# riscv_input_bank

==> riscv_input_bank/layer_met2.png <==
Scale: 1.5 px per um.
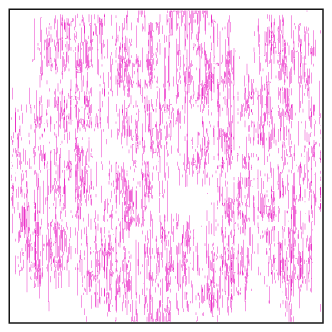

--- config.mk ---
export PLATFORM = sky130hd
export DESIGN_NAME = riscv_input_bank
export DESIGN_NICKNAME = d
export VERILOG_FILES = /design/src/rtl/riscv_peripheral_pkg.sv /design/src/rtl/riscv_debounce_channel.sv /design/src/rtl/riscv_input_bank.sv
export SDC_FILE = /design/constraint.sdc
export NUM_CORES = 1
export LEC_CHECK = 0
export ABC_CLOCK_PERIOD_IN_PS = 2600
export CELL_PAD_IN_SITES_DETAIL_PLACEMENT = 0
export CELL_PAD_IN_SITES_GLOBAL_PLACEMENT = 1
export CORE_UTILIZATION = 46
export CTS_BUF_LIST = sky130_fd_sc_hd__clkbuf_16
export DETAILED_ROUTE_END_ITERATION = 16
export GPL_TIMING_DRIVEN = 0
export PLACE_DENSITY = 0.79
export SLEW_MARGIN = 20
export SYNTH_ARGS = -nofsm -noshare
export SYNTH_HDL_FRONTEND = slang
export SYNTH_SLANG_ARGS = --single-unit
--- constraint.sdc ---
create_clock -name i_riscv_inbank_clk -period 2.6 [get_ports i_riscv_inbank_clk]
set_clock_uncertainty 0.05 [all_clocks]
set_input_delay 0.52 -clock i_riscv_inbank_clk [delete_from_list [all_inputs] [get_ports i_riscv_inbank_clk]]
set_output_delay 0.52 -clock i_riscv_inbank_clk [all_outputs]
set_load 0.01 [all_outputs]
--- src/rtl/riscv_peripheral_pkg.sv ---
// Shared types and constants for the board-input peripherals.
// Debounce FSM state encoding and default filter length.
package riscv_peripheral_pkg;

    typedef enum logic {
        STABLE   = 1'b0,
        COUNTING = 1'b1
    } debounce_state_e;

    localparam int DEFAULT_DEBOUNCE_CYCLES = 500000;

endpackage

--- src/rtl/riscv_debounce_channel.sv ---
// One input channel: synchroniser, debounce FSM and edge pulses.
// Level, rise and fall all update on the same clock edge.
module riscv_debounce_channel
    import riscv_peripheral_pkg::*;
#(
    parameter int   SYNC_STAGES     = 2,
    parameter int   DEBOUNCE_CYCLES = DEFAULT_DEBOUNCE_CYCLES,
    parameter logic RESET_VAL       = 1'b0
) (
    input  logic clk,
    input  logic rst_n,
    input  logic pin,
    output logic level,
    output logic rise,
    output logic fall
);

    localparam int CW = $clog2(DEBOUNCE_CYCLES);
    localparam logic [CW-1:0] CNT_LAST = CW'(DEBOUNCE_CYCLES - 1);

    logic [SYNC_STAGES-1:0] sync_q;
    logic                   s;
    debounce_state_e        state_q, state_d;
    logic [CW-1:0]          cnt_q, cnt_d;
    logic                   level_d, rise_d, fall_d;

    assign s = sync_q[SYNC_STAGES-1];

    always_ff @(posedge clk or negedge rst_n) begin
        if (!rst_n) begin
            sync_q  <= {SYNC_STAGES{RESET_VAL}};
            state_q <= STABLE;
            cnt_q   <= '0;
            level   <= RESET_VAL;
            rise    <= 1'b0;
            fall    <= 1'b0;
        end else begin
            sync_q  <= {sync_q[SYNC_STAGES-2:0], pin};
            state_q <= state_d;
            cnt_q   <= cnt_d;
            level   <= level_d;
            rise    <= rise_d;
            fall    <= fall_d;
        end
    end

    // A new level is accepted only after DEBOUNCE_CYCLES disagreeing samples
    always_comb begin
        state_d = state_q;
        cnt_d   = cnt_q;
        level_d = level;
        rise_d  = 1'b0;
        fall_d  = 1'b0;
        unique case (state_q)
            STABLE: begin
                if (s != level) begin
                    state_d = COUNTING;
                    cnt_d   = CW'(1);
                end else begin
                    cnt_d = '0;
                end
            end
            COUNTING: begin
                if (s == level) begin
                    state_d = STABLE;
                    cnt_d   = '0;
                end else if (cnt_q == CNT_LAST) begin
                    state_d = STABLE;
                    cnt_d   = '0;
                    level_d = s;
                    rise_d  = s;
                    fall_d  = ~s;
                end else begin
                    cnt_d = cnt_q + CW'(1);
                end
            end
        endcase
    end

endmodule

--- src/rtl/riscv_input_bank.sv ---
// N-channel debounced input bank with sticky edge flags and one
// level interrupt towards the core.
module riscv_input_bank
    import riscv_peripheral_pkg::*;
#(
    parameter int                NUM_CH          = 16,
    parameter int                SYNC_STAGES     = 2,
    parameter int                DEBOUNCE_CYCLES = DEFAULT_DEBOUNCE_CYCLES,
    parameter logic [NUM_CH-1:0] RESET_LEVEL     = '0
) (
    input  logic              i_riscv_inbank_clk,
    input  logic              i_riscv_inbank_rst_n,
    input  logic [NUM_CH-1:0] i_riscv_inbank_pins,
    input  logic [NUM_CH-1:0] i_riscv_inbank_rise_en,
    input  logic [NUM_CH-1:0] i_riscv_inbank_fall_en,
    input  logic [NUM_CH-1:0] i_riscv_inbank_irq_en,
    input  logic [NUM_CH-1:0] i_riscv_inbank_clr,
    output logic [NUM_CH-1:0] o_riscv_inbank_level,
    output logic [NUM_CH-1:0] o_riscv_inbank_rise,
    output logic [NUM_CH-1:0] o_riscv_inbank_fall,
    output logic [NUM_CH-1:0] o_riscv_inbank_pending,
    output logic              o_riscv_inbank_irq
);

    logic [NUM_CH-1:0] set_ev;

    for (genvar i = 0; i < NUM_CH; i++) begin : g_ch
        riscv_debounce_channel #(
            .SYNC_STAGES     (SYNC_STAGES),
            .DEBOUNCE_CYCLES (DEBOUNCE_CYCLES),
            .RESET_VAL       (RESET_LEVEL[i])
        ) u_ch (
            .clk   (i_riscv_inbank_clk),
            .rst_n (i_riscv_inbank_rst_n),
            .pin   (i_riscv_inbank_pins[i]),
            .level (o_riscv_inbank_level[i]),
            .rise  (o_riscv_inbank_rise[i]),
            .fall  (o_riscv_inbank_fall[i])
        );
    end

    assign set_ev = (o_riscv_inbank_rise & i_riscv_inbank_rise_en)
                  | (o_riscv_inbank_fall & i_riscv_inbank_fall_en);

    // Set has priority over clear so an event coinciding with a clear survives
    always_ff @(posedge i_riscv_inbank_clk or negedge i_riscv_inbank_rst_n) begin
        if (!i_riscv_inbank_rst_n) begin
            o_riscv_inbank_pending <= '0;
            o_riscv_inbank_irq     <= 1'b0;
        end else begin
            o_riscv_inbank_pending <= (o_riscv_inbank_pending & ~i_riscv_inbank_clr)
                                    | set_ev;
            o_riscv_inbank_irq     <= |(o_riscv_inbank_pending & i_riscv_inbank_irq_en);
        end
    end

endmodule

# edge_ser_tx

### src/rtl/edge_ser_tx.sv
// edge_ser_tx: serial clock/data transmitter for an edge-sensitive capture
// element. A parallel word is shifted out MSB first. sdata only changes when
// LOW is entered, so it is always stable across every rising edge of sclk.
// Optional feature: define EDGE_SER_TX_PARITY_EN to append one even-parity
// bit (XOR of the accepted word) after the payload bits.
module edge_ser_tx #(
   parameter int WIDTH = 8,
   parameter int DIV   = 2
) (
   input  logic             clock,
   input  logic             reset,
   input  logic             start,
   input  logic [WIDTH-1:0] din,
   output logic             busy,
   output logic             done,
   output logic             sclk,
   output logic             sdata
);

`ifdef EDGE_SER_TX_PARITY_EN
   localparam int NBITS = WIDTH + 1;
`else
   localparam int NBITS = WIDTH;
`endif

   localparam int PH_W = $clog2(DIV + 1);
   localparam int BC_W = $clog2(WIDTH + 2);
   localparam logic [PH_W-1:0] PH_LAST = PH_W'(DIV - 1);
   localparam logic [BC_W-1:0] BC_LAST = BC_W'(NBITS - 1);

   typedef enum logic [1:0] {
      IDLE,
      LOW,
      HIGH,
      DONE
   } state_t;

   state_t           state;
   state_t           next_state;
   logic [NBITS-1:0] shift_reg;
   logic [NBITS-1:0] load_word;
   logic [PH_W-1:0]  phase_cnt;
   logic [BC_W-1:0]  bit_cnt;
   logic             phase_end;
   logic             last_bit;

`ifdef EDGE_SER_TX_PARITY_EN
   assign load_word = {din, ^din};
`else
   assign load_word = din;
`endif

   assign phase_end = (phase_cnt == PH_LAST);
   assign last_bit  = (bit_cnt == BC_LAST);

   // State register: synchronous reset drops any transfer in progress.
   always_ff @(posedge clock) begin
      if (reset) begin
         state <= IDLE;
      end else begin
         state <= next_state;
      end
   end

   // Shift register and counters: load on acceptance, shift only when leaving HIGH for LOW.
   always_ff @(posedge clock) begin
      if (reset) begin
         shift_reg <= '0;
         phase_cnt <= '0;
         bit_cnt   <= '0;
      end else begin
         case (state)
            IDLE: begin
               if (start) begin
                  shift_reg <= load_word;
                  phase_cnt <= '0;
                  bit_cnt   <= '0;
               end
            end
            LOW: begin
               if (phase_end) begin
                  phase_cnt <= '0;
               end else begin
                  phase_cnt <= phase_cnt + PH_W'(1);
               end
            end
            HIGH: begin
               if (phase_end) begin
                  phase_cnt <= '0;
                  if (!last_bit) begin
                     shift_reg <= shift_reg << 1;
                     bit_cnt   <= bit_cnt + BC_W'(1);
                  end
               end else begin
                  phase_cnt <= phase_cnt + PH_W'(1);
               end
            end
            default: begin
               phase_cnt <= '0;
            end
         endcase
      end
   end

   // Next-state logic: LOW and HIGH each last DIV cycles; DONE lasts one cycle and ignores start.
   always_comb begin
      next_state = state;
      case (state)
         IDLE: begin
            if (start) begin
               next_state = LOW;
            end
         end
         LOW: begin
            if (phase_end) begin
               next_state = HIGH;
            end
         end
         HIGH: begin
            if (phase_end) begin
               next_state = last_bit ? DONE : LOW;
            end
         end
         DONE: begin
            next_state = IDLE;
         end
         default: begin
            next_state = IDLE;
         end
      endcase
   end

   // Output decode: sdata follows the shift register MSB only while a bit is on the wire.
   always_comb begin
      busy  = 1'b0;
      done  = 1'b0;
      sclk  = 1'b0;
      sdata = 1'b0;
      case (state)
         LOW: begin
            busy  = 1'b1;
            sdata = shift_reg[NBITS-1];
         end
         HIGH: begin
            busy  = 1'b1;
            sclk  = 1'b1;
            sdata = shift_reg[NBITS-1];
         end
         DONE: begin
            done = 1'b1;
         end
         default: begin
            busy = 1'b0;
         end
      endcase
   end

endmodule

### config.mk
export PLATFORM = sky130hd
export DESIGN_NAME = edge_ser_tx
export DESIGN_NICKNAME = d
export VERILOG_FILES = /design/src/rtl/edge_ser_tx.sv
export SDC_FILE = /design/constraint.sdc
export NUM_CORES = 1
export LEC_CHECK = 0
export CAP_MARGIN = 10
export CORE_ASPECT_RATIO = 0.8
export CORE_MARGIN = 1.5
export CORE_UTILIZATION = 45
export DETAILED_ROUTE_END_ITERATION = 16
export PLACE_DENSITY = 0.73
export REMOVE_ABC_BUFFERS = 1
export SYNTH_ARGS = -nofsm -noshare
export SYNTH_HDL_FRONTEND = slang
export SYNTH_SLANG_ARGS = --single-unit
### constraint.sdc
create_clock -name clock -period 2.02 [get_ports clock]
set_input_delay 0.303 -clock clock [delete_from_list [all_inputs] [get_ports clock]]
set_output_delay 0.303 -clock clock [all_outputs]
set_load 0.02 [all_outputs]
# decoder_3to8_seq

==> config.mk <==
export PLATFORM = sky130hd
export DESIGN_NAME = decoder_3to8_seq
export DESIGN_NICKNAME = d
export VERILOG_FILES = /design/src/rtl/decoder_3to8_seq.sv
export SDC_FILE = /design/constraint.sdc
export NUM_CORES = 1
export LEC_CHECK = 0
export CAP_MARGIN = 0
export CELL_PAD_IN_SITES_DETAIL_PLACEMENT = 0
export CELL_PAD_IN_SITES_GLOBAL_PLACEMENT = 1
export CORE_MARGIN = 2
export CORE_UTILIZATION = 37
export DETAILED_ROUTE_END_ITERATION = 8
export GPL_TIMING_DRIVEN = 1
export PLACE_DENSITY_LB_ADDON = 0.2
export SYNTH_ARGS = -nofsm -noshare
export SYNTH_HDL_FRONTEND = slang
export SYNTH_SLANG_ARGS = --single-unit
==> constraint.sdc <==
create_clock -name clk -period 2.45 [get_ports clk]
set_input_delay 0.3675 -clock clk [delete_from_list [all_inputs] [get_ports clk]]
set_output_delay 0.3675 -clock clk [all_outputs]
set_load 0.005 [all_outputs]
==> src/rtl/decoder_3to8_seq.sv <==
// Registered one-hot decoder with valid/ready on both sides and a built-in
// walking-one sweep generator that emits every one-hot code in order.
module decoder_3to8_seq #(
  parameter int IN_W = 3
) (
  input  logic                   clk,
  input  logic                   rst,
  input  logic                   in_valid,
  output logic                   in_ready,
  input  logic [IN_W-1:0]        in_idx,
  input  logic                   in_en,
  output logic                   out_valid,
  input  logic                   out_ready,
  output logic [(2**IN_W)-1:0]   out_data,
  output logic [IN_W-1:0]        out_idx,
  input  logic                   sweep_start,
  output logic                   sweep_busy,
  output logic                   sweep_done
);

  localparam int              OUT_W    = 2**IN_W;
  localparam logic [IN_W-1:0] CNT_LAST = IN_W'(OUT_W - 1);

  typedef enum logic [1:0] {
    ST_IDLE  = 2'd0,
    ST_SWEEP = 2'd1,
    ST_DRAIN = 2'd2
  } state_t;

  state_t              state_r;
  state_t              state_nxt_s;
  logic [IN_W-1:0]     cnt_r;
  logic [IN_W-1:0]     cnt_nxt_s;
  logic                out_valid_r;
  logic [OUT_W-1:0]    out_data_r;
  logic [IN_W-1:0]     out_idx_r;
  logic                slot_free_s;
  logic                load_s;
  logic [OUT_W-1:0]    load_data_s;
  logic [IN_W-1:0]     load_idx_s;
  logic                in_ready_s;
  logic                sweep_done_s;

  function automatic logic [OUT_W-1:0] onehot(input logic [IN_W-1:0] idx,
                                              input logic            en);
    logic [OUT_W-1:0] word;
    word = '0;
    if (en) begin
      word[idx] = 1'b1;
    end else begin
      word = '0;
    end
    return word;
  endfunction

  // Next-state, slot load selection and handshake outputs.
  always_comb begin
    state_nxt_s  = state_r;
    cnt_nxt_s    = cnt_r;
    load_s       = 1'b0;
    load_data_s  = '0;
    load_idx_s   = '0;
    in_ready_s   = 1'b0;
    sweep_done_s = 1'b0;
    slot_free_s  = !out_valid_r || out_ready;

    case (state_r)
      ST_IDLE: begin
        in_ready_s = slot_free_s;
        if (in_valid && slot_free_s) begin
          load_s      = 1'b1;
          load_data_s = onehot(in_idx, in_en);
          load_idx_s  = in_idx;
        end else begin
          load_s = 1'b0;
        end
        // A same-cycle user word is loaded above and thus precedes the sweep.
        if (sweep_start) begin
          state_nxt_s = ST_SWEEP;
          cnt_nxt_s   = '0;
        end else begin
          state_nxt_s = ST_IDLE;
        end
      end
      ST_SWEEP: begin
        if (slot_free_s) begin
          load_s      = 1'b1;
          load_data_s = onehot(cnt_r, 1'b1);
          load_idx_s  = cnt_r;
          if (cnt_r == CNT_LAST) begin
            state_nxt_s = ST_DRAIN;
          end else begin
            cnt_nxt_s = cnt_r + {{(IN_W-1){1'b0}}, 1'b1};
          end
        end else begin
          load_s = 1'b0;
        end
      end
      ST_DRAIN: begin
        if (out_valid_r && out_ready) begin
          sweep_done_s = 1'b1;
          state_nxt_s  = ST_IDLE;
        end else begin
          state_nxt_s = ST_DRAIN;
        end
      end
      default: begin
        state_nxt_s = ST_IDLE;
        cnt_nxt_s   = '0;
      end
    endcase
  end

  // State and sweep counter registers.
  always_ff @(posedge clk) begin
    if (rst) begin
      state_r <= ST_IDLE;
      cnt_r   <= '0;
    end else begin
      state_r <= state_nxt_s;
      cnt_r   <= cnt_nxt_s;
    end
  end

  // Output slot: refill when free, otherwise hold until consumed.
  always_ff @(posedge clk) begin
    if (rst) begin
      out_valid_r <= 1'b0;
      out_data_r  <= '0;
      out_idx_r   <= '0;
    end else if (load_s) begin
      out_valid_r <= 1'b1;
      out_data_r  <= load_data_s;
      out_idx_r   <= load_idx_s;
    end else if (out_valid_r && out_ready) begin
      out_valid_r <= 1'b0;
    end else begin
      out_valid_r <= out_valid_r;
    end
  end

  assign in_ready   = in_ready_s;
  assign out_valid  = out_valid_r;
  assign out_data   = out_data_r;
  assign out_idx    = out_idx_r;
  assign sweep_busy = (state_r != ST_IDLE);
  assign sweep_done = sweep_done_s;

endmodule

# jedro_1_mem_arbiter

`src/rtl/jedro_1_mem_pkg.sv`:
```
// -----------------------------------------------------------------------------
// jedro_1_mem_pkg
// Shared types and helpers for the jedro_1 unified-memory arbiter.
//   owner_e      : who owns the RAM response that returns next cycle
//   BURST_CNT_W  : width of the LSU burst counter (MAX_LSU_BURST <= 15)
//   word_addr()  : byte address -> word address (drops the 2 byte-offset bits)
// -----------------------------------------------------------------------------
package jedro_1_mem_pkg;

   typedef enum logic [1:0] {
      OWN_NONE   = 2'd0,
      OWN_IFU    = 2'd1,
      OWN_LSU_RD = 2'd2,
      OWN_LSU_WR = 2'd3
   } owner_e;

   localparam int unsigned BURST_CNT_W    = 4;
   localparam int unsigned MAX_ADDR_WIDTH = 64;

   // Callers cast the result down to the RAM word-address width.
   function automatic logic [MAX_ADDR_WIDTH-1:0] word_addr(
      input logic [MAX_ADDR_WIDTH-1:0] byte_addr
   );
      return byte_addr >> 2;
   endfunction

endpackage

```
`src/rtl/jedro_1_mem_arbiter.sv`:
```
// -----------------------------------------------------------------------------
// jedro_1_mem_arbiter
// Shares one single-port byte-writable synchronous RAM between the jedro_1
// instruction fetch port (IFU) and the load/store port (LSU).
//
// Ports:
//   clk_i, rstn_i                 clock, asynchronous active-low reset
//   ifu_req_i/addr_i              fetch request and byte address
//   ifu_gnt_o                     fetch accepted this cycle
//   ifu_rvalid_o/rdata_o          fetch data, one cycle after grant
//   lsu_req_i/we_i/be_i/addr_i/wdata_i   data request and payload
//   lsu_gnt_o                     data request accepted this cycle
//   lsu_rvalid_o/rdata_o          read data or write ack, one cycle after grant
//   ram_en_o/we_o/addr_o/wdata_o  RAM command
//   ram_rdata_i                   RAM read data, valid one cycle after ram_en_o
//
// Handshake: a requester raises req with its payload and holds both until it
// sees gnt in the same cycle; gnt is combinational and nothing is latched for
// an ungranted request. Every grant produces exactly one rvalid pulse on the
// granted port in the following cycle (writes get an ack with rdata = 0).
// rdata outputs are 0 whenever their rvalid is 0.
// -----------------------------------------------------------------------------
module jedro_1_mem_arbiter
   import jedro_1_mem_pkg::*;
#(
   parameter int unsigned DATA_WIDTH     = 32,
   parameter int unsigned ADDR_WIDTH     = 32,
   parameter int unsigned RAM_ADDR_WIDTH = 10,
   parameter int unsigned MAX_LSU_BURST  = 4
) (
   input  logic                      clk_i,
   input  logic                      rstn_i,
   input  logic                      ifu_req_i,
   input  logic [ADDR_WIDTH-1:0]     ifu_addr_i,
   output logic                      ifu_gnt_o,
   output logic                      ifu_rvalid_o,
   output logic [DATA_WIDTH-1:0]     ifu_rdata_o,
   input  logic                      lsu_req_i,
   input  logic                      lsu_we_i,
   input  logic [DATA_WIDTH/8-1:0]   lsu_be_i,
   input  logic [ADDR_WIDTH-1:0]     lsu_addr_i,
   input  logic [DATA_WIDTH-1:0]     lsu_wdata_i,
   output logic                      lsu_gnt_o,
   output logic                      lsu_rvalid_o,
   output logic [DATA_WIDTH-1:0]     lsu_rdata_o,
   output logic                      ram_en_o,
   output logic [DATA_WIDTH/8-1:0]   ram_we_o,
   output logic [RAM_ADDR_WIDTH-1:0] ram_addr_o,
   output logic [DATA_WIDTH-1:0]     ram_wdata_o,
   input  logic [DATA_WIDTH-1:0]     ram_rdata_i
);

   localparam logic [BURST_CNT_W-1:0] MAX_BURST = BURST_CNT_W'(MAX_LSU_BURST);

   owner_e                 owner_q, owner_d;
   logic [BURST_CNT_W-1:0] burst_q, burst_d;
   logic                   ifu_win, lsu_win;

   // Grant decision. LSU has priority unless the IFU has already waited
   // through MAX_LSU_BURST consecutive LSU grants. Grants are masked while
   // in reset so every output reads 0 during reset regardless of requests.
   always_comb begin
      ifu_win = 1'b0;
      lsu_win = 1'b0;
      if (rstn_i) begin
         if (ifu_req_i && (!lsu_req_i || (burst_q == MAX_BURST))) begin
            ifu_win = 1'b1;
         end else if (lsu_req_i) begin
            lsu_win = 1'b1;
         end
      end
   end

   assign ifu_gnt_o = ifu_win;
   assign lsu_gnt_o = lsu_win;

   // RAM command, same cycle as grant.
   always_comb begin
      ram_en_o    = ifu_win | lsu_win;
      ram_we_o    = '0;
      ram_wdata_o = '0;
      ram_addr_o  = '0;
      if (lsu_win) begin
         ram_addr_o  = RAM_ADDR_WIDTH'(word_addr(MAX_ADDR_WIDTH'(lsu_addr_i)));
         ram_wdata_o = lsu_wdata_i;
         if (lsu_we_i) begin
            ram_we_o = lsu_be_i;
         end
      end else if (ifu_win) begin
         ram_addr_o  = RAM_ADDR_WIDTH'(word_addr(MAX_ADDR_WIDTH'(ifu_addr_i)));
      end
   end

   // Next owner and saturating burst counter. The counter only measures LSU
   // grants that actually kept a waiting IFU out.
   always_comb begin
      owner_d = OWN_NONE;
      if (ifu_win) begin
         owner_d = OWN_IFU;
      end else if (lsu_win) begin
         owner_d = lsu_we_i ? OWN_LSU_WR : OWN_LSU_RD;
      end

      burst_d = burst_q;
      if (!ifu_req_i || ifu_win) begin
         burst_d = '0;
      end else if (lsu_win && (burst_q < MAX_BURST)) begin
         burst_d = burst_q + 1'b1;
      end
   end

   always_ff @(posedge clk_i or negedge rstn_i) begin
      if (!rstn_i) begin
         owner_q <= OWN_NONE;
         burst_q <= '0;
      end else begin
         owner_q <= owner_d;
         burst_q <= burst_d;
      end
   end

   // Response routing, one cycle after grant.
   always_comb begin
      ifu_rvalid_o = 1'b0;
      ifu_rdata_o  = '0;
      lsu_rvalid_o = 1'b0;
      lsu_rdata_o  = '0;
      unique case (owner_q)
         OWN_IFU: begin
            ifu_rvalid_o = 1'b1;
            ifu_rdata_o  = ram_rdata_i;
         end
         OWN_LSU_RD: begin
            lsu_rvalid_o = 1'b1;
            lsu_rdata_o  = ram_rdata_i;
         end
         OWN_LSU_WR: begin
            lsu_rvalid_o = 1'b1;
         end
         default: begin
         end
      endcase
   end

endmodule

```
`config.mk`:
```
export PLATFORM = sky130hd
export DESIGN_NAME = jedro_1_mem_arbiter
export DESIGN_NICKNAME = d
export VERILOG_FILES = /design/src/rtl/jedro_1_mem_pkg.sv /design/src/rtl/jedro_1_mem_arbiter.sv
export SDC_FILE = /design/constraint.sdc
export NUM_CORES = 1
export LEC_CHECK = 0
export CORE_AREA = 2 2 97 99
export DETAILED_ROUTE_END_ITERATION = 10
export DIE_AREA = 0 0 99 101
export SKIP_CTS_REPAIR_TIMING = 1
export SLEW_MARGIN = 25
export SYNTH_ARGS = -nofsm -noshare
export SYNTH_HDL_FRONTEND = slang
export SYNTH_SLANG_ARGS = --single-unit
```
`constraint.sdc`:
```
create_clock -name clk_i -period 3.2 [get_ports clk_i]
set_input_delay 0.48 -clock clk_i [delete_from_list [all_inputs] [get_ports clk_i]]
set_output_delay 0.48 -clock clk_i [all_outputs]
set_load 0.005 [all_outputs]
```

## Gallery

The metal 2 layer.
Plate I
Scale: 6 px per um.
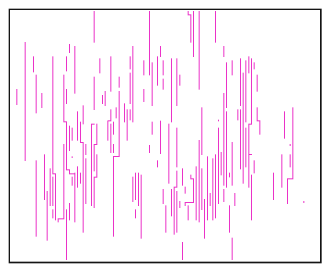
Plate II
Scale: 4 px per um.
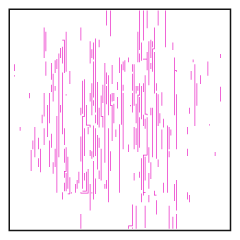
Plate III
Scale: 3 px per um.
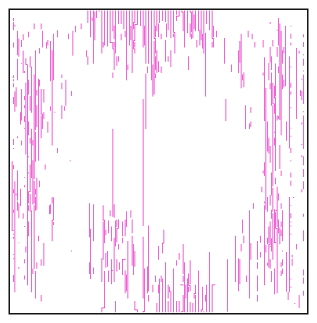
The one with the smallest die is Plate I.
The one with the largest die is Plate III.
jedro_1_mem_arbiter is Plate III.
decoder_3to8_seq is Plate II.
edge_ser_tx is Plate I.

==> edge_ser_tx/wires.png <==
Scale: 8 px per um.
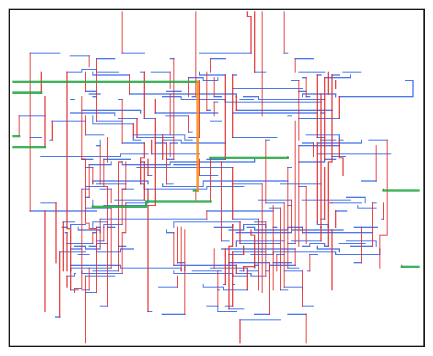
Red stands for metal 2, wire length 807 um. Orange stands for metal 4, wire length 13.6 um. Blue stands for metal 1, wire length 785 um. Green stands for metal 3, wire length 62.8 um.
Via Count: 674
WL final: 1670 um
wire length per cell: 12.7 um
GRT Util Overall: 17.7%

==> edge_ser_tx/layer_met3.png <==
Scale: 6 px per um. Cells faint in the background.
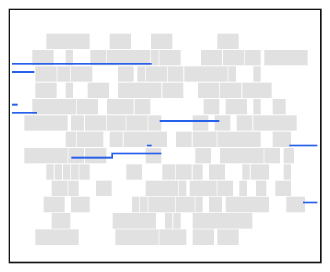
The layer carries 62.8 um of wire. 7 nets have wire on it.
met3 Usage GRT: 7.55%

==> results.toml, edge_ser_tx <==
# flow metrics
[setup_path]
path_cells = "inv_1, ha_1, and2_1, dlygate4sd2_1"
crit_path_max_incr_delay_ns = 0.38
startpoint_type = "flop"
r2r_setup_slack_ns = 0.20
endpoint = "sdata"
crit_type = "reg2out"

[routing]
dr.pass1.iters = 4

[sta]
fin_crit_ns = 1.90
fin_setup_tns_ns = 0

[min_path]
hp-start = "phase_cnt[1]$_SDFFE_PP0P_"

[synthesis]
syn_area_um2 = 853
netlist-cell-type-count = 29

[clock_network]
cts_tree = "built"
cts_hold_repair.buffers = 0

[power_and_ir_drop]
powerSeq_w = 0.000488
pg_comb_w = 0.000839

[die]
fp.dieW_um = 51.7
row_count = 13
n_tap_cell = 22

[final_layout]
final_nets = 126
inv_count = 4
buffers_excl_clock = 21

[global_routing]
antenna_found_initial = 0

[place]
port_buffers = 14

[status]
status = "completed"
==> decoder_3to8_seq/power_grid.png <==
Scale: 6 px per um. Pins as bars on the die edge. Tap cells in gray.
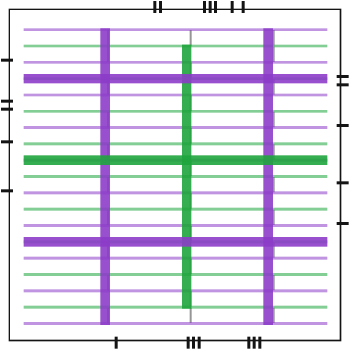
Green stands for VDD. Purple stands for VSS.
24 signal pins sit on the boundary. 3 straps on met4. 30 tap cells. 3 straps on met5. 19 met1 rails follow the rows.
Chip Width: 55.0 um
die span in y: 55.0 um
core area: 0.00248 mm^2
VDD IR max: 0.337 mV

==> results.toml, decoder_3to8_seq <==
# flow metrics
[sta]
slew_violations = 0
max_freq_mhz = 469

[power_and_ir_drop]
pwr-share-seq_pct = 51.6
power.total_w = 0.000606
p_leak_nw = 0.454
pg_comb_w = 0.000144

[status]
status = "completed"

[final_layout]
clk_share_pct = 2.13
final_nets = 158
n_clock_buffer = 4

[min_path]
worstHoldEndpoint = "out_data[1]$_SDFFE_PP0P_"

[setup_path]
endpoint = "in_ready"

[clock_network]
cts_setup_buffers = 0

[die]
fp_util_pct = 38.8

[place]
port_buffers = 23

[flow_run]
maxCapViolations = 0

[synthesis]
netlist-cell-type-count = 38
yosys_area_um2 = 961

[routing]
routed-via-count = 954
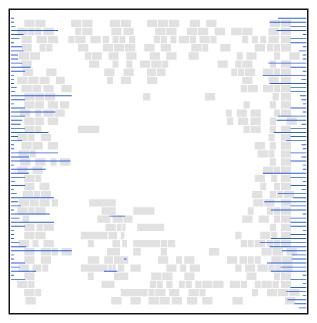
(jedro_1_mem_arbiter/layer_met3.png)
Scale: 3 px per um. Cells faint in the background.
The layer holds 12% of the routed length. The longest straight run is 20.0 um. 139 nets have wire on it. The layer carries 706 um of wire. The wires run mostly horizontal.
met3 Usage GRT: 3.12%
Via Count: 1847
WL final: 5730 um

==> jedro_1_mem_arbiter/power_grid.png <==
Scale: 4 px per um. Pins as bars on the die edge. Tap cells in gray.
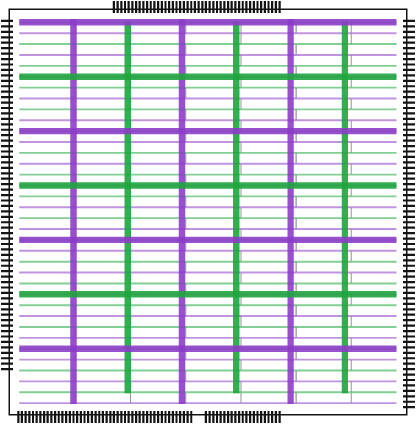
Green stands for VDD. Purple stands for VSS.
7 straps on met5. 6 straps on met4. 252 signal pins sit on the boundary. 111 tap cells. 36 met1 rails follow the rows.
core area: 0.00898 mm^2
VDD IR max: 0.0939 mV
die span in y: 101 um
Chip Width: 99 um

==> results.toml, jedro_1_mem_arbiter <==
# flow metrics
[power_and_ir_drop]
combPwrFrac_pct = 62.3
p_leak_nw = 1.35
pwr-share-seq_pct = 15.3
swShare_pct = 24.6

[setup_path]
startpoint = "rstn_i"
critPathCaptureType = "primary output"
r2r_setup_slack_ns = 1.69
crit_top_cell = "clkdlybuf4s50_1"

[place]
place_area_mm2 = 0.00331

[final_layout]
top_register = "burst_q"
flops = 6
largest_register_ff_count = 4
buffers_excl_clock = 212

[global_routing]
use_met2_pct = 20.0
met1_usage_pct = 11.0

[synthesis]
ys_cells = 152
edf_count = 0

[routing]
drc_errors = 0
drt_iter0_markers = 22

[clock_network]
cts_buffers = 3

[sta]
finalHoldViolations = 0

[die]
dieArea_mm2 = 0.0100

[status]
status = "completed"
==> riscv_input_bank/clocks.png <==
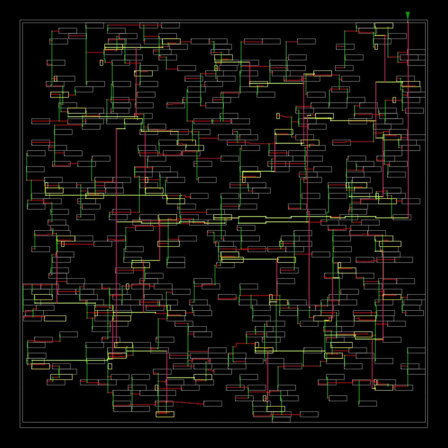
total number of sequential cells: 417
clock sinks: 417
clk_buf instances: 49

About riscv_input_bank/layer_met2.png:
1874 nets have wire on it. The longest straight run is 82.3 um. The layer holds 46% of the routed length.
met2 GRT Util: 31.2%
WL final: 40300 um
Via Count: 14600

==> results.toml, riscv_input_bank <==
# flow metrics
[synthesis]
top_logic_kind = "simple AND/OR/NAND/NOR gates"
netlist_instances = 1933
edf_count = 0
ys_cells = 1933

[status]
status = "completed"

[setup_path]
endpoint = "g_ch[8].u_ch.cnt_q[14]$_DFF_PN0_"
startpoint = "g_ch[8].u_ch.cnt_q[0]$_DFF_PN0_"
reg2regPathDepth = 6

[clock_network]
cts_tree = "built"
ctsResizeCount = 0

[power_and_ir_drop]
clockPowerShare_pct = 47.1
pwr-share-seq_pct = 48.2
vdd_drop_max_mv = 0.488

[place]
dp_hpwl_um = 27800

[final_layout]
bufAreaShareNonClock_pct = 9.37
top_register = "g_ch.u_ch.cnt_q"
final_nets = 2233
fillers = 3680
seq_area_mm2 = 0.0104

[global_routing]
grt_usage_pct = 19.1

[routing]
drc_errors = 0
wl_per_cell_um = 14.9

# dcpu16_mbus

## src/rtl/dcpu16_pkg.sv

```systemverilog
// Shared types and constants for the DCPU16 memory-side bus logic.
package dcpu16_pkg;

    // Bus arbiter transfer phases.
    typedef enum logic [1:0] {
        IDLE = 2'd0,
        XFER = 2'd1,
        DONE = 2'd2
    } state_t;

    // Master port identifiers; also used as bit positions in the request vector.
    localparam logic MST_FS = 1'b0;
    localparam logic MST_AB = 1'b1;

    // Read data returned to a master when the slave never answers.
    localparam logic [15:0] BUS_ERR_DATA = 16'hFFFF;

endpackage

```

## src/rtl/dcpu16_rr_arb.sv

```systemverilog
// Two-way round-robin picker: on contention serve the port not served last,
// otherwise serve whichever port is asking. Purely combinational.
module dcpu16_rr_arb
    import dcpu16_pkg::*;
(
    input  logic [1:0] req,
    input  logic       last,
    output logic       gnt,
    output logic       valid
);

    // Winner selection from the current requests and the previous grant.
    always_comb begin
        valid = |req;
        gnt   = MST_FS;
        if (req == 2'b11) begin
            gnt = ~last;
        end else if (req[MST_AB]) begin
            gnt = MST_AB;
        end
    end

endmodule

```

## src/rtl/dcpu16_mbus.sv

```systemverilog
// Merges the DCPU16 FBUS and ABUS master ports onto a single Wishbone-classic
// memory port, one transfer at a time, with a watchdog on the slave ack.
module dcpu16_mbus
    import dcpu16_pkg::*;
#(
    parameter int TMO = 15
) (
    input  logic        clk,
    input  logic        rst,
    input  logic        fs_stb,
    input  logic        fs_wre,
    input  logic [15:0] fs_adr,
    input  logic [15:0] fs_dto,
    output logic [15:0] fs_dti,
    output logic        fs_ack,
    input  logic        ab_stb,
    input  logic        ab_wre,
    input  logic [15:0] ab_adr,
    input  logic [15:0] ab_dto,
    output logic [15:0] ab_dti,
    output logic        ab_ack,
    output logic        wb_cyc_o,
    output logic        wb_stb_o,
    output logic        wb_we_o,
    output logic [15:0] wb_adr_o,
    output logic [15:0] wb_dat_o,
    input  logic [15:0] wb_dat_i,
    input  logic        wb_ack_i,
    output logic        bus_err
);

    // Watchdog counter width; one spare bit on the incremented value keeps the
    // limit compare free of wrap-around.
    localparam int          CW      = (TMO > 0) ? $clog2(TMO + 1) : 1;
    localparam logic [CW:0] TMO_LIM = (CW + 1)'(TMO);

    state_t        state, state_nxt;
    logic          win, win_nxt;
    logic          last_gnt, last_nxt;
    logic [CW-1:0] cnt, cnt_nxt;
    logic [CW:0]   cnt_inc;

    logic          cyc_nxt, we_nxt;
    logic [15:0]   adr_nxt, dat_nxt;
    logic [15:0]   fs_dti_nxt, ab_dti_nxt;
    logic          fs_ack_nxt, ab_ack_nxt, err_nxt;

    logic          arb_gnt, arb_valid;

    dcpu16_rr_arb u_arb (
        .req   ({ab_stb, fs_stb}),
        .last  (last_gnt),
        .gnt   (arb_gnt),
        .valid (arb_valid)
    );

    assign wb_stb_o = wb_cyc_o;
    assign cnt_inc  = {1'b0, cnt} + 1'b1;

    // Next-state and next-output logic for the transfer sequencer.
    always_comb begin
        state_nxt  = state;
        win_nxt    = win;
        last_nxt   = last_gnt;
        cnt_nxt    = cnt;
        cyc_nxt    = wb_cyc_o;
        we_nxt     = wb_we_o;
        adr_nxt    = wb_adr_o;
        dat_nxt    = wb_dat_o;
        fs_dti_nxt = fs_dti;
        ab_dti_nxt = ab_dti;
        fs_ack_nxt = 1'b0;
        ab_ack_nxt = 1'b0;
        err_nxt    = 1'b0;

        unique case (state)
            IDLE: begin
                if (arb_valid) begin
                    win_nxt   = arb_gnt;
                    last_nxt  = arb_gnt;
                    cnt_nxt   = '0;
                    cyc_nxt   = 1'b1;
                    we_nxt    = (arb_gnt == MST_AB) ? ab_wre : fs_wre;
                    adr_nxt   = (arb_gnt == MST_AB) ? ab_adr : fs_adr;
                    dat_nxt   = (arb_gnt == MST_AB) ? ab_dto : fs_dto;
                    state_nxt = XFER;
                end
            end
            XFER: begin
                if (wb_ack_i) begin
                    cyc_nxt   = 1'b0;
                    state_nxt = DONE;
                    if (win == MST_AB) begin
                        ab_ack_nxt = 1'b1;
                        if (!wb_we_o) ab_dti_nxt = wb_dat_i;
                    end else begin
                        fs_ack_nxt = 1'b1;
                        if (!wb_we_o) fs_dti_nxt = wb_dat_i;
                    end
                end else if (TMO != 0) begin
                    if (cnt_inc == TMO_LIM) begin
                        cyc_nxt   = 1'b0;
                        err_nxt   = 1'b1;
                        state_nxt = DONE;
                        if (win == MST_AB) begin
                            ab_ack_nxt = 1'b1;
                            if (!wb_we_o) ab_dti_nxt = BUS_ERR_DATA;
                        end else begin
                            fs_ack_nxt = 1'b1;
                            if (!wb_we_o) fs_dti_nxt = BUS_ERR_DATA;
                        end
                    end else begin
                        cnt_nxt = cnt_inc[CW-1:0];
                    end
                end
            end
            DONE: begin
                state_nxt = IDLE;
            end
            default: begin
                state_nxt = IDLE;
            end
        endcase
    end

    // State, bus and master-facing registers; reset clears every output.
    always_ff @(posedge clk or posedge rst) begin
        if (rst) begin
            state    <= IDLE;
            win      <= MST_FS;
            last_gnt <= MST_AB;
            cnt      <= '0;
            wb_cyc_o <= 1'b0;
            wb_we_o  <= 1'b0;
            wb_adr_o <= '0;
            wb_dat_o <= '0;
            fs_dti   <= '0;
            ab_dti   <= '0;
            fs_ack   <= 1'b0;
            ab_ack   <= 1'b0;
            bus_err  <= 1'b0;
        end else begin
            state    <= state_nxt;
            win      <= win_nxt;
            last_gnt <= last_nxt;
            cnt      <= cnt_nxt;
            wb_cyc_o <= cyc_nxt;
            wb_we_o  <= we_nxt;
            wb_adr_o <= adr_nxt;
            wb_dat_o <= dat_nxt;
            fs_dti   <= fs_dti_nxt;
            ab_dti   <= ab_dti_nxt;
            fs_ack   <= fs_ack_nxt;
            ab_ack   <= ab_ack_nxt;
            bus_err  <= err_nxt;
        end
    end

endmodule

```

## config.mk

```make
export PLATFORM = sky130hd
export DESIGN_NAME = dcpu16_mbus
export DESIGN_NICKNAME = d
export VERILOG_FILES = /design/src/rtl/dcpu16_pkg.sv /design/src/rtl/dcpu16_rr_arb.sv /design/src/rtl/dcpu16_mbus.sv
export SDC_FILE = /design/constraint.sdc
export NUM_CORES = 1
export LEC_CHECK = 0
export ABC_AREA = 1
export CAP_MARGIN = 40
export CORE_AREA = 2 2 100 102
export CTS_CLUSTER_DIAMETER = 120
export DETAILED_ROUTE_END_ITERATION = 16
export DIE_AREA = 0 0 102 104
export GPL_TIMING_DRIVEN = 1
export PLACE_DENSITY = 0.75
export SLEW_MARGIN = 15
export SYNTH_ARGS = -nofsm -noshare
export SYNTH_HDL_FRONTEND = slang
export SYNTH_SLANG_ARGS = --single-unit
export TNS_END_PERCENT = 20
```

## constraint.sdc

```tcl
create_clock -name clk -period 2.1 [get_ports clk]
set_input_delay 0.315 -clock clk [delete_from_list [all_inputs] [get_ports clk]]
set_output_delay 0.315 -clock clk [all_outputs]
set_load 0.005 [all_outputs]
```

# bcd_game_timer

### src/rtl/bcd_game_timer.sv
// BCD turn/round timer: prescaled tick, up/down BCD count, run control.
// Packed BCD output drives the display scanner directly.
module bcd_game_timer #(
   parameter int unsigned TICK_DIV = 5_000_000,
   parameter int unsigned DIGITS   = 8,
   parameter bit          COUNT_UP = 1'b0
) (
   input  logic                  clk_in,
   input  logic                  reset_btn,
   input  logic                  start,
   input  logic                  pause,
   input  logic                  clear,
   input  logic                  load,
   input  logic [4*DIGITS-1:0]   load_val,
   input  logic                  dir_up,
   output logic [4*DIGITS-1:0]   number,
   output logic                  running,
   output logic                  tick,
   output logic                  expired,
   output logic                  wrapped
);

   localparam int unsigned W  = 4 * DIGITS;
   localparam int unsigned PW = $clog2(TICK_DIV);
   localparam logic [PW-1:0] PMAX  = PW'(TICK_DIV - 1);
   localparam logic [W-1:0]  NINES = {DIGITS{4'h9}};

   typedef enum logic [1:0] {
      S_IDLE,
      S_RUN,
      S_PAUSE,
      S_EXP
   } state_e;

   state_e        state_q;
   logic [PW-1:0] presc_q;
   logic [W-1:0]  number_q;
   logic          dir_q;
   logic          running_q;
   logic          tick_q;
   logic          expired_q;
   logic          wrapped_q;

   logic [W-1:0]  load_d;
   logic [W-1:0]  dec_d;
   logic [W-1:0]  inc_d;
   logic          step_d;
   logic          can_start_d;
   logic          zero_down_d;

   function automatic logic [W-1:0] bcd_sat(input logic [W-1:0] v);
      logic [W-1:0] r;
      r = v;
      for (int i = 0; i < DIGITS; i++) begin
         if (v[4*i +: 4] > 4'd9) r[4*i +: 4] = 4'd9;
      end
      return r;
   endfunction

   function automatic logic [W-1:0] bcd_dec(input logic [W-1:0] v);
      logic [W-1:0] r;
      logic         b;
      r = v;
      b = 1'b1;
      for (int i = 0; i < DIGITS; i++) begin
         if (b) begin
            if (v[4*i +: 4] == 4'd0) begin
               r[4*i +: 4] = 4'd9;
            end else begin
               r[4*i +: 4] = v[4*i +: 4] - 4'd1;
               b = 1'b0;
            end
         end
      end
      return r;
   endfunction

   function automatic logic [W-1:0] bcd_inc(input logic [W-1:0] v);
      logic [W-1:0] r;
      logic         c;
      r = v;
      c = 1'b1;
      for (int i = 0; i < DIGITS; i++) begin
         if (c) begin
            if (v[4*i +: 4] >= 4'd9) begin
               r[4*i +: 4] = 4'd0;
            end else begin
               r[4*i +: 4] = v[4*i +: 4] + 4'd1;
               c = 1'b0;
            end
         end
      end
      return r;
   endfunction

   always_comb begin
      load_d      = bcd_sat(load_val);
      dec_d       = bcd_dec(number_q);
      inc_d       = bcd_inc(number_q);
      step_d      = (presc_q == PMAX);
      can_start_d = (state_q == S_IDLE) || (state_q == S_PAUSE);
      zero_down_d = !dir_q && (number_q == '0);
   end

   // Commands are mutually exclusive by priority; RUN stepping only
   // happens in a cycle with no effective command.
   always_ff @(posedge clk_in or posedge reset_btn) begin
      if (reset_btn) begin
         state_q   <= S_IDLE;
         presc_q   <= '0;
         number_q  <= '0;
         dir_q     <= COUNT_UP;
         running_q <= 1'b0;
         tick_q    <= 1'b0;
         expired_q <= 1'b0;
         wrapped_q <= 1'b0;
      end else begin
         tick_q    <= 1'b0;
         expired_q <= 1'b0;
         wrapped_q <= 1'b0;
         if (clear) begin
            number_q  <= '0;
            presc_q   <= '0;
            dir_q     <= dir_up;
            state_q   <= S_IDLE;
            running_q <= 1'b0;
         end else if (load) begin
            number_q  <= load_d;
            presc_q   <= '0;
            dir_q     <= dir_up;
            state_q   <= S_IDLE;
            running_q <= 1'b0;
         end else if (pause) begin
            if (state_q == S_RUN) begin
               state_q   <= S_PAUSE;
               running_q <= 1'b0;
            end
         end else if (start && can_start_d) begin
            if (state_q == S_IDLE) presc_q <= '0;
            if (zero_down_d) begin
               state_q   <= S_EXP;
               running_q <= 1'b0;
            end else begin
               state_q   <= S_RUN;
               running_q <= 1'b1;
            end
         end else if (state_q == S_RUN) begin
            if (step_d) begin
               presc_q <= '0;
               tick_q  <= 1'b1;
               if (dir_q) begin
                  number_q  <= inc_d;
                  wrapped_q <= (number_q == NINES);
               end else begin
                  number_q <= dec_d;
                  if (dec_d == '0) begin
                     expired_q <= 1'b1;
                     state_q   <= S_EXP;
                     running_q <= 1'b0;
                  end
               end
            end else begin
               presc_q <= presc_q + 1'b1;
            end
         end
      end
   end

   assign number  = number_q;
   assign running = running_q;
   assign tick    = tick_q;
   assign expired = expired_q;
   assign wrapped = wrapped_q;

endmodule
### config.mk
export PLATFORM = sky130hd
export DESIGN_NAME = bcd_game_timer
export DESIGN_NICKNAME = d
export VERILOG_FILES = /design/src/rtl/bcd_game_timer.sv
export SDC_FILE = /design/constraint.sdc
export NUM_CORES = 1
export LEC_CHECK = 0
export ABC_AREA = 0
export CORE_UTILIZATION = 60
export CTS_BUF_LIST = sky130_fd_sc_hd__clkbuf_8
export DETAILED_ROUTE_END_ITERATION = 7
export GPL_ROUTABILITY_DRIVEN = 0
export MAX_ROUTING_LAYER = met4
export PLACE_DENSITY = 0.92
export RECOVER_POWER = 50
export SLEW_MARGIN = 10
export SYNTH_ARGS = -nofsm -noshare
export SYNTH_HDL_FRONTEND = slang
export SYNTH_SLANG_ARGS = --single-unit
### constraint.sdc
create_clock -name clk_in -period 8.3 [get_ports clk_in]
set_input_delay 1.245 -clock clk_in [delete_from_list [all_inputs] [get_ports clk_in]]
set_output_delay 1.245 -clock clk_in [all_outputs]
set_load 0.02 [all_outputs]
# cisc_instr_issuer

File: config.mk
export PLATFORM = sky130hd
export DESIGN_NAME = cisc_instr_issuer
export DESIGN_NICKNAME = d
export VERILOG_FILES = /design/src/rtl/cisc_instr_issuer.sv
export SDC_FILE = /design/constraint.sdc
export NUM_CORES = 1
export LEC_CHECK = 0
export ABC_AREA = 1
export CORE_MARGIN = 5
export CORE_UTILIZATION = 40
export DETAILED_ROUTE_END_ITERATION = 10
export DONT_BUFFER_PORTS = 1
export GPL_ROUTABILITY_DRIVEN = 0
export SLEW_MARGIN = 20
export SYNTH_ARGS = -nofsm -noshare
export SYNTH_HDL_FRONTEND = slang
export SYNTH_SLANG_ARGS = --single-unit
export TNS_END_PERCENT = 20
File: constraint.sdc
create_clock -name clk -period 5 [get_ports clk]
set_input_delay 1.25 -clock clk [delete_from_list [all_inputs] [get_ports clk]]
set_output_delay 1.25 -clock clk [all_outputs]
set_load 0.02 [all_outputs]
File: src/rtl/cisc_instr_issuer.sv
// Program-buffered instruction issuer: streams stored instructions to a processor, one per cycle,
// and captures each result RES_LAT cycles later. Define ISSUER_CHECK_EN to add expected-result checking.
module cisc_instr_issuer #(
  parameter int          DEPTH      = 16,
  parameter int          RES_LAT    = 2,
  parameter logic [7:0]  NOP_OPCODE = 8'hFF,
  localparam int         AW         = $clog2(DEPTH)
) (
  input  logic          clk,
  input  logic          rst,
  input  logic          prog_we,
  input  logic [AW-1:0] prog_addr,
  input  logic [31:0]   prog_data,
  input  logic [7:0]    exp_data,
  input  logic [AW:0]   prog_len,
  input  logic          start,
  output logic          busy,
  output logic          done,
  output logic [7:0]    opcode,
  output logic [7:0]    operand1,
  output logic [7:0]    operand2,
  output logic [7:0]    operand3,
  output logic          issue_valid,
  input  logic [7:0]    result_in,
  input  logic [AW-1:0] rd_addr,
  output logic [7:0]    rd_data,
  output logic [AW:0]   mismatch_cnt
);

  typedef enum logic [1:0] {S_IDLE, S_ISSUE, S_DRAIN, S_DONE} state_t;

  localparam logic [AW:0] PC_ONE = 1;

  state_t               r_state;
  logic                 r_busy;
  logic                 r_done;
  logic                 r_issueValid;
  logic [31:0]          r_instr;
  logic [AW:0]          r_pc;
  logic [AW:0]          r_len;
  logic [31:0]          r_prog [DEPTH];
  logic [7:0]           r_res  [DEPTH];
  logic [RES_LAT-1:0]   r_slotVld;
  logic [AW-1:0]        r_slotIdx [RES_LAT];

  logic                 w_accept;
  logic                 w_capture;
  logic [AW-1:0]        w_capIdx;
  logic [AW:0]          w_pcNext;
  logic                 w_lastIssue;
  logic                 w_earlyPending;

  assign w_accept    = (r_state == S_IDLE) && start;
  assign w_capture   = r_slotVld[RES_LAT-1];
  assign w_capIdx    = r_slotIdx[RES_LAT-1];
  assign w_pcNext    = r_pc + PC_ONE;
  assign w_lastIssue = (w_pcNext == r_len);

  // Only the oldest slot may still be valid when leaving DRAIN; it captures on that same edge.
  always_comb begin
    w_earlyPending = 1'b0;
    for (int k = 0; k < RES_LAT - 1; k++) begin
      w_earlyPending = w_earlyPending | r_slotVld[k];
    end
  end

  always_ff @(posedge clk) begin
    if (prog_we && !r_busy) begin
      r_prog[prog_addr] <= prog_data;
    end
  end

  always_ff @(posedge clk) begin
    if (w_capture) begin
      r_res[w_capIdx] <= result_in;
    end
  end

  always_ff @(posedge clk or posedge rst) begin
    if (rst) begin
      r_state      <= S_IDLE;
      r_busy       <= 1'b0;
      r_done       <= 1'b0;
      r_issueValid <= 1'b0;
      r_instr      <= {NOP_OPCODE, 24'h000000};
      r_pc         <= '0;
      r_len        <= '0;
    end else begin
      r_done <= 1'b0;
      case (r_state)
        S_IDLE: begin
          if (w_accept) begin
            if (prog_len != '0) begin
              r_state      <= S_ISSUE;
              r_busy       <= 1'b1;
              r_pc         <= '0;
              r_len        <= prog_len;
              r_instr      <= r_prog[0];
              r_issueValid <= 1'b1;
            end else begin
              r_state <= S_DONE;
              r_done  <= 1'b1;
            end
          end
        end
        S_ISSUE: begin
          if (w_lastIssue) begin
            r_state      <= S_DRAIN;
            r_issueValid <= 1'b0;
            r_instr      <= {NOP_OPCODE, 24'h000000};
          end else begin
            r_pc    <= w_pcNext;
            r_instr <= r_prog[w_pcNext[AW-1:0]];
          end
        end
        S_DRAIN: begin
          if (!w_earlyPending) begin
            r_state <= S_DONE;
            r_busy  <= 1'b0;
            r_done  <= 1'b1;
          end
        end
        S_DONE: begin
          r_state <= S_IDLE;
        end
        default: begin
          r_state <= S_IDLE;
        end
      endcase
    end
  end

  // Each presented instruction enters the tracking pipe with its program index.
  always_ff @(posedge clk or posedge rst) begin
    if (rst) begin
      r_slotVld <= '0;
      for (int k = 0; k < RES_LAT; k++) begin
        r_slotIdx[k] <= '0;
      end
    end else begin
      r_slotVld[0] <= r_issueValid;
      r_slotIdx[0] <= r_pc[AW-1:0];
      for (int k = 1; k < RES_LAT; k++) begin
        r_slotVld[k] <= r_slotVld[k-1];
        r_slotIdx[k] <= r_slotIdx[k-1];
      end
    end
  end

`ifdef ISSUER_CHECK_EN
  localparam logic [AW:0] CNT_MAX = DEPTH;

  logic [7:0]  r_exp [DEPTH];
  logic [AW:0] r_mismatch;

  always_ff @(posedge clk) begin
    if (prog_we && !r_busy) begin
      r_exp[prog_addr] <= exp_data;
    end
  end

  always_ff @(posedge clk or posedge rst) begin
    if (rst) begin
      r_mismatch <= '0;
    end else if (w_accept) begin
      r_mismatch <= '0;
    end else if (w_capture && (result_in != r_exp[w_capIdx]) && (r_mismatch != CNT_MAX)) begin
      r_mismatch <= r_mismatch + PC_ONE;
    end
  end

  assign mismatch_cnt = r_mismatch;
`else
  logic w_unused;
  assign w_unused     = ^exp_data;
  assign mismatch_cnt = '0;
`endif

  assign busy        = r_busy;
  assign done        = r_done;
  assign issue_valid = r_issueValid;
  assign opcode      = r_instr[31:24];
  assign operand1    = r_instr[23:16];
  assign operand2    = r_instr[15:8];
  assign operand3    = r_instr[7:0];
  assign rd_data     = r_res[rd_addr];

endmodule


==> gallery <==
The metal 2 layer.
(a)
Scale: 1 px per um.
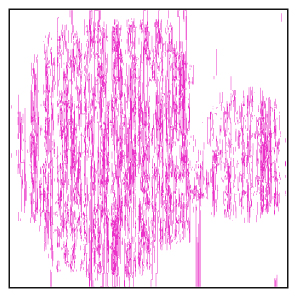
(b)
Scale: 3 px per um.
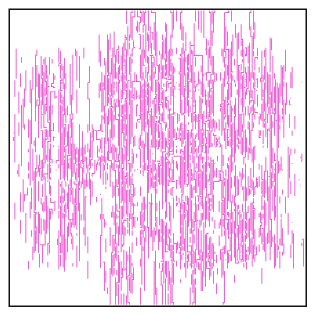
(c)
Scale: 3 px per um.
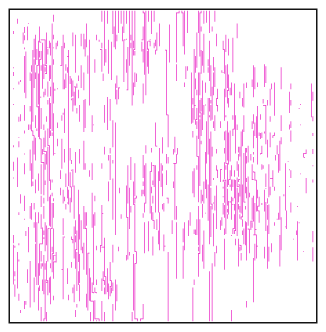
| picture | from |
|---|---|
| (b) | bcd_game_timer |
| (a) | cisc_instr_issuer |
| (c) | dcpu16_mbus |

==> cisc_instr_issuer/power_grid.png <==
Scale: 1.5 px per um. Pins as bars on the die edge. Tap cells in gray.
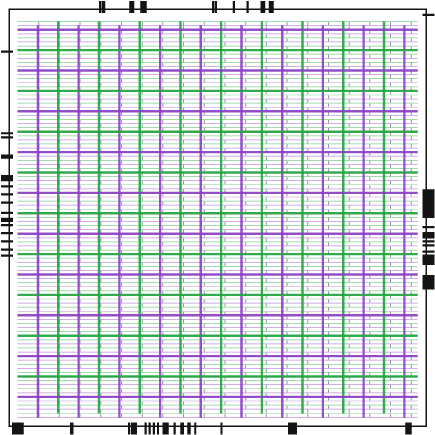
Purple stands for VSS. Green stands for VDD.
19 straps on met4. 113 signal pins sit on the boundary. 19 straps on met5. 940 tap cells.
Chip Width: 277 um
VDD IR max: 0.412 mV
die span in y: 277 um

==> results.toml, cisc_instr_issuer <==
# flow metrics
[final_layout]
dominant_cells = "sequential cells"
inv_count = 112
logic_gates = 1485

[setup_path]
crit_type = "in2out"
endpoint = "rd_data[7]"
reg2regPathDepth = 12
worst-path-stages = 5

[sta]
setup_viol_count_final = 0
maxSlewHeadroom_pct = 26.4

[power_and_ir_drop]
p_clk_w = 0.00518
pwr-share-seq_pct = 45.2

[status]
status = "completed"

[global_routing]
antenna_found_initial = 0
busiest_layer = "met2"

[clock_network]
cts.path.max_buffers = 3

[place]
port_buffers = 0

[synthesis]
yosys_area_mm2 = 0.0285
==> dcpu16_mbus/layer_met3.png <==
Scale: 3 px per um. Cells faint in the background.
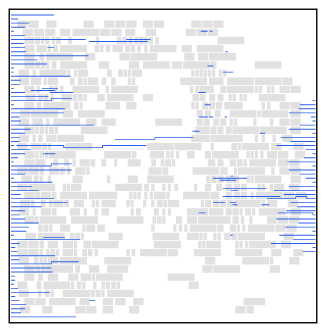
137 nets have wire on it. The longest straight run is 27.4 um. The layer carries 1050 um of wire. The wires run mostly horizontal. The layer holds 11% of the routed length.
met3 Usage GRT: 6.52%
Via Count: 3343

==> dcpu16_mbus/power_grid.png <==
Scale: 4 px per um. Pins as bars on the die edge. Tap cells in gray.
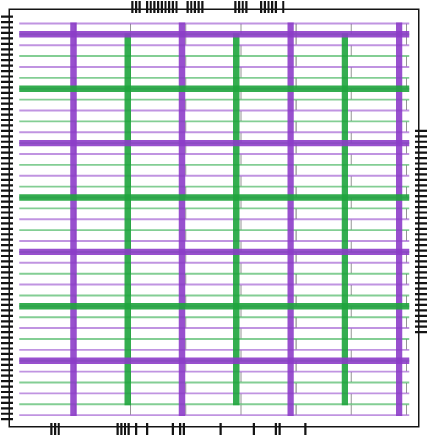
Green stands for VDD. Purple stands for VSS.
7 straps on met5. 7 straps on met4.
die span in y: 104 um
core area: 0.00955 mm^2

==> results.toml, dcpu16_mbus <==
# flow metrics
[status]
status = "completed"

[synthesis]
synth_top_cell_by_area = "dfrtp_1"
adder_share_pct = 0.713
edf_count = 0

[die]
dieArea_mm2 = 0.0106
row_count = 36

[sta]
fin_crit_ns = 1.72
fin_crit_sh_pct = 82.1
holdWs_ns = 0.421

[final_layout]
final_area_mm2 = 0.00542

[routing]
highest_layer = "met4"
drc_errors = 0

[global_routing]
grt_pass1_vias = 3371
met1_usage_pct = 25.5

[place]
port_buffers = 156
==> bcd_game_timer/wires.png <==
Scale: 4 px per um.
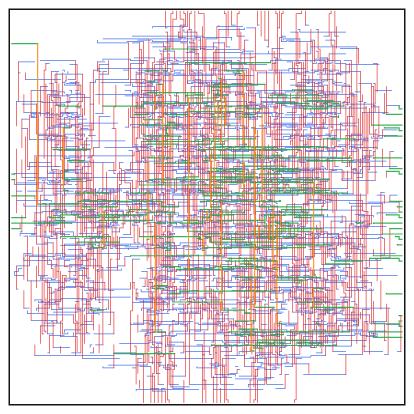
Green stands for metal 3, wire length 1620 um. Orange stands for metal 4, wire length 488 um. Blue stands for metal 1, wire length 6270 um. Red stands for metal 2, wire length 7890 um.
GRT Util Overall: 34.9%
Via Count: 6070
wire length per cell: 18.6 um
WL final: 16300 um

==> bcd_game_timer/layer_met3.png <==
Scale: 3 px per um. Cells faint in the background.
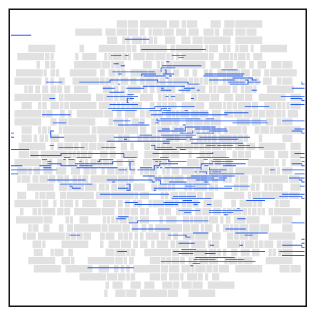
The wires run mostly horizontal. The layer carries 1620 um of wire. The longest straight run is 36.3 um.
met3 Usage GRT: 6.31%

==> results.toml, bcd_game_timer <==
# flow metrics
[die]
row_count = 34
n_tap_cell = 108

[status]
violations = "design-rule violations, max-capacitance violations, max-slew violations"
status = "complete, but fails checks"

[place]
place_area_mm2 = 0.00631
port_buffers = 74

[global_routing]
grt_overflow = 0
antenna_found_initial = 0

[setup_path]
worst-path-max-fanout = 35
crit_arrival_ns = 5.34
cp_slowest_cell = "clkbuf_1"

[flow_run]
maxCapViolations = 2

[final_layout]
comb-cell-share_pct = 57.0
logic_gates = 574

[sta]
fin_crit_ns = 5.13
slew_violations = 99

[power_and_ir_drop]
p_clk_w = 0.000307
p_int_w = 0.000642
pg_comb_w = 0.000372
power.total_w = 0.00105

[routing]
drc_errors = 7
final_antenna_net_count = 0

[synthesis]
yosys.area.top_type_share_pct = 27.8
netlist_instances = 716
yosys_area_mm2 = 0.00559

[clock_network]
numClockSinks = 62

[min_path]
worstHoldEndpoint = "presc_q[0]$_DFFE_PP0P_"

# spi_ram_ctrl

==> spi_ram_ctrl/power_grid.png <==
Scale: 4 px per um. Pins as bars on the die edge. Tap cells in gray.
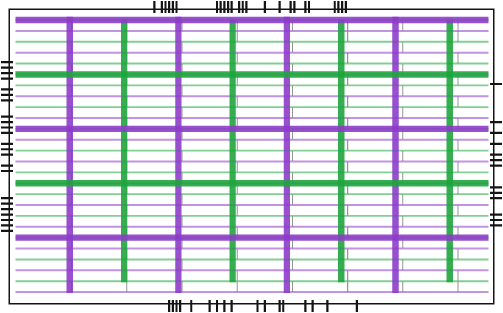

$ cat config.mk
export PLATFORM = sky130hd
export DESIGN_NAME = spi_ram_ctrl
export DESIGN_NICKNAME = d
export VERILOG_FILES = /design/src/rtl/spi_ram_pkg.sv /design/src/rtl/spi_ram_ctrl_cmd_q.sv /design/src/rtl/spi_ram_ctrl.sv
export SDC_FILE = /design/constraint.sdc
export NUM_CORES = 1
export LEC_CHECK = 0
export CELL_PAD_IN_SITES_DETAIL_PLACEMENT = 1
export CELL_PAD_IN_SITES_GLOBAL_PLACEMENT = 1
export CORE_ASPECT_RATIO = 0.6
export CORE_UTILIZATION = 32
export DETAILED_ROUTE_END_ITERATION = 7
export PLACE_DENSITY = 0.77
export SLEW_MARGIN = 40
export SYNTH_ARGS = -nofsm -noshare
export SYNTH_HDL_FRONTEND = slang
export SYNTH_SLANG_ARGS = --single-unit
$ cat constraint.sdc
create_clock -name clk -period 1.85 [get_ports clk]
set_input_delay 0.4625 -clock clk [delete_from_list [all_inputs] [get_ports clk]]
set_output_delay 0.4625 -clock clk [all_outputs]
set_load 0.01 [all_outputs]
$ cat src/rtl/spi_ram_pkg.sv
// spi_ram_pkg: command encodings, FSM states and a field helper for spi_ram_ctrl.
package spi_ram_pkg;
  localparam logic [1:0] CMD_WADDR = 2'b00;
  localparam logic [1:0] CMD_WDATA = 2'b01;
  localparam logic [1:0] CMD_RADDR = 2'b10;
  localparam logic [1:0] CMD_RDATA = 2'b11;
  localparam int SPI_W = 10;
  typedef enum logic [2:0] {
    S_IDLE,
    S_SPI_WR,
    S_SPI_RD,
    S_SPI_RWAIT,
    S_HOST_ACC,
    S_HOST_RWAIT
  } state_t;
  function automatic logic [1:0] cmd_of(input logic [SPI_W-1:0] w);
    return w[SPI_W-1:SPI_W-2];
  endfunction
endpackage

$ cat src/rtl/spi_ram_ctrl_cmd_q.sv
// spi_ram_ctrl_cmd_q: rx_valid rising-edge detector feeding a one-entry pending slot
// with a sticky overflow flag for commands that find the slot occupied.
module spi_ram_ctrl_cmd_q
  import spi_ram_pkg::*;
(
  input  logic             clk,
  input  logic             rst,
  input  logic [SPI_W-1:0] i_rx_data,
  input  logic             i_rx_valid,
  input  logic             i_deq,
  output logic [SPI_W-1:0] o_pend,
  output logic             o_pend_vld,
  output logic             o_edge,
  output logic             o_accept,
  output logic             o_ovf
);
  logic             r_rxv_q;
  logic [SPI_W-1:0] r_pend;
  logic             r_pend_vld;
  logic             r_ovf;
  logic             w_edge;
  logic             w_accept;
  assign w_edge     = i_rx_valid & ~r_rxv_q;
  // a slot being drained this cycle can take the new word
  assign w_accept   = w_edge & (~r_pend_vld | i_deq);
  assign o_pend     = r_pend;
  assign o_pend_vld = r_pend_vld;
  assign o_edge     = w_edge;
  assign o_accept   = w_accept;
  assign o_ovf      = r_ovf;
  always_ff @(posedge clk) begin
    if (rst) begin
      r_rxv_q    <= 1'b0;
      r_pend     <= '0;
      r_pend_vld <= 1'b0;
      r_ovf      <= 1'b0;
    end else begin
      r_rxv_q <= i_rx_valid;
      if (w_accept) begin
        r_pend     <= i_rx_data;
        r_pend_vld <= 1'b1;
      end else if (i_deq) begin
        r_pend_vld <= 1'b0;
      end
      if (w_edge & ~w_accept) r_ovf <= 1'b1;
    end
  end
endmodule

$ cat src/rtl/spi_ram_ctrl.sv
// spi_ram_ctrl: sequences SPI words into RAM address/write/read operations and shares the
// RAM port with a parallel host, SPI first. Define SPI_RAM_AUTOINC_EN for address auto-increment.
module spi_ram_ctrl
  import spi_ram_pkg::*;
#(
  parameter int ADDR_WIDTH = 8,
  parameter int DATA_WIDTH = 8
) (
  input  logic                  clk,
  input  logic                  rst,
  input  logic [SPI_W-1:0]      rx_data,
  input  logic                  rx_valid,
  output logic [DATA_WIDTH-1:0] tx_data,
  output logic                  tx_valid,
  input  logic                  host_req,
  input  logic                  host_we,
  input  logic [ADDR_WIDTH-1:0] host_addr,
  input  logic [DATA_WIDTH-1:0] host_wdata,
  output logic                  host_gnt,
  output logic [DATA_WIDTH-1:0] host_rdata,
  output logic                  host_rvalid,
  output logic                  mem_en,
  output logic                  mem_we,
  output logic [ADDR_WIDTH-1:0] mem_addr,
  output logic [DATA_WIDTH-1:0] mem_wdata,
  input  logic [DATA_WIDTH-1:0] mem_rdata,
  output logic                  ovf
);
  state_t                r_state;
  logic [ADDR_WIDTH-1:0] r_wr_addr;
  logic [ADDR_WIDTH-1:0] r_rd_addr;
  logic [DATA_WIDTH-1:0] r_tx_data;
  logic                  r_tx_valid;
  logic [DATA_WIDTH-1:0] r_host_rdata;
  logic                  r_host_rvalid;
  logic                  r_mem_en;
  logic                  r_mem_we;
  logic [ADDR_WIDTH-1:0] r_mem_addr;
  logic [DATA_WIDTH-1:0] r_mem_wdata;
  logic [SPI_W-1:0]      w_pend;
  logic                  w_pend_vld;
  logic                  w_edge;
  logic                  w_accept;
  logic                  w_deq;
  logic                  w_host_gnt;
  logic [1:0]            w_cmd;
  logic [ADDR_WIDTH-1:0] w_pay_addr;
  logic [DATA_WIDTH-1:0] w_pay_data;
  spi_ram_ctrl_cmd_q u_cmd_q (
    .clk        (clk),
    .rst        (rst),
    .i_rx_data  (rx_data),
    .i_rx_valid (rx_valid),
    .i_deq      (w_deq),
    .o_pend     (w_pend),
    .o_pend_vld (w_pend_vld),
    .o_edge     (w_edge),
    .o_accept   (w_accept),
    .o_ovf      (ovf)
  );
  assign w_cmd      = cmd_of(w_pend);
  assign w_pay_addr = w_pend[ADDR_WIDTH-1:0];
  assign w_pay_data = DATA_WIDTH'(w_pend[SPI_W-3:0]);
  assign w_deq      = (r_state == S_IDLE) & w_pend_vld;
  // a word arriving this cycle already outranks the host
  assign w_host_gnt = (r_state == S_IDLE) & ~w_pend_vld & ~w_edge & host_req;
  assign host_gnt    = w_host_gnt;
  assign tx_data     = r_tx_data;
  assign tx_valid    = r_tx_valid;
  assign host_rdata  = r_host_rdata;
  assign host_rvalid = r_host_rvalid;
  assign mem_en      = r_mem_en;
  assign mem_we      = r_mem_we;
  assign mem_addr    = r_mem_addr;
  assign mem_wdata   = r_mem_wdata;
  always_ff @(posedge clk) begin
    if (rst) begin
      r_state       <= S_IDLE;
      r_wr_addr     <= '0;
      r_rd_addr     <= '0;
      r_tx_data     <= '0;
      r_tx_valid    <= 1'b0;
      r_host_rdata  <= '0;
      r_host_rvalid <= 1'b0;
      r_mem_en      <= 1'b0;
      r_mem_we      <= 1'b0;
      r_mem_addr    <= '0;
      r_mem_wdata   <= '0;
    end else begin
      r_mem_en      <= 1'b0;
      r_mem_we      <= 1'b0;
      r_host_rvalid <= 1'b0;
      case (r_state)
        S_IDLE: begin
          if (w_deq) begin
            case (w_cmd)
              CMD_WADDR: r_wr_addr <= w_pay_addr;
              CMD_RADDR: r_rd_addr <= w_pay_addr;
              CMD_WDATA: begin
                r_mem_en    <= 1'b1;
                r_mem_we    <= 1'b1;
                r_mem_addr  <= r_wr_addr;
                r_mem_wdata <= w_pay_data;
                r_state     <= S_SPI_WR;
`ifdef SPI_RAM_AUTOINC_EN
                r_wr_addr   <= r_wr_addr + ADDR_WIDTH'(1);
`endif
              end
              default: begin
                r_mem_en    <= 1'b1;
                r_mem_addr  <= r_rd_addr;
                r_state     <= S_SPI_RD;
`ifdef SPI_RAM_AUTOINC_EN
                r_rd_addr   <= r_rd_addr + ADDR_WIDTH'(1);
`endif
              end
            endcase
          end else if (w_host_gnt) begin
            r_mem_en    <= 1'b1;
            r_mem_we    <= host_we;
            r_mem_addr  <= host_addr;
            r_mem_wdata <= host_wdata;
            r_state     <= S_HOST_ACC;
          end
        end
        S_SPI_WR:    r_state <= S_IDLE;
        S_SPI_RD:    r_state <= S_SPI_RWAIT;
        S_SPI_RWAIT: begin
          r_tx_data  <= mem_rdata;
          r_tx_valid <= 1'b1;
          r_state    <= S_IDLE;
        end
        S_HOST_ACC:  r_state <= r_mem_we ? S_IDLE : S_HOST_RWAIT;
        S_HOST_RWAIT: begin
          r_host_rdata  <= mem_rdata;
          r_host_rvalid <= 1'b1;
          r_state       <= S_IDLE;
        end
        default:     r_state <= S_IDLE;
      endcase
      if (w_accept) r_tx_valid <= 1'b0;
    end
  end
endmodule

# result_streamer

**src/rtl/result_streamer.sv**
```systemverilog
// Result readout path: captures one row of accumulator results on a store strobe and
// serialises it byte-by-byte, low byte of result1 first, onto the 8-bit host bus.
module result_streamer #(
    parameter int unsigned RESULT_W    = 16,
    parameter int unsigned NUM_RESULTS = 4
) (
    input  logic                clk,
    input  logic                rst_n,
    input  logic                store_result,
    input  logic [RESULT_W-1:0] result1,
    input  logic [RESULT_W-1:0] result2,
    input  logic [RESULT_W-1:0] result3,
    input  logic [RESULT_W-1:0] result4,
    input  logic                fetch_r,
    input  logic                host_ready,
    output logic [7:0]          uo_out,
    output logic                out_valid,
    output logic                out_last,
    output logic                full,
    output logic                overflow
);

    localparam int unsigned BytesPerResult = RESULT_W / 8;
    localparam int unsigned TotalBytes     = NUM_RESULTS * BytesPerResult;
    localparam int unsigned PtrW           = (TotalBytes > 1) ? $clog2(TotalBytes) : 1;
    localparam logic [PtrW-1:0] LastPtr    = PtrW'(TotalBytes - 1);

    typedef enum logic [1:0] {
        StEmpty,
        StHeld,
        StStream
    } state_e;

    state_e                     state_q, state_d;
    logic [TotalBytes-1:0][7:0] row_q, row_d;
    logic [PtrW-1:0]            ptr_q, ptr_d;
    logic [PtrW-1:0]            ptr_inc;
    logic [7:0]                 uo_d;
    logic                       valid_d, last_d, full_d, overflow_d;

    always_comb begin
        state_d    = state_q;
        row_d      = row_q;
        ptr_d      = ptr_q;
        uo_d       = uo_out;
        valid_d    = out_valid;
        last_d     = out_last;
        full_d     = full;
        overflow_d = overflow;
        ptr_inc    = ptr_q + PtrW'(1);

        unique case (state_q)
            StEmpty: begin
                if (store_result) begin
                    row_d   = {result4, result3, result2, result1};
                    state_d = StHeld;
                    full_d  = 1'b1;
                end
            end
            StHeld: begin
                if (store_result) overflow_d = 1'b1;
                if (fetch_r) begin
                    state_d = StStream;
                    ptr_d   = '0;
                    uo_d    = row_q[0];
                    valid_d = 1'b1;
                    last_d  = (LastPtr == '0);
                end
            end
            StStream: begin
                // A store here, including on the final consuming edge, is always dropped.
                if (store_result) overflow_d = 1'b1;
                if (out_valid && host_ready) begin
                    if (ptr_q == LastPtr) begin
                        state_d = StEmpty;
                        ptr_d   = '0;
                        uo_d    = 8'h00;
                        valid_d = 1'b0;
                        last_d  = 1'b0;
                        full_d  = 1'b0;
                    end else begin
                        ptr_d   = ptr_inc;
                        uo_d    = row_q[ptr_inc];
                        last_d  = (ptr_inc == LastPtr);
                    end
                end
            end
            default: state_d = StEmpty;
        endcase
    end

    always_ff @(posedge clk) begin
        if (!rst_n) begin
            state_q   <= StEmpty;
            row_q     <= '0;
            ptr_q     <= '0;
            uo_out    <= 8'h00;
            out_valid <= 1'b0;
            out_last  <= 1'b0;
            full      <= 1'b0;
            overflow  <= 1'b0;
        end else begin
            state_q   <= state_d;
            row_q     <= row_d;
            ptr_q     <= ptr_d;
            uo_out    <= uo_d;
            out_valid <= valid_d;
            out_last  <= last_d;
            full      <= full_d;
            overflow  <= overflow_d;
        end
    end

endmodule

```
**config.mk**
```make
export PLATFORM = sky130hd
export DESIGN_NAME = result_streamer
export DESIGN_NICKNAME = d
export VERILOG_FILES = /design/src/rtl/result_streamer.sv
export SDC_FILE = /design/constraint.sdc
export NUM_CORES = 1
export LEC_CHECK = 0
export CORE_MARGIN = 3
export CORE_UTILIZATION = 35
export CTS_BUF_LIST = sky130_fd_sc_hd__clkbuf_8 sky130_fd_sc_hd__clkbuf_16
export DETAILED_ROUTE_END_ITERATION = 16
export PLACE_DENSITY = 0.7
export SYNTH_ARGS = -nofsm -noshare
export SYNTH_HDL_FRONTEND = slang
export SYNTH_SLANG_ARGS = --single-unit
```
**constraint.sdc**
```tcl
create_clock -name clk -period 2.45 [get_ports clk]
set_clock_uncertainty 0.05 [all_clocks]
set_input_delay 0.245 -clock clk [delete_from_list [all_inputs] [get_ports clk]]
set_output_delay 0.245 -clock clk [all_outputs]
set_load 0.01 [all_outputs]
```
# traffic_ctrl_param

**config.mk**
```make
export PLATFORM = sky130hd
export DESIGN_NAME = traffic_ctrl_param
export DESIGN_NICKNAME = d
export VERILOG_FILES = /design/src/rtl/traffic_pkg.sv /design/src/rtl/traffic_timer.sv /design/src/rtl/traffic_ctrl_param.sv
export SDC_FILE = /design/constraint.sdc
export NUM_CORES = 1
export LEC_CHECK = 0
export CELL_PAD_IN_SITES_DETAIL_PLACEMENT = 1
export CELL_PAD_IN_SITES_GLOBAL_PLACEMENT = 1
export CORE_MARGIN = 4
export CORE_UTILIZATION = 33
export DETAILED_ROUTE_END_ITERATION = 8
export PLACE_DENSITY_LB_ADDON = 0.1
export SETUP_SLACK_MARGIN = 0.5
export SLEW_MARGIN = 20
export SYNTH_ARGS = -nofsm -noshare
export SYNTH_HDL_FRONTEND = slang
export SYNTH_SLANG_ARGS = --single-unit
export TNS_END_PERCENT = 30
```
**constraint.sdc**
```tcl
create_clock -name clock -period 1.85 [get_ports clock]
set_input_delay 0.37 -clock clock [delete_from_list [all_inputs] [get_ports clock]]
set_output_delay 0.37 -clock clock [all_outputs]
set_load 0.01 [all_outputs]
```
**src/rtl/traffic_pkg.sv**
```systemverilog
// Shared definitions for the highway/city-road traffic controller.
// Holds the 2-bit light encoding, the FSM state enum and a small helper
// used to size the in-state timer from the duration parameters.
package traffic_pkg;

  localparam logic [1:0] LightRed    = 2'b00;
  localparam logic [1:0] LightYellow = 2'b01;
  localparam logic [1:0] LightGreen  = 2'b10;

  // Codes are visible on the debug state output, so keep them fixed.
  typedef enum logic [2:0] {
    HW_GREEN    = 3'd0,
    HW_YELLOW   = 3'd1,
    RED1        = 3'd2,
    CITY_GREEN  = 3'd3,
    CITY_YELLOW = 3'd4,
    RED2        = 3'd5,
    EMERG       = 3'd6
  } state_e;

  function automatic int unsigned max4(input int unsigned a, input int unsigned b,
                                       input int unsigned c, input int unsigned d);
    int unsigned m;
    m = a;
    if (b > m) m = b;
    if (c > m) m = c;
    if (d > m) m = d;
    return m;
  endfunction

endpackage

```
**src/rtl/traffic_timer.sv**
```systemverilog
// In-state cycle timer: synchronous clear, count-enable, saturates at all-ones.
// Ports:
//   clk_i    - clock
//   rst_ni   - asynchronous active-low reset (count to 0)
//   clear_i  - force count to 0 on the next edge (wins over en_i)
//   en_i     - increment on the next edge unless saturated
//   count_o  - current count
module traffic_timer #(
  parameter int unsigned Width = 4
) (
  input  logic             clk_i,
  input  logic             rst_ni,
  input  logic             clear_i,
  input  logic             en_i,
  output logic [Width-1:0] count_o
);

  logic [Width-1:0] count_q, count_d;

  always_comb begin
    count_d = count_q;
    if (clear_i) begin
      count_d = '0;
    end else if (en_i && (count_q != {Width{1'b1}})) begin
      count_d = count_q + Width'(1);
    end
  end

  always_ff @(posedge clk_i or negedge rst_ni) begin
    if (!rst_ni) begin
      count_q <= '0;
    end else begin
      count_q <= count_d;
    end
  end

  assign count_o = count_q;

endmodule

```
**src/rtl/traffic_ctrl_param.sv**
```systemverilog
// Highway / city-road traffic light controller with pedestrian request and
// emergency override. Highway stays green until both its minimum dwell has
// elapsed and there is demand (enough waiting cars or a pending pedestrian),
// then runs a fixed yellow / all-red / city-green / yellow / all-red sequence.
// Ports:
//   clock     - single clock, rising edge
//   reset_n   - asynchronous active-low reset
//   carCount  - waiting cars on the city road
//   ped_req   - pedestrian request (pulse is enough, it is latched)
//   emerg     - emergency override, level-sensitive
//   Highway   - highway light (00 red, 01 yellow, 10 green)
//   Cityroad  - city-road light, same encoding
//   walk      - pedestrian walk, only during a served city-green
//   state     - current state code (debug)
module traffic_ctrl_param
  import traffic_pkg::*;
#(
  parameter int unsigned CNT_W  = 3,
  parameter int unsigned THRESH = 5,
  parameter int unsigned HW_MIN = 8,
  parameter int unsigned YEL_T  = 3,
  parameter int unsigned RED_T  = 1,
  parameter int unsigned CITY_T = 6
) (
  input  logic             clock,
  input  logic             reset_n,
  input  logic [CNT_W-1:0] carCount,
  input  logic             ped_req,
  input  logic             emerg,
  output logic [1:0]       Highway,
  output logic [1:0]       Cityroad,
  output logic             walk,
  output logic [2:0]       state
);

  localparam int unsigned MaxDur = max4(HW_MIN, YEL_T, RED_T, CITY_T);
  localparam int unsigned TimerW = $clog2(MaxDur) + 1;

  // Parameter legality, caught at elaboration.
  if (CNT_W < 1 || CNT_W > 31) begin : g_bad_cnt_w
    $fatal(1, "traffic_ctrl_param: CNT_W must be in 1..31");
  end
  if (THRESH < 1 || THRESH > ((1 << CNT_W) - 1)) begin : g_bad_thresh
    $fatal(1, "traffic_ctrl_param: THRESH must be in 1..2^CNT_W-1");
  end
  if (HW_MIN < 1 || YEL_T < 1 || RED_T < 1 || CITY_T < 1) begin : g_bad_dur
    $fatal(1, "traffic_ctrl_param: all durations must be >= 1");
  end

  // Last timer value of each dwell: the state is left on the edge where the
  // timer equals duration-1, giving exactly 'duration' cycles in state.
  localparam logic [TimerW-1:0] HwLast   = TimerW'(HW_MIN - 1);
  localparam logic [TimerW-1:0] YelLast  = TimerW'(YEL_T - 1);
  localparam logic [TimerW-1:0] RedLast  = TimerW'(RED_T - 1);
  localparam logic [TimerW-1:0] CityLast = TimerW'(CITY_T - 1);
  localparam logic [CNT_W-1:0]  Thresh   = CNT_W'(THRESH);

  state_e            state_q, state_d;
  logic              ped_pend_q, ped_pend_d;
  logic              walk_q, walk_d;
  logic [1:0]        hw_q, hw_d;
  logic [1:0]        city_q, city_d;
  logic [TimerW-1:0] timer;
  logic              entering;
  logic              car_req;

  traffic_timer #(
    .Width (TimerW)
  ) u_timer (
    .clk_i   (clock),
    .rst_ni  (reset_n),
    .clear_i (entering),
    .en_i    (1'b1),
    .count_o (timer)
  );

  assign car_req = (carCount >= Thresh);

  always_comb begin
    state_d = state_q;
    case (state_q)
      HW_GREEN: begin
        if ((timer >= HwLast) && (car_req || ped_pend_q)) state_d = HW_YELLOW;
      end
      HW_YELLOW:   if (timer >= YelLast)  state_d = RED1;
      RED1:        if (timer >= RedLast)  state_d = CITY_GREEN;
      CITY_GREEN:  if (timer >= CityLast) state_d = CITY_YELLOW;
      CITY_YELLOW: if (timer >= YelLast)  state_d = RED2;
      RED2:        if (timer >= RedLast)  state_d = HW_GREEN;
      // Only reached with emerg low; the override below keeps us here otherwise.
      EMERG:       state_d = HW_GREEN;
      default:     state_d = HW_GREEN;
    endcase
    // Emergency beats every other condition, including a due transition.
    if (emerg) state_d = EMERG;
  end

  // Any state change restarts the timer, including EMERG -> HW_GREEN.
  assign entering = (state_d != state_q);

  always_comb begin
    // A request arriving on the entry edge survives to be served next time.
    ped_pend_d = ped_req ||
                 (ped_pend_q && !(entering && (state_d == CITY_GREEN)));
    // Walk is decided once at city-green entry and held for the dwell.
    walk_d = 1'b0;
    if (state_d == CITY_GREEN) begin
      walk_d = entering ? ped_pend_q : walk_q;
    end

    hw_d   = LightRed;
    city_d = LightRed;
    case (state_d)
      HW_GREEN:    hw_d   = LightGreen;
      HW_YELLOW:   hw_d   = LightYellow;
      CITY_GREEN:  city_d = LightGreen;
      CITY_YELLOW: city_d = LightYellow;
      default: begin
        hw_d   = LightRed;
        city_d = LightRed;
      end
    endcase
  end

  // Outputs are registered from the next-state decode, so they always match
  // the registered state.
  always_ff @(posedge clock or negedge reset_n) begin
    if (!reset_n) begin
      state_q    <= HW_GREEN;
      ped_pend_q <= 1'b0;
      walk_q     <= 1'b0;
      hw_q       <= LightGreen;
      city_q     <= LightRed;
    end else begin
      state_q    <= state_d;
      ped_pend_q <= ped_pend_d;
      walk_q     <= walk_d;
      hw_q       <= hw_d;
      city_q     <= city_d;
    end
  end

  assign Highway  = hw_q;
  assign Cityroad = city_q;
  assign walk     = walk_q;
  assign state    = state_q;

endmodule

```
# ram_loader

==> src/rtl/loader_pkg.sv <==
// Shared definitions for the boot-time serial RAM loader.
// RAM geometry matches the 32Kx8 program RAM.
package loader_pkg;

  localparam int ADDR_W = 15;
  localparam int DATA_W = 8;

  localparam logic [DATA_W-1:0] SYNC_DEFAULT = 8'hA5;

  typedef enum logic [2:0] {
    S_IDLE,
    S_ADDR_HI,
    S_ADDR_LO,
    S_LEN_HI,
    S_LEN_LO,
    S_DATA,
    S_CSUM
  } state_t;

endpackage

==> src/rtl/loader_timer.sv <==
// Inter-byte watchdog: counts idle cycles while a frame is open.
// A kick in the expiry cycle suppresses the expiry.
module loader_timer #(
  parameter int TIMEOUT = 1000000
) (
  input  logic clk,
  input  logic rst_n,
  input  logic run,
  input  logic kick,
  output logic expired
);

  localparam int W = $clog2(TIMEOUT + 1);
  localparam logic [W-1:0] LIMIT = W'(TIMEOUT);

  logic [W-1:0] cnt;

  always_ff @(posedge clk or negedge rst_n) begin
    if (!rst_n) begin
      cnt <= '0;
    end else if (!run || kick) begin
      cnt <= '0;
    end else if (cnt != LIMIT) begin
      cnt <= cnt + W'(1);
    end
  end

  assign expired = run && !kick && (cnt == LIMIT);

endmodule

==> src/rtl/ram_loader.sv <==
// Parses SYNC/ADDR/LEN/DATA/CSUM frames from the UART
// and writes the payload straight into the program RAM.
module ram_loader
  import loader_pkg::*;
#(
  parameter logic [DATA_W-1:0] SYNC    = SYNC_DEFAULT,
  parameter int                TIMEOUT = 1000000
) (
  input  logic              clk,
  input  logic              rst_n,
  input  logic              rx_valid,
  input  logic [DATA_W-1:0] rx_data,
  output logic              ram_en,
  output logic              ram_wr,
  output logic [ADDR_W-1:0] ram_addr,
  output logic [DATA_W-1:0] ram_din,
  output logic              busy,
  output logic              done,
  output logic              err
);

  state_t            state, state_n;
  logic [ADDR_W-1:0] addr, addr_n;
  logic [15:0]       len, len_n;
  logic [7:0]        sum, sum_n, sum_add;
  logic              en_n, done_n, err_n;
  logic [ADDR_W-1:0] waddr_n;
  logic [DATA_W-1:0] din_n;
  logic              expired;

  loader_timer #(
    .TIMEOUT(TIMEOUT)
  ) u_timer (
    .clk    (clk),
    .rst_n  (rst_n),
    .run    (state != S_IDLE),
    .kick   (rx_valid),
    .expired(expired)
  );

  assign sum_add = sum + rx_data;

  always_comb begin
    state_n = state;
    addr_n  = addr;
    len_n   = len;
    sum_n   = sum;
    en_n    = 1'b0;
    done_n  = 1'b0;
    err_n   = 1'b0;
    waddr_n = ram_addr;
    din_n   = ram_din;
    if (expired) begin
      err_n   = 1'b1;
      state_n = S_IDLE;
    end else if (rx_valid) begin
      sum_n = sum_add;
      unique case (state)
        S_IDLE: begin
          sum_n = 8'h00;
          if (rx_data == SYNC) state_n = S_ADDR_HI;
        end
        S_ADDR_HI: begin
          if (rx_data[7]) begin
            err_n   = 1'b1;
            state_n = S_IDLE;
          end else begin
            addr_n[14:8] = rx_data[6:0];
            state_n      = S_ADDR_LO;
          end
        end
        S_ADDR_LO: begin
          addr_n[7:0] = rx_data;
          state_n     = S_LEN_HI;
        end
        S_LEN_HI: begin
          len_n[15:8] = rx_data;
          state_n     = S_LEN_LO;
        end
        S_LEN_LO: begin
          len_n   = {len[15:8], rx_data};
          state_n = ({len[15:8], rx_data} == 16'd0) ? S_CSUM : S_DATA;
        end
        S_DATA: begin
          en_n    = 1'b1;
          waddr_n = addr;
          din_n   = rx_data;
          addr_n  = addr + ADDR_W'(1);
          len_n   = len - 16'd1;
          if (len == 16'd1) state_n = S_CSUM;
        end
        S_CSUM: begin
          done_n  = (sum_add == 8'h00);
          err_n   = (sum_add != 8'h00);
          state_n = S_IDLE;
        end
        default: state_n = S_IDLE;
      endcase
    end
  end

  always_ff @(posedge clk or negedge rst_n) begin
    if (!rst_n) begin
      state    <= S_IDLE;
      addr     <= '0;
      len      <= '0;
      sum      <= '0;
      ram_en   <= 1'b0;
      ram_addr <= '0;
      ram_din  <= '0;
      done     <= 1'b0;
      err      <= 1'b0;
    end else begin
      state    <= state_n;
      addr     <= addr_n;
      len      <= len_n;
      sum      <= sum_n;
      ram_en   <= en_n;
      ram_addr <= waddr_n;
      ram_din  <= din_n;
      done     <= done_n;
      err      <= err_n;
    end
  end

  assign ram_wr = ram_en;
  assign busy   = (state != S_IDLE);

endmodule
==> config.mk <==
export PLATFORM = sky130hd
export DESIGN_NAME = ram_loader
export DESIGN_NICKNAME = d
export VERILOG_FILES = /design/src/rtl/loader_pkg.sv /design/src/rtl/loader_timer.sv /design/src/rtl/ram_loader.sv
export SDC_FILE = /design/constraint.sdc
export NUM_CORES = 1
export LEC_CHECK = 0
export CORE_MARGIN = 2
export CORE_UTILIZATION = 65
export CTS_BUF_LIST = sky130_fd_sc_hd__clkbuf_4
export CTS_CLUSTER_DIAMETER = 120
export DETAILED_ROUTE_END_ITERATION = 6
export PLACE_DENSITY = 0.95
export SLEW_MARGIN = 25
export SYNTH_ARGS = -nofsm -noshare
export SYNTH_HDL_FRONTEND = slang
export SYNTH_SLANG_ARGS = --single-unit
export TNS_END_PERCENT = 20
==> constraint.sdc <==
create_clock -name clk -period 5.9 [get_ports clk]
set_clock_uncertainty 0.15 [all_clocks]
set_input_delay 0.59 -clock clk [delete_from_list [all_inputs] [get_ports clk]]
set_output_delay 0.59 -clock clk [all_outputs]
set_load 0.03 [all_outputs]
==> spi_ram_ctrl/clocks.png <==
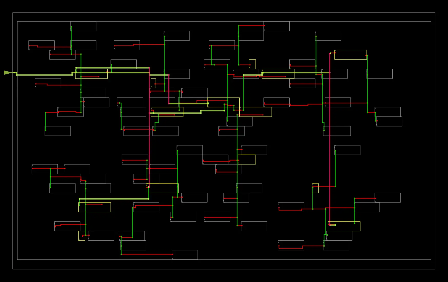
clk_buf instances: 11
Clk. pwr: 0.00152 W
total number of sequential cells: 68
Num CTS Buffers: 9
clk latency late pin: 0.33 ns

==> spi_ram_ctrl/wires.png <==
Scale: 4 px per um.
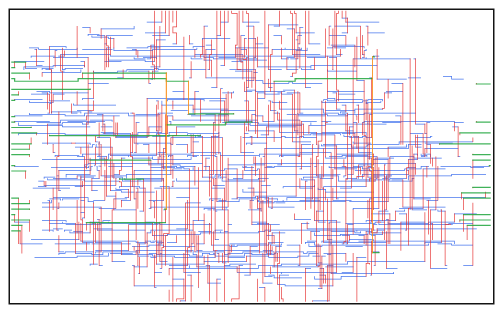
Red stands for metal 2, wire length 3300 um. Orange stands for metal 4, wire length 91.1 um. Blue stands for metal 1, wire length 3960 um. Green stands for metal 3, wire length 361 um.
wire length per cell: 16.2 um
GRT Util Overall: 19.0%

About spi_ram_ctrl/power_grid.png:
Green stands for VDD. Purple stands for VSS.
108 tap cells. 5 straps on met5. The core has 25 rows. 8 straps on met4.
die span in y: 73.2 um
VDD IR max: 0.410 mV
Chip Width: 121 um
core area: 0.00804 mm^2

==> results.toml, spi_ram_ctrl <==
# flow metrics
[status]
status = "complete, but fails checks"
violations = "negative setup slack"

[synthesis]
yosys.area.top_type_share_pct = 50.3
synth_area_per_cell_um2 = 9.70
synthSimpleGateAreaFrac_pct = 16.8
top_logic_kind = "simple AND/OR/NAND/NOR gates"
topCellsByArea = "dfxtp_1 50%, mux2i_1 15%, nor2_1 5.3%"
ys_seq_share_pct = 50.3
synth_flop_count = 68

[clock_network]
cts.path.max_buffers = 2
clk_pin_slew_ns = 0.05
cts_setup_buffers = 0

[setup_path]
crit_arrival_ns = 1.43
reg2regPathDepth = 7
startpoint_type = "flop"
critPathCaptureType = "primary output"

[final_layout]
layout_top_cell = "clkdlybuf4s50_1"
buffers_excl_clock = 98
comb-cell-share_pct = 31.2
drive_above_1_share_pct = 12.8

[global_routing]
busiest_layer = "met2"

[power_and_ir_drop]
switching_power_w = 0.000901
p_int_w = 0.00275
p_leak_nw = 1.63

[sta]
fin_ws_ns = -0.0453
setup_viol_count_final = 1

[routing]
routed-via-count = 2344
wl_met2_um = 3300
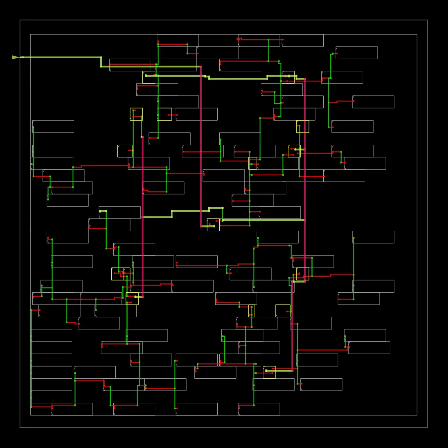
(ram_loader/clocks.png)
clk latency late pin: 0.47 ns
clk_buf instances: 9
Num CTS Buffers: 9
total number of sequential cells: 88

==> results.toml, ram_loader <==
# flow metrics
[status]
status = "completed"

[synthesis]
ff_type = "dfrtp_1"
synthMuxAreaShare_pct = 4.20

[final_layout]
buffers_excl_clock = 41
post-route-util_pct = 74.1
comb_area_mm2 = 0.00239

[sta]
fin_crit_ns = 3.28
grt_setup_unrepaired = "no"

[place]
place_congestion = 0.915
dp_hpwl_um = 7990

[setup_path]
startpoint_type = "flop"
crit_family = "simple AND/OR/NAND/NOR gates"
worst-path-max-fanout = 26

[power_and_ir_drop]
powerSeq_w = 0.00103

[global_routing]
use_met2_pct = 48.6
grt_max_degree = 46
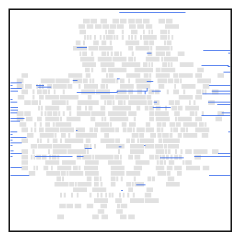
(result_streamer/layer_met3.png)
Scale: 2 px per um. Cells faint in the background.
The layer carries 364 um of wire. The wires run mostly horizontal.
WL final: 9010 um
Via Count: 3030
met3 Usage GRT: 2.91%

==> results.toml, result_streamer <==
# flow metrics
[global_routing]
met1_usage_pct = 19.9
grt_max_degree = 56

[setup_path]
crit_arrival_ns = 2.41
reg2regPathDepth = 6
worst-path-stages = 6

[die]
fp.dieW_um = 110
fp_util_pct = 36.4

[final_layout]
fin_cells = 620
post-route-util_pct = 47.0
seq_area_mm2 = 0.00162
final_nets = 555
clk_share_pct = 4.61
logic_gates = 297

[sta]
fin_crit_sh_pct = 90.1
fin_crit_ns = 2.21
holdWs_ns = 0.342
fin_ws_ns = 0.244

[power_and_ir_drop]
top_power_group = "sequential cells"
switching_power_w = 0.00106

[min_path]
hp-start = "rst_n"
whs_path_depth = 4

[synthesis]
ys_cells = 413
compound_area_share_pct = 18.0

[clock_network]
cts_buffers = 9
cts_tree = "built"
cts_setup_buffers = 0

[routing]
wl_met1_um = 4070
dr.pass1.iters = 4

[status]
status = "completed"
==> traffic_ctrl_param/layer_met2.png <==
Scale: 4 px per um.
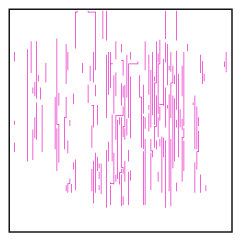
The layer carries 1130 um of wire. The layer holds 52% of the routed length. 111 nets have wire on it. The wires run mostly vertical. The longest straight run is 27.9 um.
Via Count: 706
met2 GRT Util: 24.5%
WL final: 2160 um

==> results.toml, traffic_ctrl_param <==
# flow metrics
[setup_path]
crit_family = "AND-OR/OR-AND gates"
crit_path_max_incr_delay_ns = 0.43

[synthesis]
ys_cells = 75
syn_nets = 86
synthTopCellsByCount = "12 x dfrtp_1, 8 x nor2_1, 6 x nor3_1"
top_cell = "dfrtp_1"

[place]
numPlacedInstances = 126

[sta]
fin_worst_skew_ns = 0.00131
max_freq_mhz = 517
fin_ws_ns = -0.0826
setup_viol_count_final = 8
holdWs_ns = 0.469
fin_crit_ns = 1.93

[clock_network]
cts_tree = "built"

[global_routing]
grt_max_degree = 14
met1_usage_pct = 19.7

[die]
core-area_mm2 = 0.00204

[routing]
wl_met2_um = 1130
drc_errors = 0

[status]
status = "complete, but fails checks"
violations = "negative setup slack"


## Gallery

Signal wires on met3.
picture 1
Scale: 1.5 px per um. Cells faint in the background.
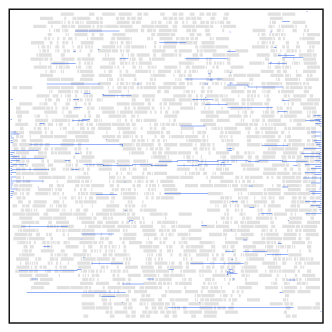
picture 2
Scale: 4 px per um. Cells faint in the background.
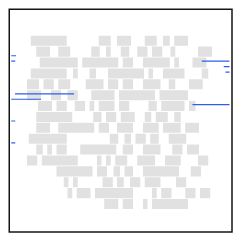
picture 3
Scale: 3 px per um. Cells faint in the background.
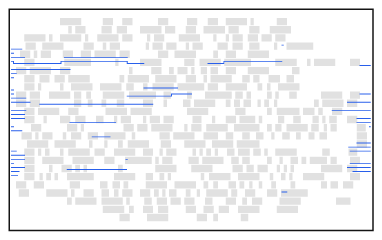
picture 4
Scale: 4 px per um. Cells faint in the background.
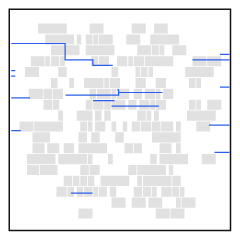
picture 5
Scale: 3 px per um. Cells faint in the background.
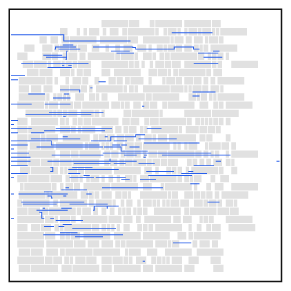
picture 6
Scale: 1 px per um. Cells faint in the background.
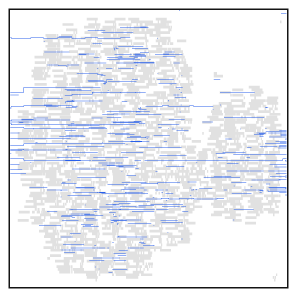
The one with the largest die is picture 6.
Picture 4 comes from decoder_3to8_seq.
Picture 1 comes from riscv_input_bank.
Picture 6 comes from cisc_instr_issuer.
Picture 5 comes from ram_loader.
Picture 3 comes from spi_ram_ctrl.
Picture 2 comes from traffic_ctrl_param.


==> notes/layouts.md <==
Pictures saved along the way, in no particular order.

Clock routing.
image #1
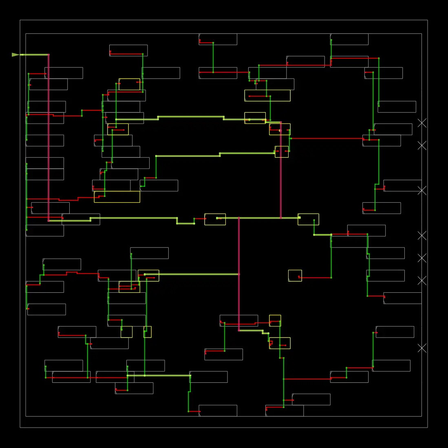
image #2
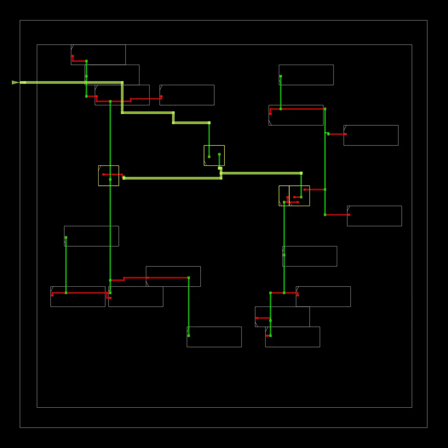
image #3
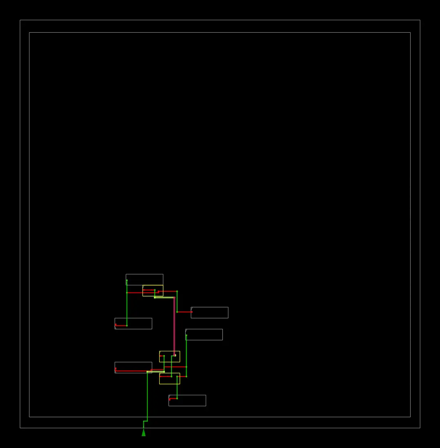
image #4
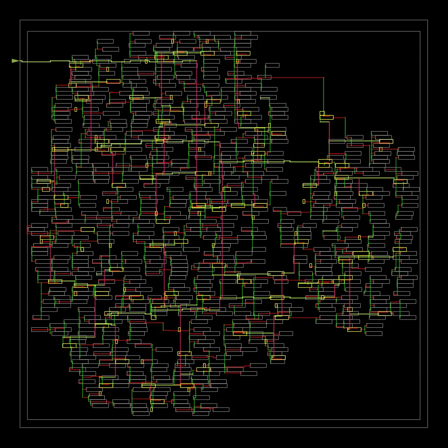
image #5
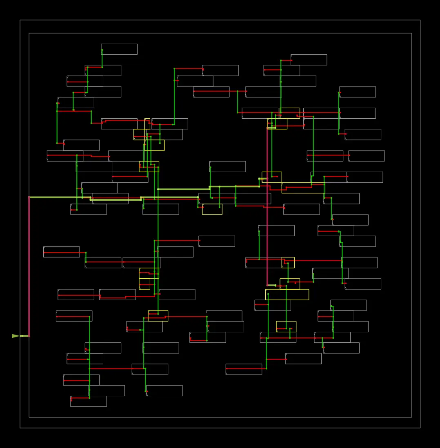
image #6
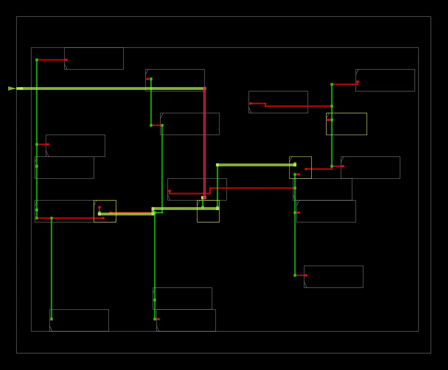
- edge_ser_tx = image #6
- cisc_instr_issuer = image #4
- dcpu16_mbus = image #5
- decoder_3to8_seq = image #2
- bcd_game_timer = image #1
- jedro_1_mem_arbiter = image #3
The one with the fewest sequential cells is image #3.
The one with the most sequential cells is image #4.

No activity file was given, so power comes from the tool's default toggle rates.
